######## sumador_restador_acumulador ########
File: config.mk
export PLATFORM = sky130hd
export DESIGN_NAME = sumador_restador_acumulador
export DESIGN_NICKNAME = d
export VERILOG_FILES = /design/src/rtl/sumador_pkg.sv /design/src/rtl/nucleo_suma_resta.sv /design/src/rtl/sumador_restador_acumulador.sv
export SDC_FILE = /design/constraint.sdc
export NUM_CORES = 1
export LEC_CHECK = 0
export ABC_AREA = 1
export CAP_MARGIN = 20
export CELL_PAD_IN_SITES_DETAIL_PLACEMENT = 1
export CELL_PAD_IN_SITES_GLOBAL_PLACEMENT = 2
export CORE_ASPECT_RATIO = 0.6
export CORE_MARGIN = 5
export CORE_UTILIZATION = 27
export CTS_CLUSTER_SIZE = 24
export DETAILED_ROUTE_END_ITERATION = 6
export HOLD_SLACK_MARGIN = 0.03
export PLACE_DENSITY = 0.79
export SYNTH_ARGS = -nofsm -noshare
export SYNTH_HDL_FRONTEND = slang
export SYNTH_SLANG_ARGS = --single-unit
File: constraint.sdc
create_clock -name clk -period 2.1 [get_ports clk]
set_input_delay 0.42 -clock clk [delete_from_list [all_inputs] [get_ports clk]]
set_output_delay 0.42 -clock clk [all_outputs]
set_load 0.02 [all_outputs]
File: src/rtl/sumador_pkg.sv
// rtl/sumador_pkg.sv - operation codes and shared constants for the add/subtract accumulator
package sumador_pkg;

    localparam int OP_W = 3;

    typedef enum logic [OP_W-1:0] {
        OP_ADD     = 3'b000,
        OP_SUB     = 3'b001,
        OP_ACC_ADD = 3'b010,
        OP_ACC_SUB = 3'b011,
        OP_LOAD    = 3'b100,
        OP_CLR     = 3'b101,
        OP_RSV0    = 3'b110,
        OP_RSV1    = 3'b111
    } op_t;

endpackage

File: src/rtl/nucleo_suma_resta.sv
// rtl/nucleo_suma_resta.sv - combinational add/subtract core with raw carry and signed overflow
//   x, y : operands        sub  : 1 = x - y, 0 = x + y
//   r    : WIDTH-bit sum   cout : raw carry out (subtract: 1 = no borrow)
//   ovf  : signed overflow of the raw operation
module nucleo_suma_resta #(
    parameter int WIDTH = 4
) (
    input  logic [WIDTH-1:0] x,
    input  logic [WIDTH-1:0] y,
    input  logic             sub,
    output logic [WIDTH-1:0] r,
    output logic             cout,
    output logic             ovf
);

    logic [WIDTH-1:0] y_eff;
    logic [WIDTH:0]   sum;

    // Subtraction is x + ~y + 1, so the carry-in doubles as the subtract select.
    assign y_eff = sub ? ~y : y;
    assign sum   = {1'b0, x} + {1'b0, y_eff} + {{WIDTH{1'b0}}, sub};
    assign r     = sum[WIDTH-1:0];
    assign cout  = sum[WIDTH];

    // Using the effective (possibly inverted) y folds both overflow rules into one:
    // operands of equal sign producing a result of the other sign.
    assign ovf = (x[WIDTH-1] == y_eff[WIDTH-1]) && (r[WIDTH-1] != x[WIDTH-1]);

endmodule

File: src/rtl/sumador_restador_acumulador.sv
// rtl/sumador_restador_acumulador.sv - registered add/subtract unit with accumulator, flags and handshake
//   clk, rst           : clock, asynchronous active-high reset
//   in_valid/in_ready  : operation handshake (op, a, b)
//   out_valid/out_ready: result handshake (c, cout, ovf, zero, neg, err)
//   acc                : accumulator value
//   op_count           : accepted operations, wraps
import sumador_pkg::*;

module sumador_restador_acumulador #(
    parameter int WIDTH = 4,
    parameter int SAT   = 0,
    parameter int CNT_W = 8
) (
    input  logic             clk,
    input  logic             rst,
    input  logic             in_valid,
    output logic             in_ready,
    input  logic [OP_W-1:0]  op,
    input  logic [WIDTH-1:0] a,
    input  logic [WIDTH-1:0] b,
    output logic             out_valid,
    input  logic             out_ready,
    output logic [WIDTH-1:0] c,
    output logic             cout,
    output logic             ovf,
    output logic             zero,
    output logic             neg,
    output logic             err,
    output logic [WIDTH-1:0] acc,
    output logic [CNT_W-1:0] op_count
);

    localparam logic [WIDTH-1:0] SAT_MIN = {1'b1, {(WIDTH-1){1'b0}}};
    localparam logic [WIDTH-1:0] SAT_MAX = {1'b0, {(WIDTH-1){1'b1}}};

    op_t              op_e;
    logic             accept;
    logic [WIDTH-1:0] x;
    logic [WIDTH-1:0] y;
    logic             sub;
    logic             arith;
    logic [WIDTH-1:0] core_r;
    logic             core_cout;
    logic             core_ovf;
    logic [WIDTH-1:0] c_next;
    logic             cout_next;
    logic             ovf_next;
    logic             err_next;
    logic [WIDTH-1:0] acc_next;

    assign in_ready = !out_valid || out_ready;
    assign accept   = in_valid && in_ready;
    assign op_e     = op_t'(op);

    nucleo_suma_resta #(
        .WIDTH (WIDTH)
    ) u_nucleo (
        .x    (x),
        .y    (y),
        .sub  (sub),
        .r    (core_r),
        .cout (core_cout),
        .ovf  (core_ovf)
    );

    always_comb begin
        x         = a;
        y         = b;
        sub       = 1'b0;
        arith     = 1'b0;
        c_next    = '0;
        cout_next = 1'b0;
        ovf_next  = 1'b0;
        err_next  = 1'b0;
        acc_next  = acc;

        case (op_e)
            OP_ADD: begin
                arith = 1'b1;
            end
            OP_SUB: begin
                arith = 1'b1;
                sub   = 1'b1;
            end
            OP_ACC_ADD: begin
                x     = acc;
                y     = a;
                arith = 1'b1;
            end
            OP_ACC_SUB: begin
                x     = acc;
                y     = a;
                arith = 1'b1;
                sub   = 1'b1;
            end
            OP_LOAD: begin
                c_next   = a;
                acc_next = a;
            end
            OP_CLR: begin
                c_next   = '0;
                acc_next = '0;
            end
            default: begin
                err_next = 1'b1;
            end
        endcase

        if (arith) begin
            cout_next = core_cout;
            ovf_next  = core_ovf;
            // Saturate toward the sign of x: only x's sign can be "kept" on overflow.
            if ((SAT != 0) && core_ovf) begin
                c_next = x[WIDTH-1] ? SAT_MIN : SAT_MAX;
            end else begin
                c_next = core_r;
            end
        end

        // Accumulate ops write back the final (possibly saturated) result.
        if ((op_e == OP_ACC_ADD) || (op_e == OP_ACC_SUB)) begin
            acc_next = c_next;
        end
    end

    always_ff @(posedge clk or posedge rst) begin
        if (rst) begin
            out_valid <= 1'b0;
            c         <= '0;
            cout      <= 1'b0;
            ovf       <= 1'b0;
            zero      <= 1'b0;
            neg       <= 1'b0;
            err       <= 1'b0;
            acc       <= '0;
            op_count  <= '0;
        end else begin
            if (accept) begin
                out_valid <= 1'b1;
                c         <= c_next;
                cout      <= cout_next;
                ovf       <= ovf_next;
                zero      <= (c_next == '0);
                neg       <= c_next[WIDTH-1];
                err       <= err_next;
                acc       <= acc_next;
                op_count  <= op_count + CNT_W'(1);
            end else if (out_ready) begin
                out_valid <= 1'b0;
            end
        end
    end

endmodule

######## multicycle_main_fsm ########
### src/rtl/multicycle_main_fsm.sv
// Multicycle MIPS main control FSM.
// Sequences one instruction through FETCH/DECODE and the per-class execute
// states. It drives every datapath enable and mux select, waits on the memory
// handshake, and flags unsupported opcodes. It also counts retired instructions.
module multicycle_main_fsm #(
  parameter logic [5:0] OP_RTYPE    = 6'b000000,
  parameter logic [5:0] OP_LW       = 6'b100011,
  parameter logic [5:0] OP_SW       = 6'b101011,
  parameter logic [5:0] OP_BEQ      = 6'b000100,
  parameter logic [5:0] OP_ADDI     = 6'b001000,
  parameter logic [5:0] OP_J        = 6'b000010,
  parameter logic       ENABLE_ADDI = 1'b1,
  parameter logic       ENABLE_J    = 1'b1,
  parameter int         CNT_WIDTH   = 32
) (
  input  logic                 clk,
  input  logic                 reset,
  input  logic [5:0]           op,
  input  logic                 mem_ready,
  output logic                 iord,
  output logic                 mem_write,
  output logic                 ir_write,
  output logic                 reg_dst,
  output logic                 mem_to_reg,
  output logic                 reg_write,
  output logic                 alu_src_a,
  output logic [1:0]           alu_src_b,
  output logic [1:0]           alu_op,
  output logic [1:0]           pc_src,
  output logic                 pc_write,
  output logic                 branch,
  output logic                 illegal_op,
  output logic [3:0]           state,
  output logic [CNT_WIDTH-1:0] instr_count
);

  // State codes are visible on the debug port, so the encoding is fixed.
  typedef enum logic [3:0] {
    S_FETCH    = 4'd0,
    S_DECODE   = 4'd1,
    S_MEMADR   = 4'd2,
    S_MEMRD    = 4'd3,
    S_MEMWB    = 4'd4,
    S_MEMWR    = 4'd5,
    S_EXECUTE  = 4'd6,
    S_ALUWB    = 4'd7,
    S_BRANCH   = 4'd8,
    S_ADDIEXEC = 4'd9,
    S_ADDIWB   = 4'd10,
    S_JUMP     = 4'd11
  } state_t;

  // ALU source B selects.
  localparam logic [1:0] SRCB_REG  = 2'b00;
  localparam logic [1:0] SRCB_FOUR = 2'b01;
  localparam logic [1:0] SRCB_IMM  = 2'b10;
  localparam logic [1:0] SRCB_BOFF = 2'b11;

  // ALU operation selects.
  localparam logic [1:0] ALU_ADD   = 2'b00;
  localparam logic [1:0] ALU_SUB   = 2'b01;
  localparam logic [1:0] ALU_FUNCT = 2'b10;

  // PC source selects.
  localparam logic [1:0] PC_ALURES = 2'b00;
  localparam logic [1:0] PC_ALUOUT = 2'b01;
  localparam logic [1:0] PC_JUMP   = 2'b10;

  state_t state_reg;
  state_t state_next;
  logic [CNT_WIDTH-1:0] count_reg;
  logic retire;

  // Opcode classification. Optional instructions are gated by their enables,
  // so a disabled opcode falls through to the illegal path.
  logic is_mem;
  logic is_rtype;
  logic is_beq;
  logic is_addi;
  logic is_j;

  assign is_mem   = (op == OP_LW) || (op == OP_SW);
  assign is_rtype = (op == OP_RTYPE);
  assign is_beq   = (op == OP_BEQ);
  assign is_addi  = (op == OP_ADDI) && ENABLE_ADDI;
  assign is_j     = (op == OP_J) && ENABLE_J;

  assign state       = state_reg;
  assign instr_count = count_reg;

  // State register and retired-instruction counter. Reset wins over retire.
  always_ff @(posedge clk) begin
    if (reset) begin
      state_reg <= S_FETCH;
      count_reg <= '0;
    end else begin
      state_reg <= state_next;
      if (retire) begin
        count_reg <= count_reg + CNT_WIDTH'(1);
      end
    end
  end

  // Next-state, control outputs and retire strobe, decoded from the current state.
  always_comb begin
    state_next = S_FETCH;
    retire     = 1'b0;
    iord       = 1'b0;
    mem_write  = 1'b0;
    ir_write   = 1'b0;
    reg_dst    = 1'b0;
    mem_to_reg = 1'b0;
    reg_write  = 1'b0;
    alu_src_a  = 1'b0;
    alu_src_b  = SRCB_REG;
    alu_op     = ALU_ADD;
    pc_src     = PC_ALURES;
    pc_write   = 1'b0;
    branch     = 1'b0;
    illegal_op = 1'b0;

    case (state_reg)
      S_FETCH: begin
        // Read the instruction at PC and compute PC+4 in the same cycle.
        // IR and PC load only when memory delivers the word.
        alu_src_b  = SRCB_FOUR;
        ir_write   = mem_ready;
        pc_write   = mem_ready;
        state_next = mem_ready ? S_DECODE : S_FETCH;
      end
      S_DECODE: begin
        // Precompute the branch target while the opcode is examined.
        alu_src_b = SRCB_BOFF;
        if (is_mem) begin
          state_next = S_MEMADR;
        end else if (is_rtype) begin
          state_next = S_EXECUTE;
        end else if (is_beq) begin
          state_next = S_BRANCH;
        end else if (is_addi) begin
          state_next = S_ADDIEXEC;
        end else if (is_j) begin
          state_next = S_JUMP;
        end else begin
          illegal_op = 1'b1;
          state_next = S_FETCH;
        end
      end
      S_MEMADR: begin
        alu_src_a  = 1'b1;
        alu_src_b  = SRCB_IMM;
        state_next = (op == OP_LW) ? S_MEMRD : S_MEMWR;
      end
      S_MEMRD: begin
        iord       = 1'b1;
        state_next = mem_ready ? S_MEMWB : S_MEMRD;
      end
      S_MEMWB: begin
        mem_mask_free_wb: begin
        end
        mem_to_reg = 1'b1;
        reg_write  = 1'b1;
        retire     = 1'b1;
        state_next = S_FETCH;
      end
      S_MEMWR: begin
        // The write strobe is held for the whole wait; the store retires
        // only on the cycle memory accepts it.
        iord       = 1'b1;
        mem_write  = 1'b1;
        retire     = mem_ready;
        state_next = mem_ready ? S_FETCH : S_MEMWR;
      end
      S_EXECUTE: begin
        alu_src_a  = 1'b1;
        alu_op     = ALU_FUNCT;
        state_next = S_ALUWB;
      end
      S_ALUWB: begin
        reg_dst    = 1'b1;
        reg_write  = 1'b1;
        retire     = 1'b1;
        state_next = S_FETCH;
      end
      S_BRANCH: begin
        // The datapath qualifies branch with the ALU zero flag.
        alu_src_a  = 1'b1;
        alu_op     = ALU_SUB;
        pc_src     = PC_ALUOUT;
        branch     = 1'b1;
        retire     = 1'b1;
        state_next = S_FETCH;
      end
      S_ADDIEXEC: begin
        alu_src_a  = 1'b1;
        alu_src_b  = SRCB_IMM;
        state_next = S_ADDIWB;
      end
      S_ADDIWB: begin
        reg_write  = 1'b1;
        retire     = 1'b1;
        state_next = S_FETCH;
      end
      S_JUMP: begin
        pc_src     = PC_JUMP;
        pc_write   = 1'b1;
        retire     = 1'b1;
        state_next = S_FETCH;
      end
      default: begin
        // Unreachable codes recover to FETCH with every enable low.
        state_next = S_FETCH;
      end
    endcase

    // While reset is held, present the FETCH selects with every enable
    // low, so nothing in the datapath or memory is disturbed.
    if (reset) begin
      retire     = 1'b0;
      iord       = 1'b0;
      mem_write  = 1'b0;
      ir_write   = 1'b0;
      reg_dst    = 1'b0;
      mem_to_reg = 1'b0;
      reg_write  = 1'b0;
      alu_src_a  = 1'b0;
      alu_src_b  = SRCB_FOUR;
      alu_op     = ALU_ADD;
      pc_src     = PC_ALURES;
      pc_write   = 1'b0;
      branch     = 1'b0;
      illegal_op = 1'b0;
    end
  end

endmodule
### config.mk
export PLATFORM = sky130hd
export DESIGN_NAME = multicycle_main_fsm
export DESIGN_NICKNAME = d
export VERILOG_FILES = /design/src/rtl/multicycle_main_fsm.sv
export SDC_FILE = /design/constraint.sdc
export NUM_CORES = 1
export LEC_CHECK = 0
export CAP_MARGIN = 40
export CORE_UTILIZATION = 48
export DETAILED_ROUTE_END_ITERATION = 10
export PLACE_DENSITY = 0.9
export SLEW_MARGIN = 20
export SYNTH_ARGS = -nofsm -noshare
export SYNTH_HDL_FRONTEND = slang
export SYNTH_SLANG_ARGS = --single-unit
### constraint.sdc
create_clock -name clk -period 2.75 [get_ports clk]
set_input_delay 0.55 -clock clk [delete_from_list [all_inputs] [get_ports clk]]
set_output_delay 0.55 -clock clk [all_outputs]
set_load 0.01 [all_outputs]
######## task_tick_scheduler ########
File: src/rtl/task_tick_scheduler.sv
// Programmable tick prescaler plus a one-at-a-time task round scheduler.
// Each tick starts a round over the masked tasks, lowest index first.
module task_tick_scheduler #(
    parameter int DIV_WIDTH   = 16,
    parameter int DIV_DEFAULT = 250,
    parameter int NUM_TASKS   = 3,
    parameter int TIMEOUT     = 1000
) (
    input  logic                 i_main_clk,
    input  logic                 i_rst_n,
    input  logic                 i_enable,
    input  logic                 i_div_load,
    input  logic [DIV_WIDTH-1:0] i_div_value,
    input  logic [NUM_TASKS-1:0] i_task_mask,
    input  logic [NUM_TASKS-1:0] i_task_done,
    input  logic                 i_err_clr,
    output logic                 o_tick,
    output logic [NUM_TASKS-1:0] o_task_start,
    output logic                 o_busy,
    output logic [NUM_TASKS-1:0] o_timeout_err,
    output logic                 o_overrun
);

    localparam int TW = $clog2(TIMEOUT + 1);
    localparam logic [DIV_WIDTH-1:0] DIV_ONE = DIV_WIDTH'(1);
    localparam logic [NUM_TASKS-1:0] TASK_ONE = NUM_TASKS'(1);
    localparam logic [TW-1:0] TIMER_ONE = TW'(1);
    localparam logic [TW-1:0] TIMER_LAST = TW'(TIMEOUT - 1);

    typedef enum logic [1:0] {
        S_IDLE,
        S_SELECT,
        S_START,
        S_WAIT
    } state_t;

    logic [DIV_WIDTH-1:0] r_div;
    logic [DIV_WIDTH-1:0] r_cnt;
    state_t               r_state;
    logic [NUM_TASKS-1:0] r_pending;
    logic [NUM_TASKS-1:0] r_cur;
    logic [TW-1:0]        r_timer;
    logic [NUM_TASKS-1:0] r_start;
    logic                 r_busy;
    logic [NUM_TASKS-1:0] r_terr;
    logic                 r_ovr;

    logic [DIV_WIDTH-1:0] w_div_last;
    logic [DIV_WIDTH-1:0] w_div_new;
    logic                 w_wrap;
    logic                 w_tick;
    logic [NUM_TASKS-1:0] w_low;
    logic                 w_done_cur;
    logic                 w_timer_end;
    logic                 w_to_hit;
    logic                 w_ovr_set;

    assign w_div_last  = r_div - DIV_ONE;
    assign w_div_new   = (i_div_value == '0) ? DIV_ONE : i_div_value;
    assign w_wrap      = (r_cnt == w_div_last);
    // A load cycle restarts the period, so the old period never ticks.
    assign w_tick      = i_rst_n & i_enable & ~i_div_load & w_wrap;
    assign w_low       = r_pending & (~r_pending + TASK_ONE);
    assign w_done_cur  = |(i_task_done & r_cur);
    assign w_timer_end = (r_timer == TIMER_LAST);
    assign w_to_hit    = (r_state == S_WAIT) & ~w_done_cur & w_timer_end;
    assign w_ovr_set   = w_tick & (r_state != S_IDLE);

    always_ff @(posedge i_main_clk) begin
        if (!i_rst_n) begin
            r_div <= DIV_WIDTH'(DIV_DEFAULT);
            r_cnt <= '0;
        end else if (i_div_load) begin
            r_div <= w_div_new;
            r_cnt <= '0;
        end else if (!i_enable || w_wrap) begin
            r_cnt <= '0;
        end else begin
            r_cnt <= r_cnt + DIV_ONE;
        end
    end

    // Setting an error in the same cycle as a clear keeps the error.
    always_ff @(posedge i_main_clk) begin
        if (!i_rst_n) begin
            r_terr <= '0;
            r_ovr  <= 1'b0;
        end else begin
            r_terr <= (i_err_clr ? '0 : r_terr) | (w_to_hit ? r_cur : '0);
            r_ovr  <= (r_ovr & ~i_err_clr) | w_ovr_set;
        end
    end

    always_ff @(posedge i_main_clk) begin
        if (!i_rst_n) begin
            r_state   <= S_IDLE;
            r_pending <= '0;
            r_cur     <= '0;
            r_timer   <= '0;
            r_start   <= '0;
            r_busy    <= 1'b0;
        end else begin
            r_start <= '0;
            unique case (r_state)
                S_IDLE: begin
                    if (w_tick) begin
                        r_pending <= i_task_mask;
                        r_state   <= S_SELECT;
                        r_busy    <= 1'b1;
                    end
                end
                S_SELECT: begin
                    if (r_pending == '0) begin
                        r_state <= S_IDLE;
                        r_busy  <= 1'b0;
                    end else begin
                        r_cur     <= w_low;
                        r_pending <= r_pending & ~w_low;
                        r_start   <= w_low;
                        r_state   <= S_START;
                    end
                end
                S_START: begin
                    r_timer <= '0;
                    r_state <= S_WAIT;
                end
                S_WAIT: begin
                    if (w_done_cur || w_timer_end) begin
                        r_state <= S_SELECT;
                    end else begin
                        r_timer <= r_timer + TIMER_ONE;
                    end
                end
                default: begin
                    r_state <= S_IDLE;
                    r_busy  <= 1'b0;
                end
            endcase
        end
    end

    assign o_tick        = w_tick;
    assign o_task_start  = r_start;
    assign o_busy        = r_busy;
    assign o_timeout_err = r_terr;
    assign o_overrun     = r_ovr;

endmodule

File: config.mk
export PLATFORM = sky130hd
export DESIGN_NAME = task_tick_scheduler
export DESIGN_NICKNAME = d
export VERILOG_FILES = /design/src/rtl/task_tick_scheduler.sv
export SDC_FILE = /design/constraint.sdc
export NUM_CORES = 1
export LEC_CHECK = 0
export CORE_UTILIZATION = 55
export DETAILED_ROUTE_END_ITERATION = 16
export DONT_BUFFER_PORTS = 1
export HOLD_SLACK_MARGIN = 0.15
export PLACE_DENSITY = 0.7
export SETUP_SLACK_MARGIN = 0.2
export SYNTH_ARGS = -nofsm -noshare
export SYNTH_HDL_FRONTEND = slang
export SYNTH_SLANG_ARGS = --single-unit
File: constraint.sdc
create_clock -name i_main_clk -period 3.9 [get_ports i_main_clk]
set_clock_uncertainty 0.2 [all_clocks]
set_input_delay 0.39 -clock i_main_clk [delete_from_list [all_inputs] [get_ports i_main_clk]]
set_output_delay 0.39 -clock i_main_clk [all_outputs]
set_load 0.02 [all_outputs]
### Wiring by layer, multicycle_main_fsm

Two of the layers only.
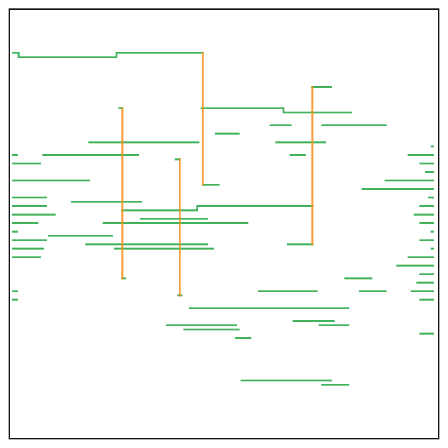
metal 3 -> green  # wire length 455 um
metal 4 -> orange  # wire length 95.2 um
WL final: 5830 um
GRT Total Usage: 26.6%
via count: 2,317
Wirelength per Cell: 14.8 um

### I/O nets highlighted, multicycle_main_fsm

Scale bar: 20 um.
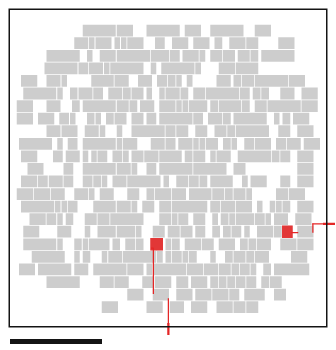
alu_src_b -> red  # bits 2, direction output, end cells 2, buffers 2, wire 21.2 um
io pins: 61
I/O Buffers: 60

==> results.sh, multicycle_main_fsm <==
# implementation run metrics
export IMPL_flop_area_um2=723
export IMPL_worst_r2r_path_depth=6
export IMPL_buffers=81
export IMPL_use_met2_pct=44.7
export IMPL_finalHoldViolCount=0
export IMPL_ys_async_sr_fraction_pct=0
export IMPL_peakVddDrop_uv=264
export IMPL_top_cell="nor2_1"
export IMPL_vias_per_cell=5.90
export IMPL_synth_nets=278
export IMPL_yosys_top_cells_count="nor2_1, dfxtp_1, nand2_1"
export IMPL_grt_pass1_wl_um=9290
export IMPL_maxSlewViolCount=0
export IMPL_grt_antenna_before_repair=0
export IMPL_setup_worst_path_class="input pin to primary output"
export IMPL_die_y_um=68.4
export IMPL_relSlewSlack_pct=72.0
export IMPL_hold_path_class="flop to flop"
export IMPL_crit_arrival_ns=2.08
export IMPL_worst_setup_path_end_kind="primary output"
export IMPL_layout_top_cell="clkdlybuf4s50_1"
export IMPL_cp_required_ns=2.20
export IMPL_synth_top_area_share_pct=34.1
export IMPL_p_leak_nw=0.992
export IMPL_cts_buffers=5
export IMPL_startpoint_type="input pin"
export IMPL_comb_cells=212
export IMPL_status="complete, no violations"
export IMPL_synth_seq_cells=36
export IMPL_max_cap_viol_count=0
export IMPL_top_usage_layer="met2"
multicycle_main_fsm: metrics by stage:
| step | total power, mW | hold WS (ns) | setup WS (ns) |
|---|---|---|---|
| finish | 1.03 | 0.482 | 0.123 |
| CTS | 1.03 | 0.487 | 0.0585 |
| floorplan | 0.576 | 0.496 | 0.562 |
| detailed placement | 0.620 | 0.477 | -0.0948 |
| global route | 1.06 | 0.506 | 0.0365 |
| global placement | 0.619 | 0.464 | -0.0749 |
multicycle_main_fsm: metal layers:
| metal | vias up | share of wire (%) |
|---|---|---|
| li1 | 1130 | - |
| met1 | 1076 | 42 |
| met2 | 101 | 48 |
| met3 | 10 | 7.8 |
| met4 | 0 | 1.6 |
| met5 | - | 0 |
multicycle_main_fsm: worst max path at each step:
stage	from	cells past startpoint	to
4_1_cts	state[1]	5	alu_src_a
2_1_floorplan	instr_count[20]	6	instr_count[31]
6_report	mem_ready	4	pc_write
5_1_grt	op[0]	6	illegal_op
3_3_place_gp	op[0]	6	illegal_op
3_5_place_dp	reset	7	instr_count[24]
multicycle_main_fsm: power breakdown:
part	internal, mW	total (mW)	switching (mW)
registers	0.522	0.526	0.00356
logic	0.0407	0.0832	0.0425
clock network	0.223	0.417	0.194
### Wiring by layer, task_tick_scheduler

Two of the layers only.
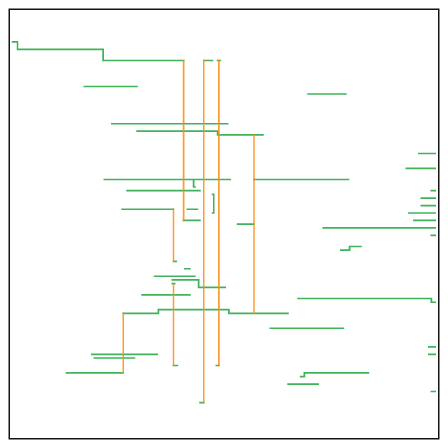
metal 3 -> green  # wire length 375 um
metal 4 -> orange  # wire length 216 um

### I/O nets highlighted, task_tick_scheduler

Scale bar: 20 um.
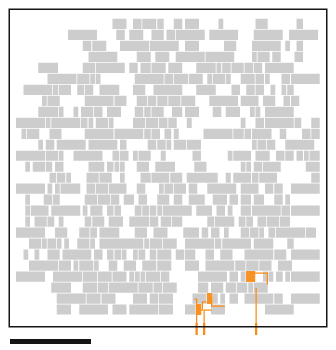
i_task_mask -> orange  # bits 3, direction input, end cells 3, buffers 3, wire 36.7 um

==> results.sh, task_tick_scheduler <==
# implementation run metrics
export IMPL_root_buffer="clkbuf_8"
export IMPL_critPathLaunch="r_div[0]"
export IMPL_ctsLongestPathBuffers=2
export IMPL_status="complete, no violations"
export IMPL_clock_fmax_ghz=0.284
export IMPL_setup_violations_final=0
export IMPL_insertion_delay_ns=0.34
export IMPL_crit_chain="inv_1 > ha_1 > or4b_4 > o22ai_1 > nand4_1 > nand2b_1 > or4_1 > nor2_4"
export IMPL_wl_per_cell_um=15.7
export IMPL_cts_max_level=3
export IMPL_p_leak_nw=1.35
export IMPL_synthTopCellsByArea="dfxtp_1, xor2_1, mux2i_1"
export IMPL_holdWs_ns=0.154
export IMPL_gp_congestion=0.934
export IMPL_max_cap_viol_count=0
export IMPL_drt_total_wl_um=7400
export IMPL_flop_area_um2=1160
export IMPL_dpl_hpwl_um=5020
export IMPL_powerSeq_uw=623
==> task_tick_scheduler: per-layer routing <==
metal	wire, um	vias up	global-route usage, %
met5	0	-	0
met4	215	0	14.1
met3	374	16	8.84
met2	3680	67	44.2
met1	3130	1284	29.5
li1	-	1392	-
==> task_tick_scheduler: worst paths after layout <==
kind,end,slack (ns),cells past startpoint
max,o_tick,0.38,8
min,r_timer[7],0.15,2
max reg2reg,r_state[0],0.65,9
min reg2reg,r_timer[7],0.30,2
==> task_tick_scheduler: logic make-up after synthesis <==
family,count (synthesis),synth area share [%]
DFF,58,36.3
AOI/OAI and AO/OA,60,12.9
buffers and inverters,34,4.58
adders and majority gates,8,3.13
xor gates and xnor gates,37,10.1
muxes,14,4.38
and+or+nand+nor,167,28.6
==> task_tick_scheduler: worst max-delay path: cells and delay by family (launching register included) <==
kind	cells	cell delay [ns]
AND/OR/NAND/NOR	5	1.68
buffers and inverters	1	0.07
flip-flops	1	0.35
AND-OR/OR-AND	1	0.20
adder cells (fa/ha/maj)	1	0.28
### I/O nets highlighted, sumador_restador_acumulador

Scale bar: 20 um.
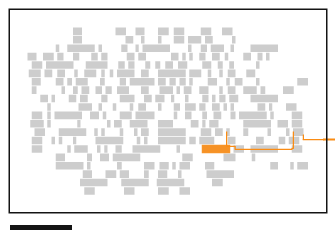
neg -> orange  # bits 1, direction output, end cells 1, buffers 1, wire 41.4 um

==> results.sh, sumador_restador_acumulador <==
# implementation run metrics
export IMPL_cts_tree="done"
export IMPL_port_buffers=37
export IMPL_top_power_group="combinational logic"
export IMPL_drtPass1Iterations=2
export IMPL_worst_setup_path_end_kind="flop"
export IMPL_fill_cells=614
export IMPL_clock_buffers=4
export IMPL_peakVddDrop_uv=413
export IMPL_crit_cells=9
export IMPL_ant_nets=0
export IMPL_maxSlewViolCount=0
export IMPL_cpMostUsedCell="nand2_2"
export IMPL_clock_fmax_ghz=0.492
export IMPL_drt_iter0_markers=22
export IMPL_layout_top_cell="nand2_1"
export IMPL_ff_type="dfrtp_1"
export IMPL_switching_power_uw=719
export IMPL_crit_arrival_ns=2.18
export IMPL_skew_ns=0.00729
export IMPL_hold_path_class="flop to flop"
export IMPL_yosys_top_cells_count="nand2_1, dfrtp_1, inv_1"
export IMPL_buffers=70
export IMPL_nWellTaps=66
export IMPL_pg_clk_uw=274
export IMPL_fp_coreArea_um2=5000
export IMPL_wl_per_cell_um=13.4
export IMPL_logic_area_um2=812
export IMPL_top_cell="nand2_1"
export IMPL_drc=0
export IMPL_crit_family="buffers and inverters"
export IMPL_ctsResizeCount=17
export IMPL_setup_worst_path_class="input pin to flop"
export IMPL_setup_tns_ns=0
export IMPL_vias_per_cell=4.31
export IMPL_combPwrFrac_pct=50.9
export IMPL_critPathBufInv=2
export IMPL_status="complete, no violations"
export IMPL_muxShareOfSynthArea_pct=0
export IMPL_root_buffer="clkbuf_8"
export IMPL_whs_path_depth=1
export IMPL_relSlewSlack_pct=80.2
export IMPL_p_clk_share_pct=14.8
export IMPL_worst_r2r_path_depth=9
export IMPL_comb_cells=120
export IMPL_rows=20
[sumador_restador_acumulador: final timing paths]
kind	to	slack, ns	startpoint
setup / recovery	acc[1]	0.07	b[1]
hold / removal	op_count[7]	0.47	op_count[7]
setup reg to reg	acc[1]	0.28	acc[0]
hold reg to reg	op_count[7]	0.47	op_count[7]
max in group asynchronous	acc[3]	1.37	rst
min in group asynchronous	op_count[4]	0.50	rst
[sumador_restador_acumulador: per-stage QoR]
stage               power (mW)  instance area, um2  setup WS, ns  cells  utilization [%]
finish                    1.84                2180        0.0683    303             43.6
global route              1.99                2180      -0.00208    303             43.6
CTS                       1.87                2140        0.0139    301             42.9
detailed placement        1.56                2050        -0.668    292             40.9
global placement          1.55                2050        -0.630    292             40.9
floorplan                 1.12                1420       -0.0579    166                -
[sumador_restador_acumulador: metal layers]
layer  track usage (%)  up-vias  wire length [um]
li1                  -      669                 -
met1              19.9      609              2190
met2              19.4       26              1710
met3              2.97        2               171
met4              1.47        0                 8
met5                 0        -                 0
[sumador_restador_acumulador: state kept, by name (all words and copies together), names as in the netlist]
register,count
op_count,8
err,1
acc,4
c,4
out_valid,1
zero,1
ovf,1
cout,1

######## serial_paralelo_flat ########
### Register map, names as in the netlist, serial_paralelo_flat

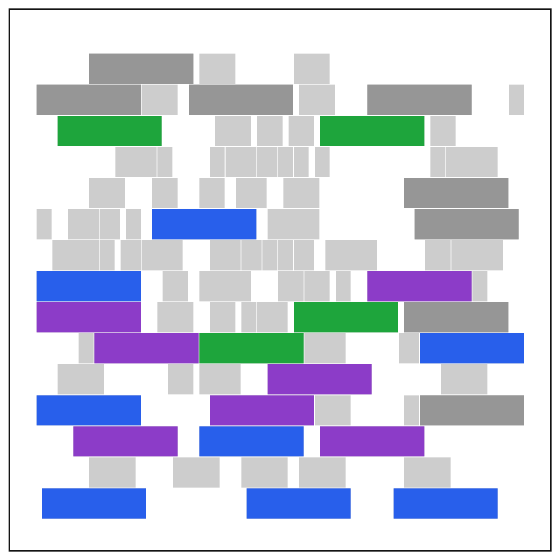

$ cat src/rtl/serial_paralelo_if.sv
// Byte-deserializer bus: serial bit in, deserialized byte and link status out.
// slave is the deserializer side; master is the upstream driver / downstream consumer.
interface serial_paralelo_if;
  logic       data_in;
  logic [7:0] data_out;
  logic       valid_out;
  logic       byte_strobe;
  logic       active;
  logic       los;

  modport slave (
    input  data_in,
    output data_out,
    output valid_out,
    output byte_strobe,
    output active,
    output los
  );

  modport master (
    output data_in,
    input  data_out,
    input  valid_out,
    input  byte_strobe,
    input  active,
    input  los
  );
endinterface

$ cat src/rtl/serial_paralelo.sv
// Serial-to-parallel receiver. Hunts for the IDLE (COM) symbol to find byte alignment,
// declares the link active after BC_COUNT aligned idles and then presents one byte per
// 8 bit clocks. Idle bytes in the active state are presented with valid_out low.
// Optional feature: define SP_LOS_EN to drop sync after STUCK_LIMIT consecutive
// 0x00/0xFF bytes (one-cycle los pulse). Without it, los is tied low.
module serial_paralelo #(
  parameter logic [7:0]  IDLE        = 8'hBC,
  parameter int unsigned BC_COUNT    = 4,
  parameter int unsigned STUCK_LIMIT = 8
) (
  input  logic               clk_32f,
  input  logic               reset,
  serial_paralelo_if.slave   bus
);

  typedef enum logic [1:0] {StSearch, StAlign, StActive} state_e;

  state_e     state_q, state_d;
  logic [7:0] shift_q, shift_d;
  logic [2:0] bit_cnt_q, bit_cnt_d;
  logic [3:0] bc_cnt_q, bc_cnt_d;
  logic [7:0] data_q, data_d;
  logic       valid_q, valid_d;
  logic       strobe_q, strobe_d;
  logic       active_q, active_d;
  logic       los_q, los_d;

  logic [7:0] win;
  logic [3:0] bc_inc;
  logic       boundary;
  logic       win_idle;
  logic       present;

`ifdef SP_LOS_EN
  localparam int unsigned StuckW = $clog2(STUCK_LIMIT + 1);
  logic [StuckW-1:0] stuck_q, stuck_d;
  logic              win_stuck;
`else
  logic unused_stuck_limit;
  assign unused_stuck_limit = ^STUCK_LIMIT;
`endif

  // Next-state: alignment FSM, byte framing and output updates.
  always_comb begin
    win       = {shift_q[6:0], bus.data_in};
    boundary  = (bit_cnt_q == 3'd7);
    win_idle  = (win == IDLE);
    bc_inc    = bc_cnt_q + 4'd1;
    present   = 1'b0;

    shift_d   = win;
    bit_cnt_d = bit_cnt_q + 3'd1;
    state_d   = state_q;
    bc_cnt_d  = bc_cnt_q;
    data_d    = data_q;
    valid_d   = valid_q;
    strobe_d  = 1'b0;
    active_d  = active_q;
    los_d     = 1'b0;
`ifdef SP_LOS_EN
    win_stuck = (win == 8'h00) || (win == 8'hFF);
    stuck_d   = stuck_q;
`endif

    unique case (state_q)
      StSearch: begin
        if (win_idle) begin
          // Zero here puts the next wrap exactly 8 edges out.
          bit_cnt_d = 3'd0;
          bc_cnt_d  = 4'd1;
          state_d   = StAlign;
        end
      end
      StAlign: begin
        if (boundary) begin
          if (win_idle) begin
            bc_cnt_d = bc_inc;
            if (bc_inc == 4'(BC_COUNT)) begin
              state_d  = StActive;
              active_d = 1'b1;
            end
          end else begin
            bc_cnt_d = 4'd0;
            state_d  = StSearch;
          end
        end
      end
      StActive: begin
        if (boundary) begin
`ifdef SP_LOS_EN
          if (win_stuck) begin
            if (stuck_q == StuckW'(STUCK_LIMIT - 1)) begin
              // Sync lost: data_out keeps the last presented byte.
              state_d  = StSearch;
              active_d = 1'b0;
              valid_d  = 1'b0;
              los_d    = 1'b1;
              bc_cnt_d = 4'd0;
              stuck_d  = '0;
            end else begin
              stuck_d = stuck_q + StuckW'(1);
              present = 1'b1;
            end
          end else begin
            stuck_d = '0;
            present = 1'b1;
          end
`else
          present = 1'b1;
`endif
        end
      end
      default: state_d = StSearch;
    endcase

    if (present) begin
      data_d   = win;
      valid_d  = !win_idle;
      strobe_d = 1'b1;
    end
  end

  // State and registered outputs; reset clears everything immediately.
  always_ff @(posedge clk_32f or posedge reset) begin
    if (reset) begin
      state_q   <= StSearch;
      shift_q   <= 8'h00;
      bit_cnt_q <= 3'd0;
      bc_cnt_q  <= 4'd0;
      data_q    <= 8'h00;
      valid_q   <= 1'b0;
      strobe_q  <= 1'b0;
      active_q  <= 1'b0;
      los_q     <= 1'b0;
`ifdef SP_LOS_EN
      stuck_q   <= '0;
`endif
    end else begin
      state_q   <= state_d;
      shift_q   <= shift_d;
      bit_cnt_q <= bit_cnt_d;
      bc_cnt_q  <= bc_cnt_d;
      data_q    <= data_d;
      valid_q   <= valid_d;
      strobe_q  <= strobe_d;
      active_q  <= active_d;
      los_q     <= los_d;
`ifdef SP_LOS_EN
      stuck_q   <= stuck_d;
`endif
    end
  end

  assign bus.data_out    = data_q;
  assign bus.valid_out   = valid_q;
  assign bus.byte_strobe = strobe_q;
  assign bus.active      = active_q;
`ifdef SP_LOS_EN
  assign bus.los         = los_q;
`else
  assign bus.los         = 1'b0;
  logic unused_los_q;
  assign unused_los_q = los_q;
`endif

endmodule
$ cat src/flat_wrapper.sv
// flat-port wrapper written by rule: the top's interface ports become plain ports
module serial_paralelo_flat 
#(
  parameter logic [7:0]  IDLE        = 8'hBC,
  parameter int unsigned BC_COUNT    = 4,
  parameter int unsigned STUCK_LIMIT = 8
)
  (clk_32f, reset, bus_data_in, bus_data_out, bus_valid_out, bus_byte_strobe, bus_active, bus_los);
  serial_paralelo_if bus_i ();
  input  logic clk_32f;
  input  logic reset;
  input wire logic [$bits(bus_i.data_in)-1:0] bus_data_in;
  output wire logic [$bits(bus_i.data_out)-1:0] bus_data_out;
  output wire logic [$bits(bus_i.valid_out)-1:0] bus_valid_out;
  output wire logic [$bits(bus_i.byte_strobe)-1:0] bus_byte_strobe;
  output wire logic [$bits(bus_i.active)-1:0] bus_active;
  output wire logic [$bits(bus_i.los)-1:0] bus_los;
  assign bus_i.data_in = bus_data_in;
  assign bus_data_out = bus_i.data_out;
  assign bus_valid_out = bus_i.valid_out;
  assign bus_byte_strobe = bus_i.byte_strobe;
  assign bus_active = bus_i.active;
  assign bus_los = bus_i.los;
  serial_paralelo #(.IDLE(IDLE), .BC_COUNT(BC_COUNT), .STUCK_LIMIT(STUCK_LIMIT)) u_core (.clk_32f(clk_32f), .reset(reset), .bus(bus_i));
endmodule
$ cat config.mk
export PLATFORM = sky130hd
export DESIGN_NAME = serial_paralelo_flat
export DESIGN_NICKNAME = d
export VERILOG_FILES = /design/src/rtl/serial_paralelo_if.sv /design/src/rtl/serial_paralelo.sv /design/src/flat_wrapper.sv
export SDC_FILE = /design/constraint.sdc
export NUM_CORES = 1
export LEC_CHECK = 0
export CAP_MARGIN = 15
export CORE_MARGIN = 2
export CORE_UTILIZATION = 60
export DETAILED_ROUTE_END_ITERATION = 6
export DONT_BUFFER_PORTS = 1
export HOLD_SLACK_MARGIN = 0.02
export PLACE_DENSITY = 0.73
export SYNTH_ARGS = -nofsm -noshare
export SYNTH_HDL_FRONTEND = slang
export SYNTH_SLANG_ARGS = --single-unit
$ cat constraint.sdc
create_clock -name clk_32f -period 2.97 [get_ports clk_32f]
set_input_delay 0.891 -clock clk_32f [delete_from_list [all_inputs] [get_ports clk_32f]]
set_output_delay 0.891 -clock clk_32f [all_outputs]
set_load 0.02 [all_outputs]
######## rsa_crt_decrypt ########
`src/rtl/rsa_pkg.sv`:
```
// Shared definitions for the RSA-CRT decryption engine: default operand
// width, cycles per modular multiplication and the controller state enums.
package rsa_pkg;

  localparam int WIDTH      = 6;
  localparam int MUL_CYCLES = WIDTH + 1;  // one load cycle plus WIDTH shift-add steps

  typedef enum logic [3:0] {
    ST_IDLE,
    ST_CHK,
    ST_RED_P,
    ST_EXP_P,
    ST_RED_Q,
    ST_EXP_Q,
    ST_CMB_MODP,
    ST_CMB_H,
    ST_CMB_HQ,
    ST_FIN,
    ST_DONE
  } state_t;

  // Which half of a square-and-multiply exponent bit is in flight.
  typedef enum logic {
    PH_SQR,
    PH_MUL
  } phase_t;

endpackage

```
`src/rtl/rsa_modmul.sv`:
```
// Iterative interleaved modular multiplier: acc = a*b mod m.
// b is consumed MSB first; each step doubles acc and conditionally adds a,
// with one conditional subtract of m after each partial result.
// Handshake: i_load starts an operation (1 cycle), then STEPS step cycles;
// o_done rises with the final step and holds until the next i_load.
// Precondition: a < m, which keeps every partial result below m.
module rsa_modmul
  import rsa_pkg::*;
#(
  parameter int WIDTH = rsa_pkg::WIDTH,
  parameter int STEPS = MUL_CYCLES - 1
) (
  input  logic             clk,
  input  logic             rst_n,
  input  logic             i_load,
  input  logic [WIDTH-1:0] i_a,
  input  logic [WIDTH-1:0] i_b,
  input  logic [WIDTH-1:0] i_m,
  output logic [WIDTH-1:0] o_acc,
  output logic             o_busy,
  output logic             o_done
);

  localparam int CW = $clog2(STEPS + 1);

  logic [WIDTH-1:0] r_a, r_b, r_m, r_acc;
  logic [CW-1:0]    r_cnt;
  logic             r_busy, r_done;

  logic [WIDTH:0]   w_m_ext, w_dbl, w_sum;
  logic [WIDTH-1:0] w_dbl_red, w_sum_red, w_next;

  // One shift-add step: double and reduce, then add a and reduce.
  assign w_m_ext   = {1'b0, r_m};
  assign w_dbl     = {r_acc, 1'b0};
  assign w_dbl_red = (w_dbl >= w_m_ext) ? WIDTH'(w_dbl - w_m_ext) : WIDTH'(w_dbl);
  assign w_sum     = {1'b0, w_dbl_red} + {1'b0, r_a};
  assign w_sum_red = (w_sum >= w_m_ext) ? WIDTH'(w_sum - w_m_ext) : WIDTH'(w_sum);
  assign w_next    = r_b[WIDTH-1] ? w_sum_red : w_dbl_red;

  // Operand capture on load, then one multiplier bit per cycle.
  always_ff @(posedge clk or negedge rst_n) begin
    // NOTE: sequential state uses <= so every register samples pre-edge values.
    if (!rst_n) begin
      r_a    <= '0;
      r_b    <= '0;
      r_m    <= '0;
      r_acc  <= '0;
      r_cnt  <= '0;
      r_busy <= 1'b0;
      r_done <= 1'b0;
    end else if (i_load) begin
      r_a    <= i_a;
      r_b    <= i_b;
      r_m    <= i_m;
      r_acc  <= '0;
      r_cnt  <= CW'(STEPS);
      r_busy <= 1'b1;
      r_done <= 1'b0;
    end else if (r_busy) begin
      r_acc <= w_next;
      r_b   <= r_b << 1;
      r_cnt <= r_cnt - CW'(1);
      if (r_cnt == CW'(1)) begin
        r_busy <= 1'b0;
        r_done <= 1'b1;
      end
    end
  end

  assign o_acc  = r_acc;
  assign o_busy = r_busy;
  assign o_done = r_done;

endmodule

```
`src/rtl/rsa_crt_decrypt.sv`:
```
// RSA decryption via the Chinese Remainder Theorem: m = C^d mod N using
// (P, Q, Dp, Dq, Qinv). Every reduction, exponentiation step and
// recombination product runs on one shared rsa_modmul instance.
// Optional macro CONST_TIME_EN: execute the multiply on every exponent bit
// and discard it when the bit is 0, so latency does not depend on Dp/Dq.
module rsa_crt_decrypt
  import rsa_pkg::*;
#(
  parameter int WIDTH = rsa_pkg::WIDTH
) (
  input  logic             clk,
  input  logic             rst_n,
  input  logic             Start,
  input  logic [WIDTH-1:0] C,
  input  logic [WIDTH-1:0] P,
  input  logic [WIDTH-1:0] Q,
  input  logic [WIDTH-1:0] N,
  input  logic [WIDTH-1:0] Dp,
  input  logic [WIDTH-1:0] Dq,
  input  logic [WIDTH-1:0] Qinv,
  output logic [WIDTH-1:0] Result,
  output logic             Done,
  output logic             Err,
  output logic             Busy
);

  localparam int               BW  = (WIDTH > 1) ? $clog2(WIDTH) : 1;
  localparam logic [WIDTH-1:0] ONE = WIDTH'(1);

  state_t           r_state;
  phase_t           r_phase;
  logic             r_armed, r_bad;
  logic [BW-1:0]    r_bit;
  logic [WIDTH-1:0] r_c, r_p, r_q, r_n, r_dp, r_dq, r_qinv;
  logic [WIDTH-1:0] r_cp, r_r, r_m1, r_m2;

  logic             w_mul_load, w_mul_busy, w_mul_done, w_ready;
  logic [WIDTH-1:0] w_mul_a, w_mul_b, w_mul_m, w_mul_acc;
  logic             w_invalid, w_ebit, w_do_mul, w_exp_end;
  logic [WIDTH-1:0] w_exp_e, w_exp_m, w_r_after, w_d;
  logic [WIDTH:0]   w_d_sum;

  rsa_modmul #(
    .WIDTH(WIDTH),
    .STEPS(WIDTH)
  ) u_modmul (
    .clk   (clk),
    .rst_n (rst_n),
    .i_load(w_mul_load),
    .i_a   (w_mul_a),
    .i_b   (w_mul_b),
    .i_m   (w_mul_m),
    .o_acc (w_mul_acc),
    .o_busy(w_mul_busy),
    .o_done(w_mul_done)
  );

  assign w_ready   = w_mul_done & ~w_mul_busy;
  assign w_invalid = (r_p < WIDTH'(2)) || (r_q < WIDTH'(2)) || (r_n < WIDTH'(2)) || (r_qinv >= r_p);

  // Exponent walk: the Q half reuses the same sequencing as the P half.
  assign w_exp_e = (r_state == ST_EXP_Q) ? r_dq : r_dp;
  assign w_exp_m = (r_state == ST_EXP_Q) ? r_q : r_p;
  assign w_ebit  = w_exp_e[r_bit];
`ifdef CONST_TIME_EN
  assign w_do_mul = 1'b1;
`else
  assign w_do_mul = w_ebit;
`endif
  // A multiply issued for a zero exponent bit leaves r unchanged.
  assign w_r_after = (r_phase == PH_MUL && !w_ebit) ? r_r : w_mul_acc;
  assign w_exp_end = (r_bit == '0) && (r_phase == PH_MUL || !w_do_mul);

  // d = (m1 + P - t) mod P with t = m2 mod P arriving from the multiplier.
  assign w_d_sum = {1'b0, r_m1} + {1'b0, r_p} - {1'b0, w_mul_acc};
  assign w_d     = (w_d_sum >= {1'b0, r_p}) ? WIDTH'(w_d_sum - {1'b0, r_p}) : WIDTH'(w_d_sum);

  // Select the next multiplier job in the cycle the previous one completes.
  always_comb begin
    // NOTE: defaults first so no path through the case infers a latch.
    w_mul_load = 1'b0;
    w_mul_a    = '0;
    w_mul_b    = '0;
    w_mul_m    = '0;
    case (r_state)
      ST_CHK: if (!w_invalid) begin
        w_mul_load = 1'b1; w_mul_a = ONE; w_mul_b = r_c; w_mul_m = r_p;
      end
      ST_RED_P: if (w_ready) begin
        w_mul_load = 1'b1; w_mul_a = ONE; w_mul_b = ONE; w_mul_m = r_p;
      end
      ST_RED_Q: if (w_ready) begin
        w_mul_load = 1'b1; w_mul_a = ONE; w_mul_b = ONE; w_mul_m = r_q;
      end
      ST_EXP_P, ST_EXP_Q: if (w_ready) begin
        w_mul_load = 1'b1;
        if (!w_exp_end) begin
          if (r_phase == PH_SQR && w_do_mul) begin
            w_mul_a = w_mul_acc; w_mul_b = r_cp; w_mul_m = w_exp_m;
          end else begin
            w_mul_a = w_r_after; w_mul_b = w_r_after; w_mul_m = w_exp_m;
          end
        end else if (r_state == ST_EXP_P) begin
          w_mul_a = ONE; w_mul_b = r_c; w_mul_m = r_q;
        end else begin
          w_mul_a = ONE; w_mul_b = w_r_after; w_mul_m = r_p;
        end
      end
      ST_CMB_MODP: if (w_ready) begin
        w_mul_load = 1'b1; w_mul_a = r_qinv; w_mul_b = w_d; w_mul_m = r_p;
      end
      ST_CMB_H: if (w_ready) begin
        w_mul_load = 1'b1; w_mul_a = w_mul_acc; w_mul_b = r_q; w_mul_m = r_n;
      end
      default: ;
    endcase
  end

  // Controller: handshake, operand capture, result bookkeeping, outputs.
  always_ff @(posedge clk or negedge rst_n) begin
    if (!rst_n) begin
      r_state <= ST_IDLE;
      r_phase <= PH_SQR;
      r_armed <= 1'b1;
      r_bad   <= 1'b0;
      r_bit   <= '0;
      r_c     <= '0;
      r_p     <= '0;
      r_q     <= '0;
      r_n     <= '0;
      r_dp    <= '0;
      r_dq    <= '0;
      r_qinv  <= '0;
      r_cp    <= '0;
      r_r     <= '0;
      r_m1    <= '0;
      r_m2    <= '0;
      Result  <= '0;
      Done    <= 1'b0;
      Err     <= 1'b0;
      Busy    <= 1'b0;
    end else begin
      if (!Start) r_armed <= 1'b1;
      case (r_state)
        ST_IDLE, ST_DONE: if (Start && r_armed) begin
          r_armed <= 1'b0;
          r_c     <= C;
          r_p     <= P;
          r_q     <= Q;
          r_n     <= N;
          r_dp    <= Dp;
          r_dq    <= Dq;
          r_qinv  <= Qinv;
          Result  <= '0;
          Done    <= 1'b0;
          Err     <= 1'b0;
          Busy    <= 1'b1;
          r_state <= ST_CHK;
        end
        ST_CHK: begin
          r_bad   <= w_invalid;
          r_state <= w_invalid ? ST_FIN : ST_RED_P;
        end
        ST_RED_P, ST_RED_Q: if (w_ready) begin
          r_cp    <= w_mul_acc;
          r_r     <= ONE;
          r_bit   <= BW'(WIDTH - 1);
          r_phase <= PH_SQR;
          r_state <= (r_state == ST_RED_P) ? ST_EXP_P : ST_EXP_Q;
        end
        ST_EXP_P, ST_EXP_Q: if (w_ready) begin
          r_r <= w_r_after;
          if (w_exp_end) begin
            if (r_state == ST_EXP_P) begin
              r_m1    <= w_r_after;
              r_state <= ST_RED_Q;
            end else begin
              r_m2    <= w_r_after;
              r_state <= ST_CMB_MODP;
            end
          end else if (r_phase == PH_SQR && w_do_mul) begin
            r_phase <= PH_MUL;
          end else begin
            r_phase <= PH_SQR;
            r_bit   <= r_bit - BW'(1);
          end
        end
        ST_CMB_MODP: if (w_ready) r_state <= ST_CMB_H;
        ST_CMB_H:    if (w_ready) r_state <= ST_CMB_HQ;
        ST_CMB_HQ: if (w_ready) begin
          r_r     <= w_mul_acc;
          r_state <= ST_FIN;
        end
        ST_FIN: begin
          Result  <= r_bad ? '0 : r_m2 + r_r;
          Err     <= r_bad;
          Done    <= 1'b1;
          Busy    <= 1'b0;
          r_state <= ST_DONE;
        end
        default: r_state <= ST_IDLE;
      endcase
    end
  end

endmodule

```
`config.mk`:
```
export PLATFORM = sky130hd
export DESIGN_NAME = rsa_crt_decrypt
export DESIGN_NICKNAME = d
export VERILOG_FILES = /design/src/rtl/rsa_pkg.sv /design/src/rtl/rsa_modmul.sv /design/src/rtl/rsa_crt_decrypt.sv
export SDC_FILE = /design/constraint.sdc
export NUM_CORES = 1
export LEC_CHECK = 0
export CORE_MARGIN = 2
export CORE_UTILIZATION = 61
export CTS_BUF_LIST = sky130_fd_sc_hd__clkbuf_8
export CTS_CLUSTER_DIAMETER = 60
export CTS_CLUSTER_SIZE = 40
export DETAILED_ROUTE_END_ITERATION = 8
export PLACE_DENSITY = 0.89
export SETUP_SLACK_MARGIN = 0.2
export SLEW_MARGIN = 5
export SYNTH_ARGS = -nofsm -noshare
export SYNTH_HDL_FRONTEND = slang
export SYNTH_SLANG_ARGS = --single-unit
```
`constraint.sdc`:
```
create_clock -name clk -period 5.4 [get_ports clk]
set_input_delay 0.81 -clock clk [delete_from_list [all_inputs] [get_ports clk]]
set_output_delay 0.81 -clock clk [all_outputs]
set_load 0.005 [all_outputs]
```
######## block_serializer_64x8bit ########
File: config.mk
export PLATFORM = sky130hd
export DESIGN_NAME = block_serializer_64x8bit
export DESIGN_NICKNAME = d
export VERILOG_FILES = /design/src/rtl/block_serializer_64x8bit.sv
export SDC_FILE = /design/constraint.sdc
export NUM_CORES = 2
export LEC_CHECK = 0
export ABC_CLOCK_PERIOD_IN_PS = 4500
export CAP_MARGIN = 0
export CORE_MARGIN = 8
export CORE_UTILIZATION = 55
export CTS_CLUSTER_SIZE = 24
export DETAILED_ROUTE_END_ITERATION = 8
export PLACE_DENSITY = 0.77
export SETUP_SLACK_MARGIN = 0.2
export SLEW_MARGIN = 25
export SYNTH_ARGS = -nofsm -noshare
export SYNTH_HDL_FRONTEND = slang
export SYNTH_HIERARCHICAL = 1
export SYNTH_SLANG_ARGS = --single-unit
export TNS_END_PERCENT = 50
File: constraint.sdc
create_clock -name clock -period 4.5 [get_ports clock]
set_input_delay 1.35 -clock clock [delete_from_list [all_inputs] [get_ports clock]]
set_output_delay 1.35 -clock clock [all_outputs]
set_load 0.05 [all_outputs]
File: src/rtl/block_serializer_64x8bit.sv
// Ping-pong serializer: accepts 512-bit 8x8 blocks and streams one pixel per beat,
// in raster or JPEG zigzag order chosen at elaboration.

module block_serializer_64x8bit_slot #(
  parameter int DATA_WIDTH = 8,
  parameter int DEPTH      = 64
) (
  input  logic                             clock,
  input  logic                             reset_n,
  input  logic                             load,
  input  logic [DEPTH*DATA_WIDTH-1:0]      blk_data,
  input  logic [$clog2(DEPTH)-1:0]         rd_pos,
  output logic [DATA_WIDTH-1:0]            rd_data
);
  logic [DEPTH-1:0][DATA_WIDTH-1:0] mem;

  // Pixel 0 arrives in the MSB byte; mem[i] holds raster pixel i.
  always_ff @(posedge clock or negedge reset_n) begin
    if (!reset_n) begin
      mem <= '0;
    end else if (load) begin
      for (int i = 0; i < DEPTH; i++)
        mem[i] <= blk_data[DEPTH*DATA_WIDTH-1-DATA_WIDTH*i -: DATA_WIDTH];
    end
  end

  assign rd_data = mem[rd_pos];
endmodule

module block_serializer_64x8bit #(
  parameter int DATA_WIDTH = 8,
  parameter int DEPTH      = 64,
  parameter int ZIGZAG     = 0
) (
  input  logic                        clock,
  input  logic                        reset_n,
  input  logic                        blk_valid,
  output logic                        blk_ready,
  input  logic [DEPTH*DATA_WIDTH-1:0] blk_data_512,
  output logic                        pix_valid,
  input  logic                        pix_ready,
  output logic [DATA_WIDTH-1:0]       pix_data,
  output logic [5:0]                  pix_index,
  output logic                        pix_last,
  output logic                        busy
);
  localparam int AW = $clog2(DEPTH);

  typedef enum logic [1:0] {EMPTY = 2'd0, ONE = 2'd1, FULL = 2'd2} occ_t;

  typedef struct packed {
    logic [DATA_WIDTH-1:0] data;
    logic [5:0]            index;
    logic                  last;
  } pix_t;

  localparam logic [5:0] ZZ_TAB [64] = '{
     0,  1,  8, 16,  9,  2,  3, 10, 17, 24, 32, 25, 18, 11,  4,  5,
    12, 19, 26, 33, 40, 48, 41, 34, 27, 20, 13,  6,  7, 14, 21, 28,
    35, 42, 49, 56, 57, 50, 43, 36, 29, 22, 15, 23, 30, 37, 44, 51,
    58, 59, 52, 45, 38, 31, 39, 46, 53, 60, 61, 54, 47, 55, 62, 63};

  occ_t                             occ, occ_nxt;
  logic                             wr_sel, rd_sel;
  logic [AW-1:0]                    rd_cnt;
  logic [AW-1:0]                    pos;
  logic                             load, beat, last_beat;
  logic [1:0]                       slot_load;
  logic [1:0][DATA_WIDTH-1:0]       slot_pix;
  pix_t                             pix;

  assign load      = blk_valid && blk_ready;
  assign beat      = pix_valid && pix_ready;
  assign last_beat = beat && (rd_cnt == AW'(DEPTH-1));
  assign pos       = (ZIGZAG != 0) ? ZZ_TAB[rd_cnt] : rd_cnt;
  assign slot_load = {load & wr_sel, load & ~wr_sel};

  // Both slots are read at the same position; rd_sel picks the draining one.
  genvar g;
  generate
    for (g = 0; g < 2; g++) begin : g_slot
      block_serializer_64x8bit_slot #(
        .DATA_WIDTH(DATA_WIDTH),
        .DEPTH     (DEPTH)
      ) u_slot (
        .clock   (clock),
        .reset_n (reset_n),
        .load    (slot_load[g]),
        .blk_data(blk_data_512),
        .rd_pos  (pos),
        .rd_data (slot_pix[g])
      );
    end
  endgenerate

  // Occupancy FSM: state register
  always_ff @(posedge clock or negedge reset_n) begin
    if (!reset_n) occ <= EMPTY;
    else          occ <= occ_nxt;
  end

  // Occupancy FSM: next state; a load coinciding with a last beat leaves occ unchanged
  always_comb begin
    occ_nxt = occ;
    unique case (occ)
      EMPTY: if (load) occ_nxt = ONE;
      ONE: begin
        if (load && !last_beat)      occ_nxt = FULL;
        else if (!load && last_beat) occ_nxt = EMPTY;
      end
      FULL:    if (last_beat) occ_nxt = ONE;
      default: occ_nxt = EMPTY;
    endcase
  end

  // Occupancy FSM: outputs depend on registered state only
  always_comb begin
    blk_ready = (occ != FULL);
    pix_valid = (occ != EMPTY);
    busy      = (occ != EMPTY);
  end

  always_ff @(posedge clock or negedge reset_n) begin
    if (!reset_n) begin
      wr_sel <= 1'b0;
      rd_sel <= 1'b0;
      rd_cnt <= '0;
    end else begin
      if (load)      wr_sel <= ~wr_sel;
      if (beat)      rd_cnt <= rd_cnt + 1'b1;
      if (last_beat) rd_sel <= ~rd_sel;
    end
  end

  always_comb begin
    pix = '0;
    if (pix_valid) begin
      pix.data  = slot_pix[rd_sel];
      pix.index = 6'(pos);
      pix.last  = (rd_cnt == AW'(DEPTH-1));
    end
  end

  assign pix_data  = pix.data;
  assign pix_index = pix.index;
  assign pix_last  = pix.last;
endmodule

==> gallery <==
I/O nets highlighted.
(a)
Scale bar: 10 um.
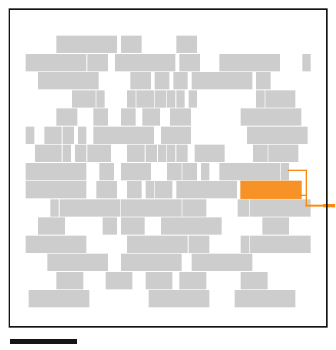
(b)
Scale bar: 20 um.
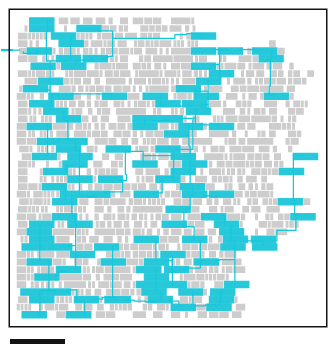
(c)
Scale bar: 100 um.
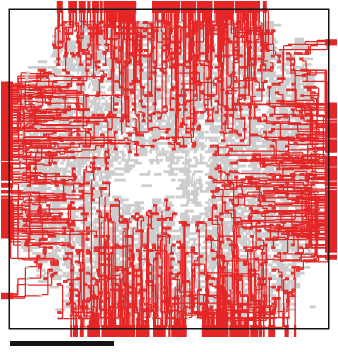
- (c) = block_serializer_64x8bit
- (a) = serial_paralelo_flat
- (b) = rsa_crt_decrypt
- most cells: (c)
- fewest cells: (a)

### Wiring by layer, block_serializer_64x8bit

Two of the layers only.
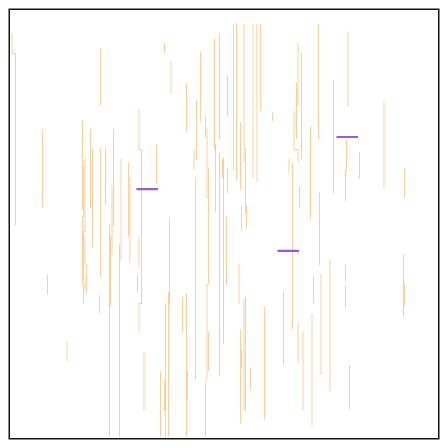
metal 4 -> orange  # wire length 5,900 um
metal 5 -> purple  # wire length 41.4 um
WL final: 142,000 um
GRT Total Usage: 30.0%
Wirelength per Cell: 30.5 um
via count: 28,700

### Register map, names as in the netlist, block_serializer_64x8bit

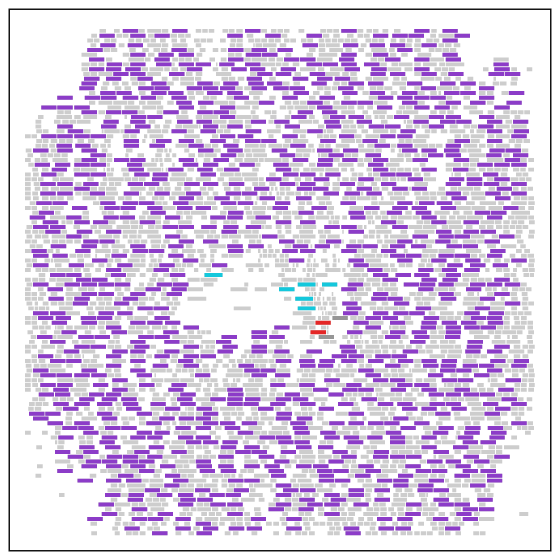
occ -> red  # flops 2
pos -> cyan  # flops 6, where centre
g_slot.u_slot/mem -> purple  # flops 1,024, where all over the die
fin util: 69.9%
fraction of area in registers: 44.3%
Sequential Area: 25,900 um2

==> results.sh, block_serializer_64x8bit <==
# implementation run metrics
export IMPL_top_cell="mux2_2"
export IMPL_logic_family="multiplexers"
export IMPL_gp_congestion=0.905
export IMPL_max_cap_viol_count=0
export IMPL_placed_cells_incl_taps=4408
export IMPL_fill_cells=5346
export IMPL_synth_nets=3371
export IMPL_r2r_start="pos[0]"
export IMPL_skew_ns=0.0160
export IMPL_ctsHoldBuffers=0
export IMPL_io_pins=534
export IMPL_warning_count=32
export IMPL_ff_type="dfrtp_1"
export IMPL_grt_pass1_vias=31800
export IMPL_final_nets=3920
export IMPL_setup_violations_final=8
export IMPL_status="finished, violations left"
export IMPL_largest_reg_flops=1024
export IMPL_layout_min_cycle_time_ns=4.83
export IMPL_aoi_share_pct=2.22
export IMPL_cts_max_level=3
export IMPL_yosys_cells=2853
export IMPL_insertion_delay_ns=0.66
export IMPL_endpoint="pix_data[5]"
export IMPL_dpl_hpwl_um=103000
export IMPL_hold_path_class="flop to flop"
export IMPL_ys_types=44
export IMPL_yosys_top_cells_count="mux2_2, dfrtp_1, mux4_2"
export IMPL_netlist_instances=2853
export IMPL_whs_path_depth=1
export IMPL_worstReg2RegEnd="occ[1]"
export IMPL_cp_required_ns=3.15
export IMPL_dpl_instance_area_um2=53700
export IMPL_muxShareOfSynthArea_pct=39.0
export IMPL_worst_r2r_path_depth=9
export IMPL_worst_slack_ns=-0.326
export IMPL_hold_start="g_slot[1].u_slot/mem[59]"
export IMPL_violations="setup timing"
export IMPL_synth_top_area_share_pct=55.6
## block_serializer_64x8bit: metal layers
metal / track usage [%] / vias up / part of all wire, %
met5: 0 / - / 0.029
met4: 13.3 / 6 / 4.2
met1: 37.9 / 15400 / 38
li1: - / 12000 / -
met2: 49.7 / 1031 / 50
met3: 6.68 / 240 / 6.9
## block_serializer_64x8bit: cell type report
class	instances	area, um2	share of cell area (%)
Antenna cell	31	77.6	0.133
Clock buffer	151	3130	5.35
Clock inverter	39	509	0.871
Inverter	8	33.8	0.0578
Multi-Input combinational cell	1604	20400	34.9
Sequential cell	1034	25900	44.3
Tap cell	1134	1420	2.43
Timing Repair Buffer	647	7020	12.0
## block_serializer_64x8bit: per-stage QoR
step | TNS [ns] | hold WS [ns] | setup WS [ns]
2_1_floorplan | 0 | 0.461 | 0.680
3_3_place_gp | -0.0645 | 0.483 | -0.0645
3_5_place_dp | -0.0547 | 0.491 | -0.0547
4_1_cts | -2.52 | 0.504 | -0.354
5_1_grt | -2.97 | 0.512 | -0.395
6_report | -2.40 | 0.501 | -0.326
### Cell outlines without signal wires, rsa_crt_decrypt

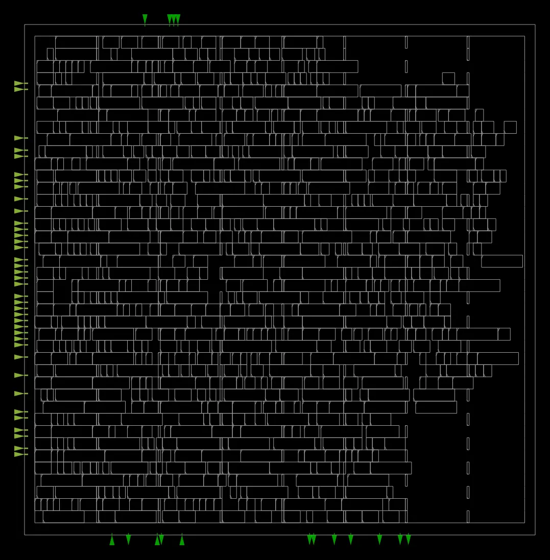
number of fill cells in the layout: 824
fin util: 72.0%
Core Region: 11,900 um2
Layout Cells excl Fill: 1,040

==> results.sh, rsa_crt_decrypt <==
# implementation run metrics
export IMPL_status="complete, no violations"
export IMPL_edf_count=0
export IMPL_nonClkBufAreaFrac_pct=7.30
export IMPL_placed_cells_incl_taps=1005
export IMPL_drtPass1Iterations=6
export IMPL_rrSetupSlack_ns=0.44
export IMPL_simple_gate_area_share_pct=17.8
export IMPL_gp_congestion=1.07
export IMPL_cts_buffers=17
export IMPL_startpoint_type="flop"
export IMPL_die_width_um=114
export IMPL_setup_worst_path_class="flop to flop"
export IMPL_crit_cells=20
export IMPL_worst_r2r_path_depth=20
export IMPL_cts_clk_slew_worst_paths_ns=0.09
export IMPL_synth_nets=928
export IMPL_ys_chip_area_um2=7400
[rsa_crt_decrypt: synthesized netlist by cell type, drive strengths merged (4+ instances only)]
cell type	instances	share of area, %
o21a	5	0.51
o32ai	4	0.47
dfrtp	113	38
o2bb2ai	8	1.0
nand3b	4	0.41
xnor2	18	2.1
xor2	7	0.83
o211ai	4	0.41
fa	11	3.0
ha	45	7.6
a222oi	6	0.81
a21boi	4	0.46
a211oi	6	0.61
a221oi	4	0.47
o21ai	55	3.7
nor2b	12	1.0
mux2	12	1.8
and3	5	0.42
nand2b	11	0.93
a21oi	39	2.6
nand3	21	1.4
inv	66	3.3
buf	4	0.34
a21o	9	0.91
nor3	12	0.81
nand2	165	8.4
a211o	8	0.95
mux2i	15	2.0
a22o	9	1.1
nor2	43	2.2
o2111ai	5	0.59
clkbuf	28	1.4
a22oi	8	0.81
[rsa_crt_decrypt: routing by layer]
metal | track usage (%) | vias up | part of all wire, %
li1 | - | 3025 | -
met1 | 42.7 | 3042 | 41
met2 | 49.0 | 402 | 45
met3 | 7.78 | 88 | 9.3
met4 | 15.6 | 0 | 5.3
met5 | 0 | - | 0
### Cell outlines without signal wires, serial_paralelo_flat

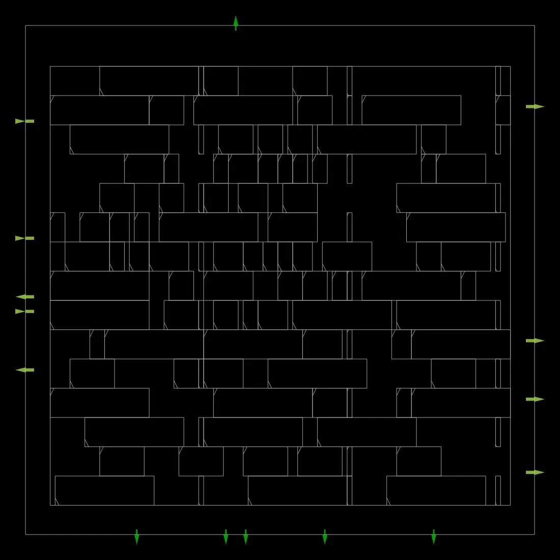
number of fill cells in the layout: 146
seq_cells: 27

## Picture notes: 'Register map, names as in the netlist' of serial_paralelo_flat
u_core.bus.data_out -> blue  # flops 8
u_core.bc_cnt_q -> green  # flops 4
u_core.shift_q -> purple  # flops 7
not coloured = 8

==> results.sh, serial_paralelo_flat <==
# implementation run metrics
export IMPL_status="complete, no violations"
export IMPL_die_width_um=47.3
export IMPL_synth_nets=97
export IMPL_grt_pass1_wl_um=3120
export IMPL_setup_violations_final=0
export IMPL_drive_gt1_share_pct=18.5
export IMPL_top_usage_layer="met2"
export IMPL_met1_usage_pct=27.3
export IMPL_setup_worst_path_class="flop to flop"
export IMPL_fin_cells=117
export IMPL_layout_min_cycle_time_ns=1.79
export IMPL_aoi_share_pct=10.7
export IMPL_gr_usage_met3_pct=3.85
export IMPL_grt_pass1_vias=700
export IMPL_diodes=0
export IMPL_postCtsSetupRepairBufs=0
export IMPL_worst_setup_path_end_kind="flop"
export IMPL_yosys_top_cells_count="dfrtp_1, mux2_2, inv_1"
export IMPL_ys_types=34
export IMPL_ant_nets=0
export IMPL_synthTopCellsByArea="dfrtp_1, mux2_2, ha_1"
export IMPL_met3_length_um=83
export IMPL_worstReg2RegEnd="u_core.bus.data_out[3]"
export IMPL_adder_share_pct=4.44
export IMPL_track_usage_pct=20.3
export IMPL_synth_seq_cells=27
export IMPL_crit_family="adder cells"
export IMPL_initCoreUtil_pct=64.5
export IMPL_critPathMaxFanout=11
export IMPL_route_top_layer_used="met4"
==> serial_paralelo_flat: final cells by class <==
| cell class | count | area [um2] |
|---|---|---|
| Multi-Input combinational cell | 53 | 407 |
| Clock buffer | 3 | 22.5 |
| Clock inverter | 1 | 8.76 |
| Inverter | 7 | 26.3 |
| Fill cell | 146 | 567 |
| Sequential cell | 27 | 676 |
| Timing Repair Buffer | 1 | 7.51 |
| Tap cell | 25 | 31.3 |
==> serial_paralelo_flat: through the flow <==
| step | hold slack (ns) | util (%) | worst slack [ns] | instance area, um2 |
|---|---|---|---|---|
| after floorplan | 0.363 | - | 1.24 | 1130 |
| after global placement | 0.376 | 65.7 | 1.18 | 1150 |
| after detailed placement | 0.382 | 65.7 | 1.08 | 1150 |
| after CTS | 0.417 | 67.5 | 1.17 | 1180 |
| after global routing | 0.434 | 67.5 | 1.03 | 1180 |
| final | 0.414 | 67.5 | 1.18 | 1180 |
==> serial_paralelo_flat: worst register-to-register path, cell delays in order, from the launching register on <==
cell and delay (ns):
dfrtp_1 0.41, ha_1 0.20, ha_1 0.28, nand3_1 0.39, mux2_2 0.41

######## matmul_operand_sequencer ########
### I/O nets highlighted, matmul_operand_sequencer

Scale bar: 50 um.
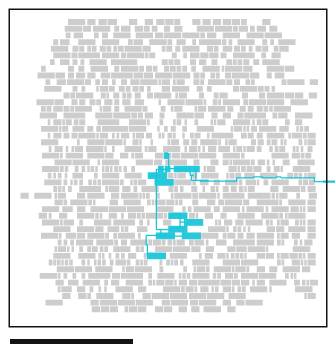

## config.mk

```make
export PLATFORM = sky130hd
export DESIGN_NAME = matmul_operand_sequencer
export DESIGN_NICKNAME = d
export VERILOG_FILES = /design/src/rtl/matmul_operand_sequencer_pkg.sv /design/src/rtl/matmul_operand_store.sv /design/src/rtl/matmul_operand_sequencer.sv
export SDC_FILE = /design/constraint.sdc
export NUM_CORES = 1
export LEC_CHECK = 0
export CORE_MARGIN = 3
export CORE_UTILIZATION = 55
export CTS_CLUSTER_DIAMETER = 200
export CTS_CLUSTER_SIZE = 30
export DETAILED_ROUTE_END_ITERATION = 7
export PLACE_DENSITY = 0.76
export SLEW_MARGIN = 20
export SYNTH_ARGS = -nofsm -noshare
export SYNTH_HDL_FRONTEND = slang
export SYNTH_SLANG_ARGS = --single-unit
```

## constraint.sdc

```tcl
create_clock -name clk -period 4.3 [get_ports clk]
set_input_delay 1.29 -clock clk [delete_from_list [all_inputs] [get_ports clk]]
set_output_delay 1.29 -clock clk [all_outputs]
set_load 0.01 [all_outputs]
```

## src/rtl/matmul_operand_sequencer_pkg.sv

```systemverilog
// matmul_operand_sequencer_pkg: shared default parameters and FSM state encoding
package matmul_operand_sequencer_pkg;
    localparam int NBITS = 4;
    localparam int NDATA = 4;
    localparam int LATENCY = 3;
    localparam int N = NDATA;
    localparam int IDXW = $clog2(NDATA);
    localparam int ADDRW = 2 * IDXW;
    localparam int RESW = 2 * NBITS;
    typedef enum logic [2:0] {IDLE, ISSUE, WAIT, EMIT, DONE} state_t;
endpackage

```

## src/rtl/matmul_operand_store.sv

```systemverilog
// matmul_operand_store: NxN element array with one write port and a row (or column) read view.
// Reads see a write landing at the same edge, so a load issued alongside start reaches the first launch.
module matmul_operand_store
    import matmul_operand_sequencer_pkg::*;
#(
    parameter int Nbits = NBITS,
    parameter int Ndata = NDATA,
    parameter bit COL = 1'b0,
    localparam int IW = $clog2(Ndata),
    localparam int AW = 2 * IW
) (
    input  logic                   clk,
    input  logic                   reset,
    input  logic                   we,
    input  logic [AW-1:0]          addr,
    input  logic [Nbits-1:0]       data,
    input  logic [IW-1:0]          idx,
    output logic [Ndata*Nbits-1:0] view
);
    logic [Nbits-1:0] mem [Ndata*Ndata];
    logic [Nbits-1:0] nxt [Ndata*Ndata];

    always_comb begin
        nxt = mem;
        if (we) nxt[addr] = data;
    end

    always_ff @(posedge clk) begin
        if (reset) mem <= '{default: '0};
        else mem <= nxt;
    end

    for (genvar k = 0; k < Ndata; k++) begin : g_view
        assign view[k*Nbits +: Nbits] = COL ? nxt[{IW'(k), idx}] : nxt[{idx, IW'(k)}];
    end
endmodule

```

## src/rtl/matmul_operand_sequencer.sv

```systemverilog
// matmul_operand_sequencer: walks every (i,j) of C = A*B, launching row i of A and column j of B
// to the scalar-product engine and streaming each captured result out over valid/ready.
module matmul_operand_sequencer
    import matmul_operand_sequencer_pkg::*;
#(
    parameter int Nbits = NBITS,
    parameter int Ndata = NDATA,
    parameter int LAT = LATENCY,
    localparam int IW = $clog2(Ndata),
    localparam int AW = 2 * IW,
    localparam int RW = 2 * Nbits,
    localparam int BW = Ndata * Nbits
) (
    input  logic             clk,
    input  logic             reset,
    input  logic             ld_valid,
    output logic             ld_ready,
    input  logic             ld_sel,
    input  logic [AW-1:0]    ld_addr,
    input  logic [Nbits-1:0] ld_data,
    input  logic             start,
    output logic             busy,
    output logic             done,
    output logic [BW-1:0]    sp_A,
    output logic [BW-1:0]    sp_B,
    output logic             sp_valid,
    input  logic [RW-1:0]    sp_result,
    output logic             res_valid,
    input  logic             res_ready,
    output logic [RW-1:0]    res_data,
    output logic [IW-1:0]    res_row,
    output logic [IW-1:0]    res_col
);
    localparam int CW = LAT > 1 ? $clog2(LAT) : 1;
    localparam logic [IW-1:0] LAST = IW'(Ndata - 1);

    state_t state, nxt;
    logic [IW-1:0] i, j, i_nxt, j_nxt;
    logic [CW-1:0] cnt;
    logic [BW-1:0] a_row, b_col;
    logic hs, last;

    matmul_operand_store #(.Nbits(Nbits), .Ndata(Ndata), .COL(1'b0)) u_a (
        .clk(clk),
        .reset(reset),
        .we(ld_valid && ld_ready && !ld_sel),
        .addr(ld_addr),
        .data(ld_data),
        .idx(i_nxt),
        .view(a_row)
    );

    matmul_operand_store #(.Nbits(Nbits), .Ndata(Ndata), .COL(1'b1)) u_b (
        .clk(clk),
        .reset(reset),
        .we(ld_valid && ld_ready && ld_sel),
        .addr(ld_addr),
        .data(ld_data),
        .idx(j_nxt),
        .view(b_col)
    );

    assign hs = res_valid && res_ready;
    assign last = (i == LAST) && (j == LAST);

    // Index of the next launch; the stores are read here so sp_A/sp_B register on entry to ISSUE.
    assign j_nxt = state == IDLE ? '0 : (state == EMIT && hs) ? j + 1'b1 : j;
    assign i_nxt = state == IDLE ? '0 : (state == EMIT && hs && j == LAST) ? i + 1'b1 : i;

    always_ff @(posedge clk) begin
        if (reset) state <= IDLE;
        else state <= nxt;
    end

    always_comb begin
        nxt = state;
        case (state)
            IDLE:    nxt = start ? ISSUE : IDLE;
            ISSUE:   nxt = WAIT;
            WAIT:    nxt = cnt == '0 ? EMIT : WAIT;
            EMIT:    nxt = !hs ? EMIT : last ? DONE : ISSUE;
            default: nxt = IDLE;
        endcase
    end

    always_comb begin
        ld_ready = state == IDLE;
        busy = state != IDLE;
        done = state == DONE;
        sp_valid = state == ISSUE;
    end

    always_ff @(posedge clk) begin
        if (reset) begin
            i <= '0;
            j <= '0;
            cnt <= '0;
            sp_A <= '0;
            sp_B <= '0;
            res_valid <= 1'b0;
            res_data <= '0;
            res_row <= '0;
            res_col <= '0;
        end else begin
            i <= i_nxt;
            j <= j_nxt;
            cnt <= state == ISSUE ? CW'(LAT - 1) : (state == WAIT && cnt != '0) ? cnt - 1'b1 : cnt;
            if (nxt == ISSUE) begin
                sp_A <= a_row;
                sp_B <= b_col;
            end
            if (state == WAIT && cnt == '0) begin
                res_valid <= 1'b1;
                res_data <= sp_result;
                res_row <= i;
                res_col <= j;
            end else if (hs) begin
                res_valid <= 1'b0;
            end
        end
    end
endmodule

```

######## ber_checker_mc ########
[src/rtl/ber_checker_mc.sv]
// ber_checker_mc: multi-lane self-synchronising PRBS bit-error-rate checker with snapshot readout
module ber_checker_mc #(
  parameter int N_CH       = 2,
  parameter int PRBS_ORDER = 9,
  parameter int VERIFY_LEN = 64,
  parameter int WIN_LEN    = 1024,
  parameter int ERR_THR    = 32,
  parameter int CNT_W      = 48,
  parameter int LOL_W      = 16
) (
  input  logic             clk,
  input  logic             i_reset,
  input  logic             i_en,
  input  logic [N_CH-1:0]  i_rx_bits,
  input  logic             i_clear,
  input  logic             i_snapshot,
  input  logic [3:0]       i_ch_sel,
  output logic [N_CH-1:0]  o_lock,
  output logic [N_CH-1:0]  o_ber_ok_led,
  output logic             o_snap_valid,
  output logic [CNT_W-1:0] o_snap_bits,
  output logic [CNT_W-1:0] o_snap_errs,
  output logic [LOL_W-1:0] o_snap_lol
);
  localparam int P  = PRBS_ORDER;
  localparam int T  = (P == 7) ? 6 : (P == 9) ? 5 : (P == 15) ? 14 : 1;
  localparam int PW = $clog2(((P > VERIFY_LEN) ? P : VERIFY_LEN) + 1);
  localparam int WW = $clog2(WIN_LEN + 1);
  localparam int EW = $clog2(ERR_THR + 2);
  typedef enum logic [1:0] {SEARCH, VERIFY, LOCKED} state_t;
  if (P != 7 && P != 9 && P != 15) begin : g_bad_order
    $error("ber_checker_mc: PRBS_ORDER must be 7, 9 or 15");
  end
  logic [CNT_W-1:0] bits_a [N_CH];
  logic [CNT_W-1:0] errs_a [N_CH];
  logic [LOL_W-1:0] lol_a  [N_CH];
  for (genvar g = 0; g < N_CH; g++) begin : g_lane
    state_t           state;
    logic [P-1:0]     lfsr;
    logic [PW-1:0]    cnt;
    logic [WW-1:0]    win_cnt;
    logic [EW-1:0]    win_errs;
    logic [EW-1:0]    win_next;
    logic [CNT_W-1:0] bits;
    logic [CNT_W-1:0] errs;
    logic [LOL_W-1:0] lol;
    logic             lock;
    logic             ok;
    logic             rx;
    logic             pred;
    logic             err;
    logic             lost;
    logic             wend;
    assign rx       = i_rx_bits[g];
    assign pred     = lfsr[P-1] ^ lfsr[T-1];
    assign err      = rx ^ pred;
    assign win_next = win_errs + EW'(err);
    assign lost     = state == LOCKED && win_next > EW'(ERR_THR);
    assign wend     = win_cnt == WW'(WIN_LEN - 1);
    // Lane lock FSM, LFSR (fed back from itself once locked) and saturating statistics
    always_ff @(posedge clk) begin
      if (i_reset) begin
        state    <= SEARCH;
        lfsr     <= '0;
        cnt      <= '0;
        win_cnt  <= '0;
        win_errs <= '0;
        bits     <= '0;
        errs     <= '0;
        lol      <= '0;
        lock     <= 1'b0;
        ok       <= 1'b0;
      end else begin
        if (i_en) begin
          lfsr <= {lfsr[P-2:0], state == LOCKED ? pred : rx};
          case (state)
            SEARCH: begin
              cnt <= cnt == PW'(P - 1) ? '0 : cnt + PW'(1);
              if (cnt == PW'(P - 1)) state <= VERIFY;
            end
            VERIFY: begin
              cnt <= (err || cnt == PW'(VERIFY_LEN - 1)) ? '0 : cnt + PW'(1);
              if (err) state <= SEARCH;
              else if (cnt == PW'(VERIFY_LEN - 1)) begin
                state <= LOCKED;
                lock  <= 1'b1;
              end
            end
            LOCKED: begin
              win_cnt  <= (lost || wend) ? '0 : win_cnt + WW'(1);
              win_errs <= (lost || wend) ? '0 : win_next;
              if (lost) begin
                state <= SEARCH;
                lock  <= 1'b0;
                ok    <= 1'b0;
              end else if (wend) ok <= win_next == '0;
            end
            default: state <= SEARCH;
          endcase
        end
        if (i_clear) begin
          bits <= '0;
          errs <= '0;
          lol  <= '0;
        end else if (i_en && state == LOCKED) begin
          bits <= &bits ? bits : bits + CNT_W'(1);
          errs <= (&errs || !err) ? errs : errs + CNT_W'(1);
          lol  <= (&lol || !lost) ? lol : lol + LOL_W'(1);
        end
      end
    end
    assign o_lock[g]       = lock;
    assign o_ber_ok_led[g] = ok;
    assign bits_a[g]       = bits;
    assign errs_a[g]       = errs;
    assign lol_a[g]        = lol;
  end
  logic [CNT_W-1:0] sel_bits;
  logic [CNT_W-1:0] sel_errs;
  logic [LOL_W-1:0] sel_lol;
  // Lane select for the snapshot; an index past the last lane reads as zeros
  always_comb begin
    sel_bits = '0;
    sel_errs = '0;
    sel_lol  = '0;
    for (int i = 0; i < N_CH; i++) begin
      sel_bits = i_ch_sel == 4'(i) ? bits_a[i] : sel_bits;
      sel_errs = i_ch_sel == 4'(i) ? errs_a[i] : sel_errs;
      sel_lol  = i_ch_sel == 4'(i) ? lol_a[i]  : sel_lol;
    end
  end
  // Snapshot capture of pre-clear counter values, with a one-cycle valid pulse
  always_ff @(posedge clk) begin
    if (i_reset) begin
      o_snap_valid <= 1'b0;
      o_snap_bits  <= '0;
      o_snap_errs  <= '0;
      o_snap_lol   <= '0;
    end else begin
      o_snap_valid <= i_snapshot;
      if (i_snapshot) begin
        o_snap_bits <= sel_bits;
        o_snap_errs <= sel_errs;
        o_snap_lol  <= sel_lol;
      end
    end
  end
endmodule

[config.mk]
export PLATFORM = sky130hd
export DESIGN_NAME = ber_checker_mc
export DESIGN_NICKNAME = d
export VERILOG_FILES = /design/src/rtl/ber_checker_mc.sv
export SDC_FILE = /design/constraint.sdc
export NUM_CORES = 1
export LEC_CHECK = 0
export CAP_MARGIN = 10
export CORE_MARGIN = 2
export CORE_UTILIZATION = 55
export DETAILED_ROUTE_END_ITERATION = 10
export GPL_ROUTABILITY_DRIVEN = 0
export GPL_TIMING_DRIVEN = 0
export PLACE_DENSITY = 0.81
export SLEW_MARGIN = 0
export SYNTH_ARGS = -nofsm -noshare
export SYNTH_HDL_FRONTEND = slang
export SYNTH_SLANG_ARGS = --single-unit
[constraint.sdc]
create_clock -name clk -period 7.28 [get_ports clk]
set_input_delay 1.456 -clock clk [delete_from_list [all_inputs] [get_ports clk]]
set_output_delay 1.456 -clock clk [all_outputs]
set_load 0.005 [all_outputs]
### I/O nets highlighted, ber_checker_mc

Scale bar: 50 um.
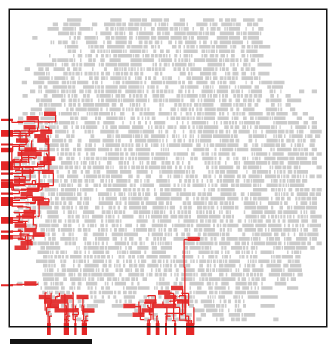
o_snap_bits -> red  # bits 48, direction output, end cells 48, buffers 48, wire 1,360 um
io pins: 128
I/O Buffers: 125

### Cell outlines without signal wires, ber_checker_mc

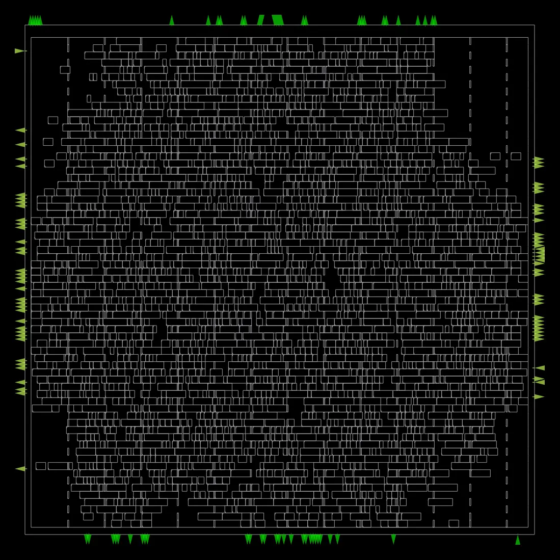
Cell Rows: 68
Tap Count: 455
number of fill cells in the layout: 2,849

==> results.sh, ber_checker_mc <==
# implementation run metrics
export IMPL_xor_share_pct=7.38
export IMPL_drive_gt1_share_pct=4.91
export IMPL_powerDensity_nw_per_um2=213
export IMPL_status="complete, no violations"
export IMPL_die_y_um=192
export IMPL_ys_types=78
export IMPL_pg_clk_mw=2.31
export IMPL_logic_area_um2=10600
export IMPL_use_met2_pct=46.9
export IMPL_hold_start="g_lane[0].win_errs[0]"
export IMPL_startpoint_type="input pin"
export IMPL_drc=0
export IMPL_simple_gate_area_share_pct=26.9
export IMPL_max_stage_delay_ns=0.53
export IMPL_whs_path_depth=2
export IMPL_crit_chain="clkdlybuf4s50_1 > xor3_1 > ha_1 > ha_1 > or4_1 > a2bb2oi_1 > o211ai_1 > and3_1 > clkbuf_1 > buf_2 > o21ai_0 > a21oi_1"
export IMPL_cts_sinks=411
export IMPL_vias=18800
export IMPL_logic_family="simple AND/OR/NAND/NOR gates"
export IMPL_chip_area_um2=37000
export IMPL_area_delta_synth_final_pct=16.9
export IMPL_grt_pass1_vias=17200
export IMPL_dominant_cells="combinational gates"
export IMPL_critPathBufInv=3
export IMPL_ant_nets=0
export IMPL_final_nets=2524
export IMPL_grt_max_degree=14
==> ber_checker_mc: registers in the layout, indices dropped and copies added (netlist names) <==
register / cells
g_lane.bits: 96
g_lane.errs: 96
o_snap_bits: 48
o_snap_errs: 48
g_lane.lol: 32
g_lane.win_cnt: 22
g_lane.lfsr: 18
o_snap_lol: 16
g_lane.cnt: 14
g_lane.win_errs: 12
g_lane.state: 4
g_lane.lock: 2
g_lane.ok: 2
o_snap_valid: 1
==> ber_checker_mc: routing by layer <==
layer  vias to the layer above  part of all wire, %
met1                      8934                   43
met5                         -                    0
met3                       132                  8.7
li1                       8840                    -
met4                         0                  3.2
met2                       888                   45
==> ber_checker_mc: worst register-to-register path: cells and delay by family (launching register included) <==
family / cells / cell delay (ns)
buf+inv: 2 / 0.69
simple gates: 2 / 0.81
compound gates: 4 / 0.57
fa+ha+maj: 2 / 0.60
xor+xnor: 1 / 0.59
flops: 1 / 0.37
==> ber_checker_mc: kinds of logic after synthesis <==
family,count (synthesis)
and+or+nand+nor,1039
AOI/OAI and AO/OA,481
DFF,411
buffers and inverters,178
xor gates and xnor gates,161
muxes,38
adders and majority gates,16
### Cell outlines without signal wires, matmul_operand_sequencer

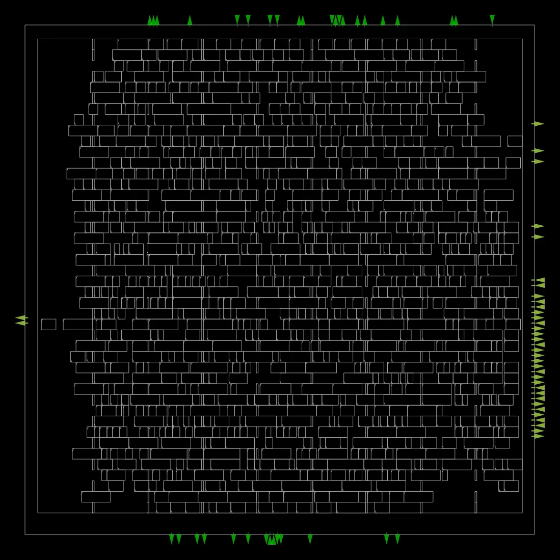
Tap Count: 184
fraction of area in registers: 37.8%
Core Region: 14,600 um2
fin util: 65.9%
Layout Cells excl Fill: 1,134

### Metal 2, matmul_operand_sequencer

Scale bar: 50 um.
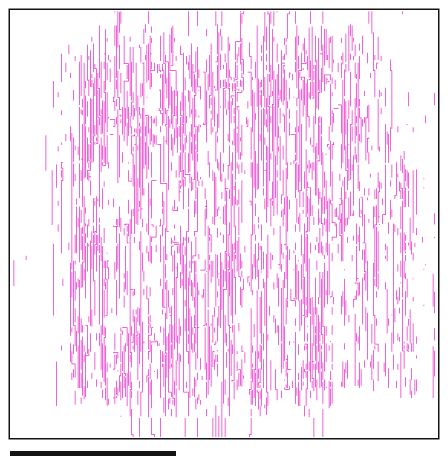
wire length on this layer = 9,750 um
main direction = vertical
nets with wire on the layer = 795
share of all routed wire = 47%

About 'I/O nets highlighted' of matmul_operand_sequencer:
ld_sel -> cyan  # bits 1, direction input, end cells 14, buffers 2, wire 169 um
I/O Buffers: 70
io pins: 71

==> results.sh, matmul_operand_sequencer <==
# implementation run metrics
export IMPL_synthTopCellsByArea="dfxtp_1, mux2i_1, a21oi_1"
export IMPL_maxSlewViolCount=0
export IMPL_layout_top_cells="dfxtp_1, nor2_1, a21oi_1"
export IMPL_diodes=0
export IMPL_setup_worst_path_class="flop to primary output"
export IMPL_postCtsSetupRepairBufs=0
export IMPL_relSlewSlack_pct=49.7
export IMPL_whs_path_depth=2
export IMPL_insertion_delay_ns=0.44
export IMPL_tightest_slew_ns=0.754
export IMPL_dpl_hpwl_um=12600
export IMPL_cts_tree="done"
export IMPL_combPwrFrac_pct=8.9
export IMPL_rsz0062_at_grt="no"
export IMPL_fill_cells=1187
export IMPL_logic_family="AND-OR/OR-AND gates"
export IMPL_worst_r2r_path_depth=6
export IMPL_gp_congestion=0.800
export IMPL_drt_iter0_markers=569
export IMPL_final_nets=962
export IMPL_ys_warn_count=0
export IMPL_chip_area_um2=16600
export IMPL_flop_area_um2=3640
export IMPL_ctsLongestPathBuffers=2
export IMPL_vias_per_cell=6.06
export IMPL_status="complete, no violations"
export IMPL_peakVddDrop_uv=319
export IMPL_grt_overflow_total=0
export IMPL_cts_sinks=182
export IMPL_area_delta_synth_final_pct=16.6
export IMPL_ff_type="dfxtp_1"
export IMPL_r2r_start="state[1]"
-- matmul_operand_sequencer: power by group through the flow --
stage | clock network [mW] | registers (mW) | logic, mW
2_1_floorplan | 0 | 1.78 | 0.185
3_3_place_gp | 0 | 1.78 | 0.314
3_5_place_dp | 0 | 1.78 | 0.317
4_1_cts | 1.55 | 1.74 | 0.319
5_1_grt | 1.62 | 1.74 | 0.348
6_report | 1.54 | 1.74 | 0.320
-- matmul_operand_sequencer: state kept, by name (all words and copies together), names as in the netlist --
signal and cells:
res_data 8, u_a.mem 64, state 3, res_col 2
sp_B 16, cnt 2, res_row 2, j 2
sp_A 16, res_valid 1, i 2, u_b.mem 64
-- matmul_operand_sequencer: critical path, cell delays in order, from the launching register on --
cell	delay (ns)
dfxtp_1	0.45
or3_1	0.41
buf_4	0.19
inv_2	0.32
clkdlybuf4s50_1	0.62
-- matmul_operand_sequencer: metal layers --
metal  routed length, um  GRT usage, %  up-vias
met3                1040          4.23       28
met2                9750          40.4      190
met1                9500          35.0     3337
li1                    -             -     3321
met4                 345          8.89        0
met5                   0             0        -
-- matmul_operand_sequencer: kinds of logic after synthesis --
group           Yosys count
mux                     104
buf+inv                 106
fa+ha+maj                 3
compound gates          272
flops                   182
simple gates            239

## Gallery

Wiring by layer.
Two of the layers only.
shot_01.png
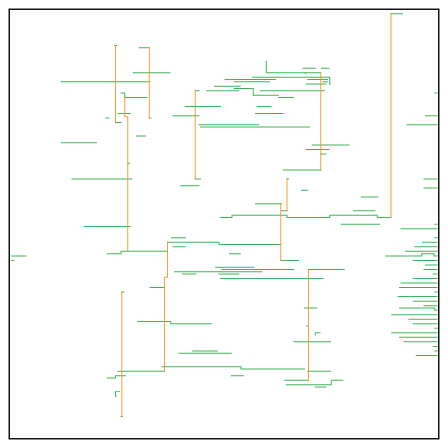
shot_02.png
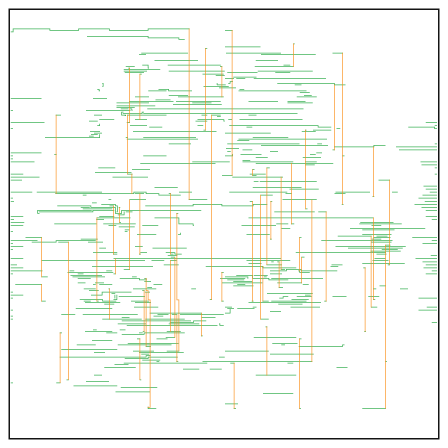
shot_02.png: ber_checker_mc
shot_01.png: matmul_operand_sequencer
Of these, most wire: shot_02.png



==> gallery <==
Register map, names as in the netlist.
panel A
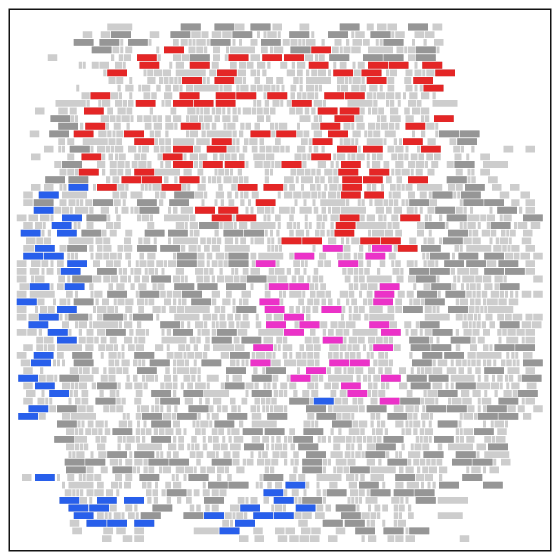
panel B
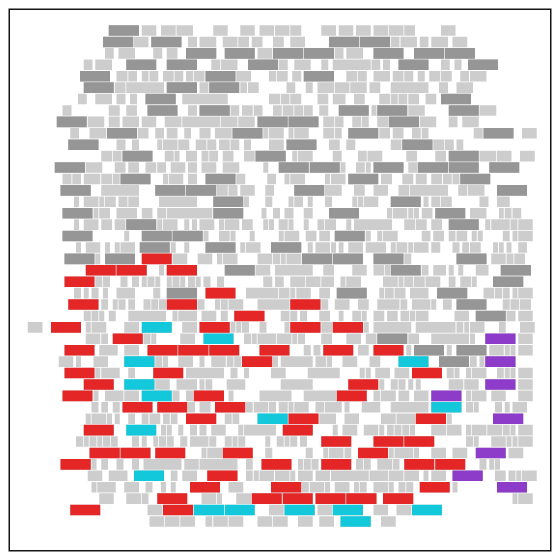
panel C
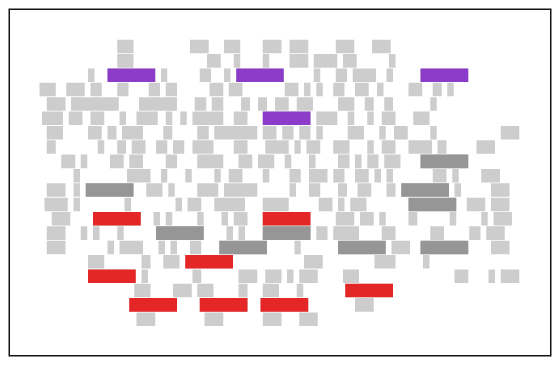
panel D
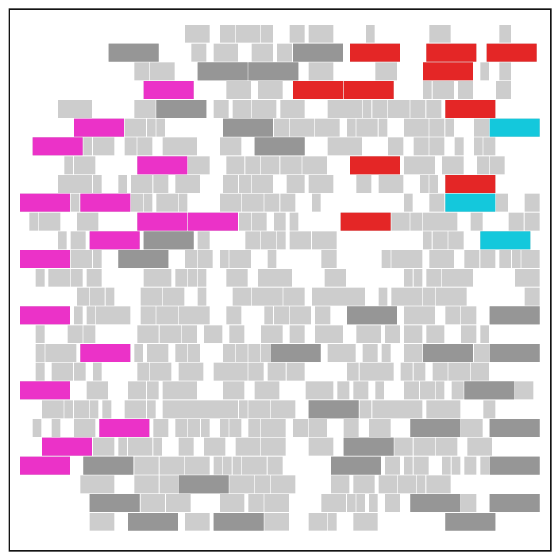
panel E
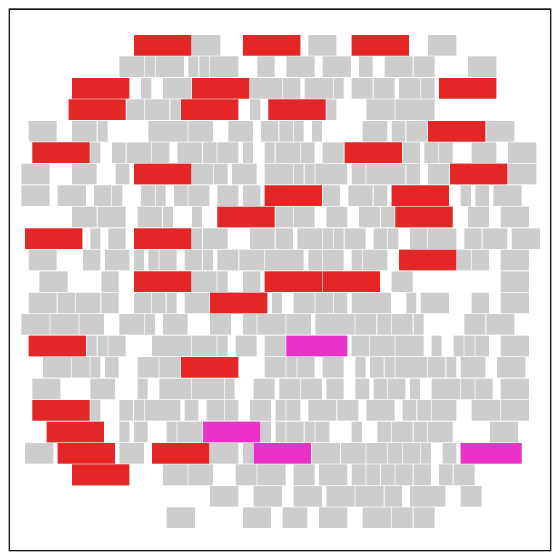
- ber_checker_mc = panel A
- multicycle_main_fsm = panel E
- matmul_operand_sequencer = panel B
- sumador_restador_acumulador = panel C
- task_tick_scheduler = panel D
- fewest cells: panel C
- fewest sequential cells: panel C

Key to panel E:
state -> magenta  # flops 4, where south
instr_count -> red  # flops 32, where all over the die


==> notes/layouts.md <==
Pictures saved along the way, in no particular order.

Metal 2.
Plate I
Scale bar: 50 um.
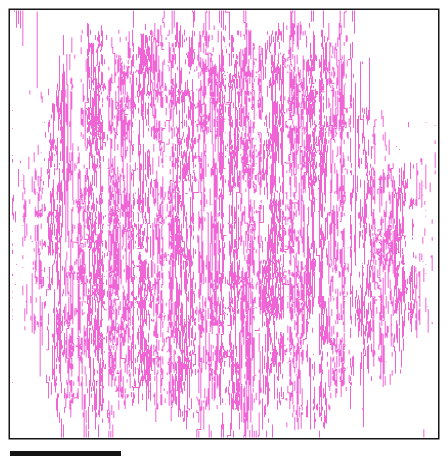
Plate II
Scale bar: 10 um.
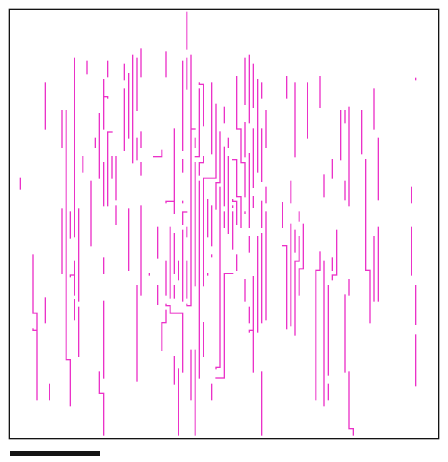
Plate III
Scale bar: 20 um.
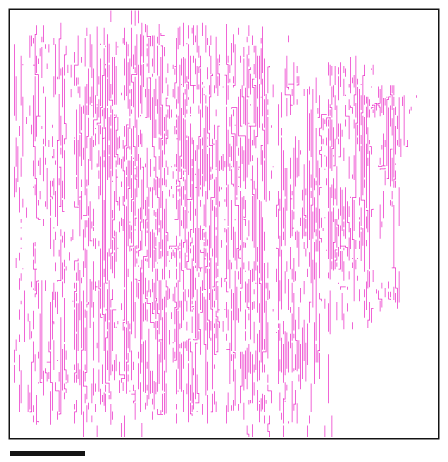
Plate IV
Scale bar: 20 um.
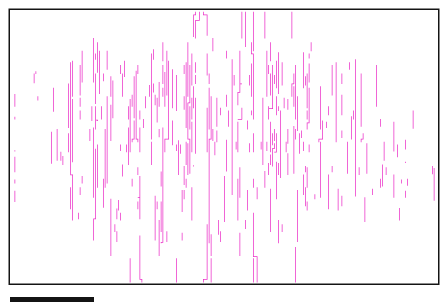
Plate V
Scale bar: 20 um.
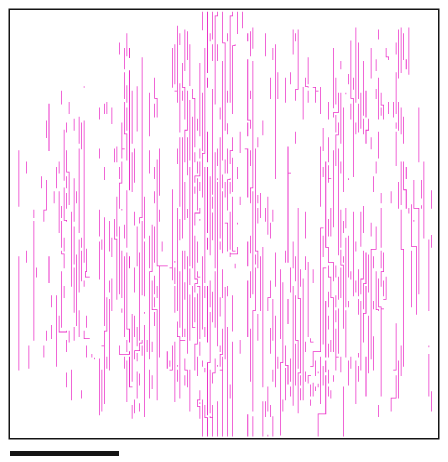
Plate VI
Scale bar: 100 um.
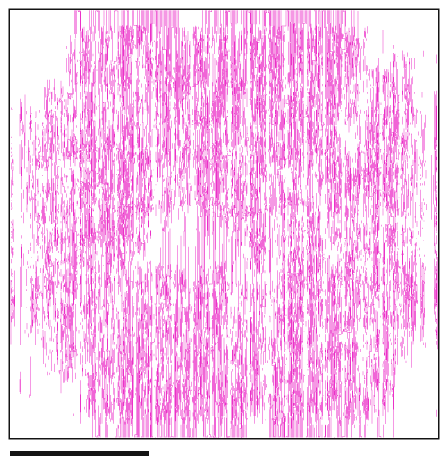
ber_checker_mc is Plate I.
serial_paralelo_flat is Plate II.
Block_serializer_64x8bit is Plate VI.
task_tick_scheduler is Plate V.
sumador_restador_acumulador is Plate IV.
rsa_crt_decrypt is Plate III.
- largest die: Plate VI

Key to Plate III:
longest straight run = 49.8 um
share of all routed wire = 45%
main direction = vertical
wire length on this layer = 8,760 um

No activity file was given, so power comes from the tool's default toggle rates.
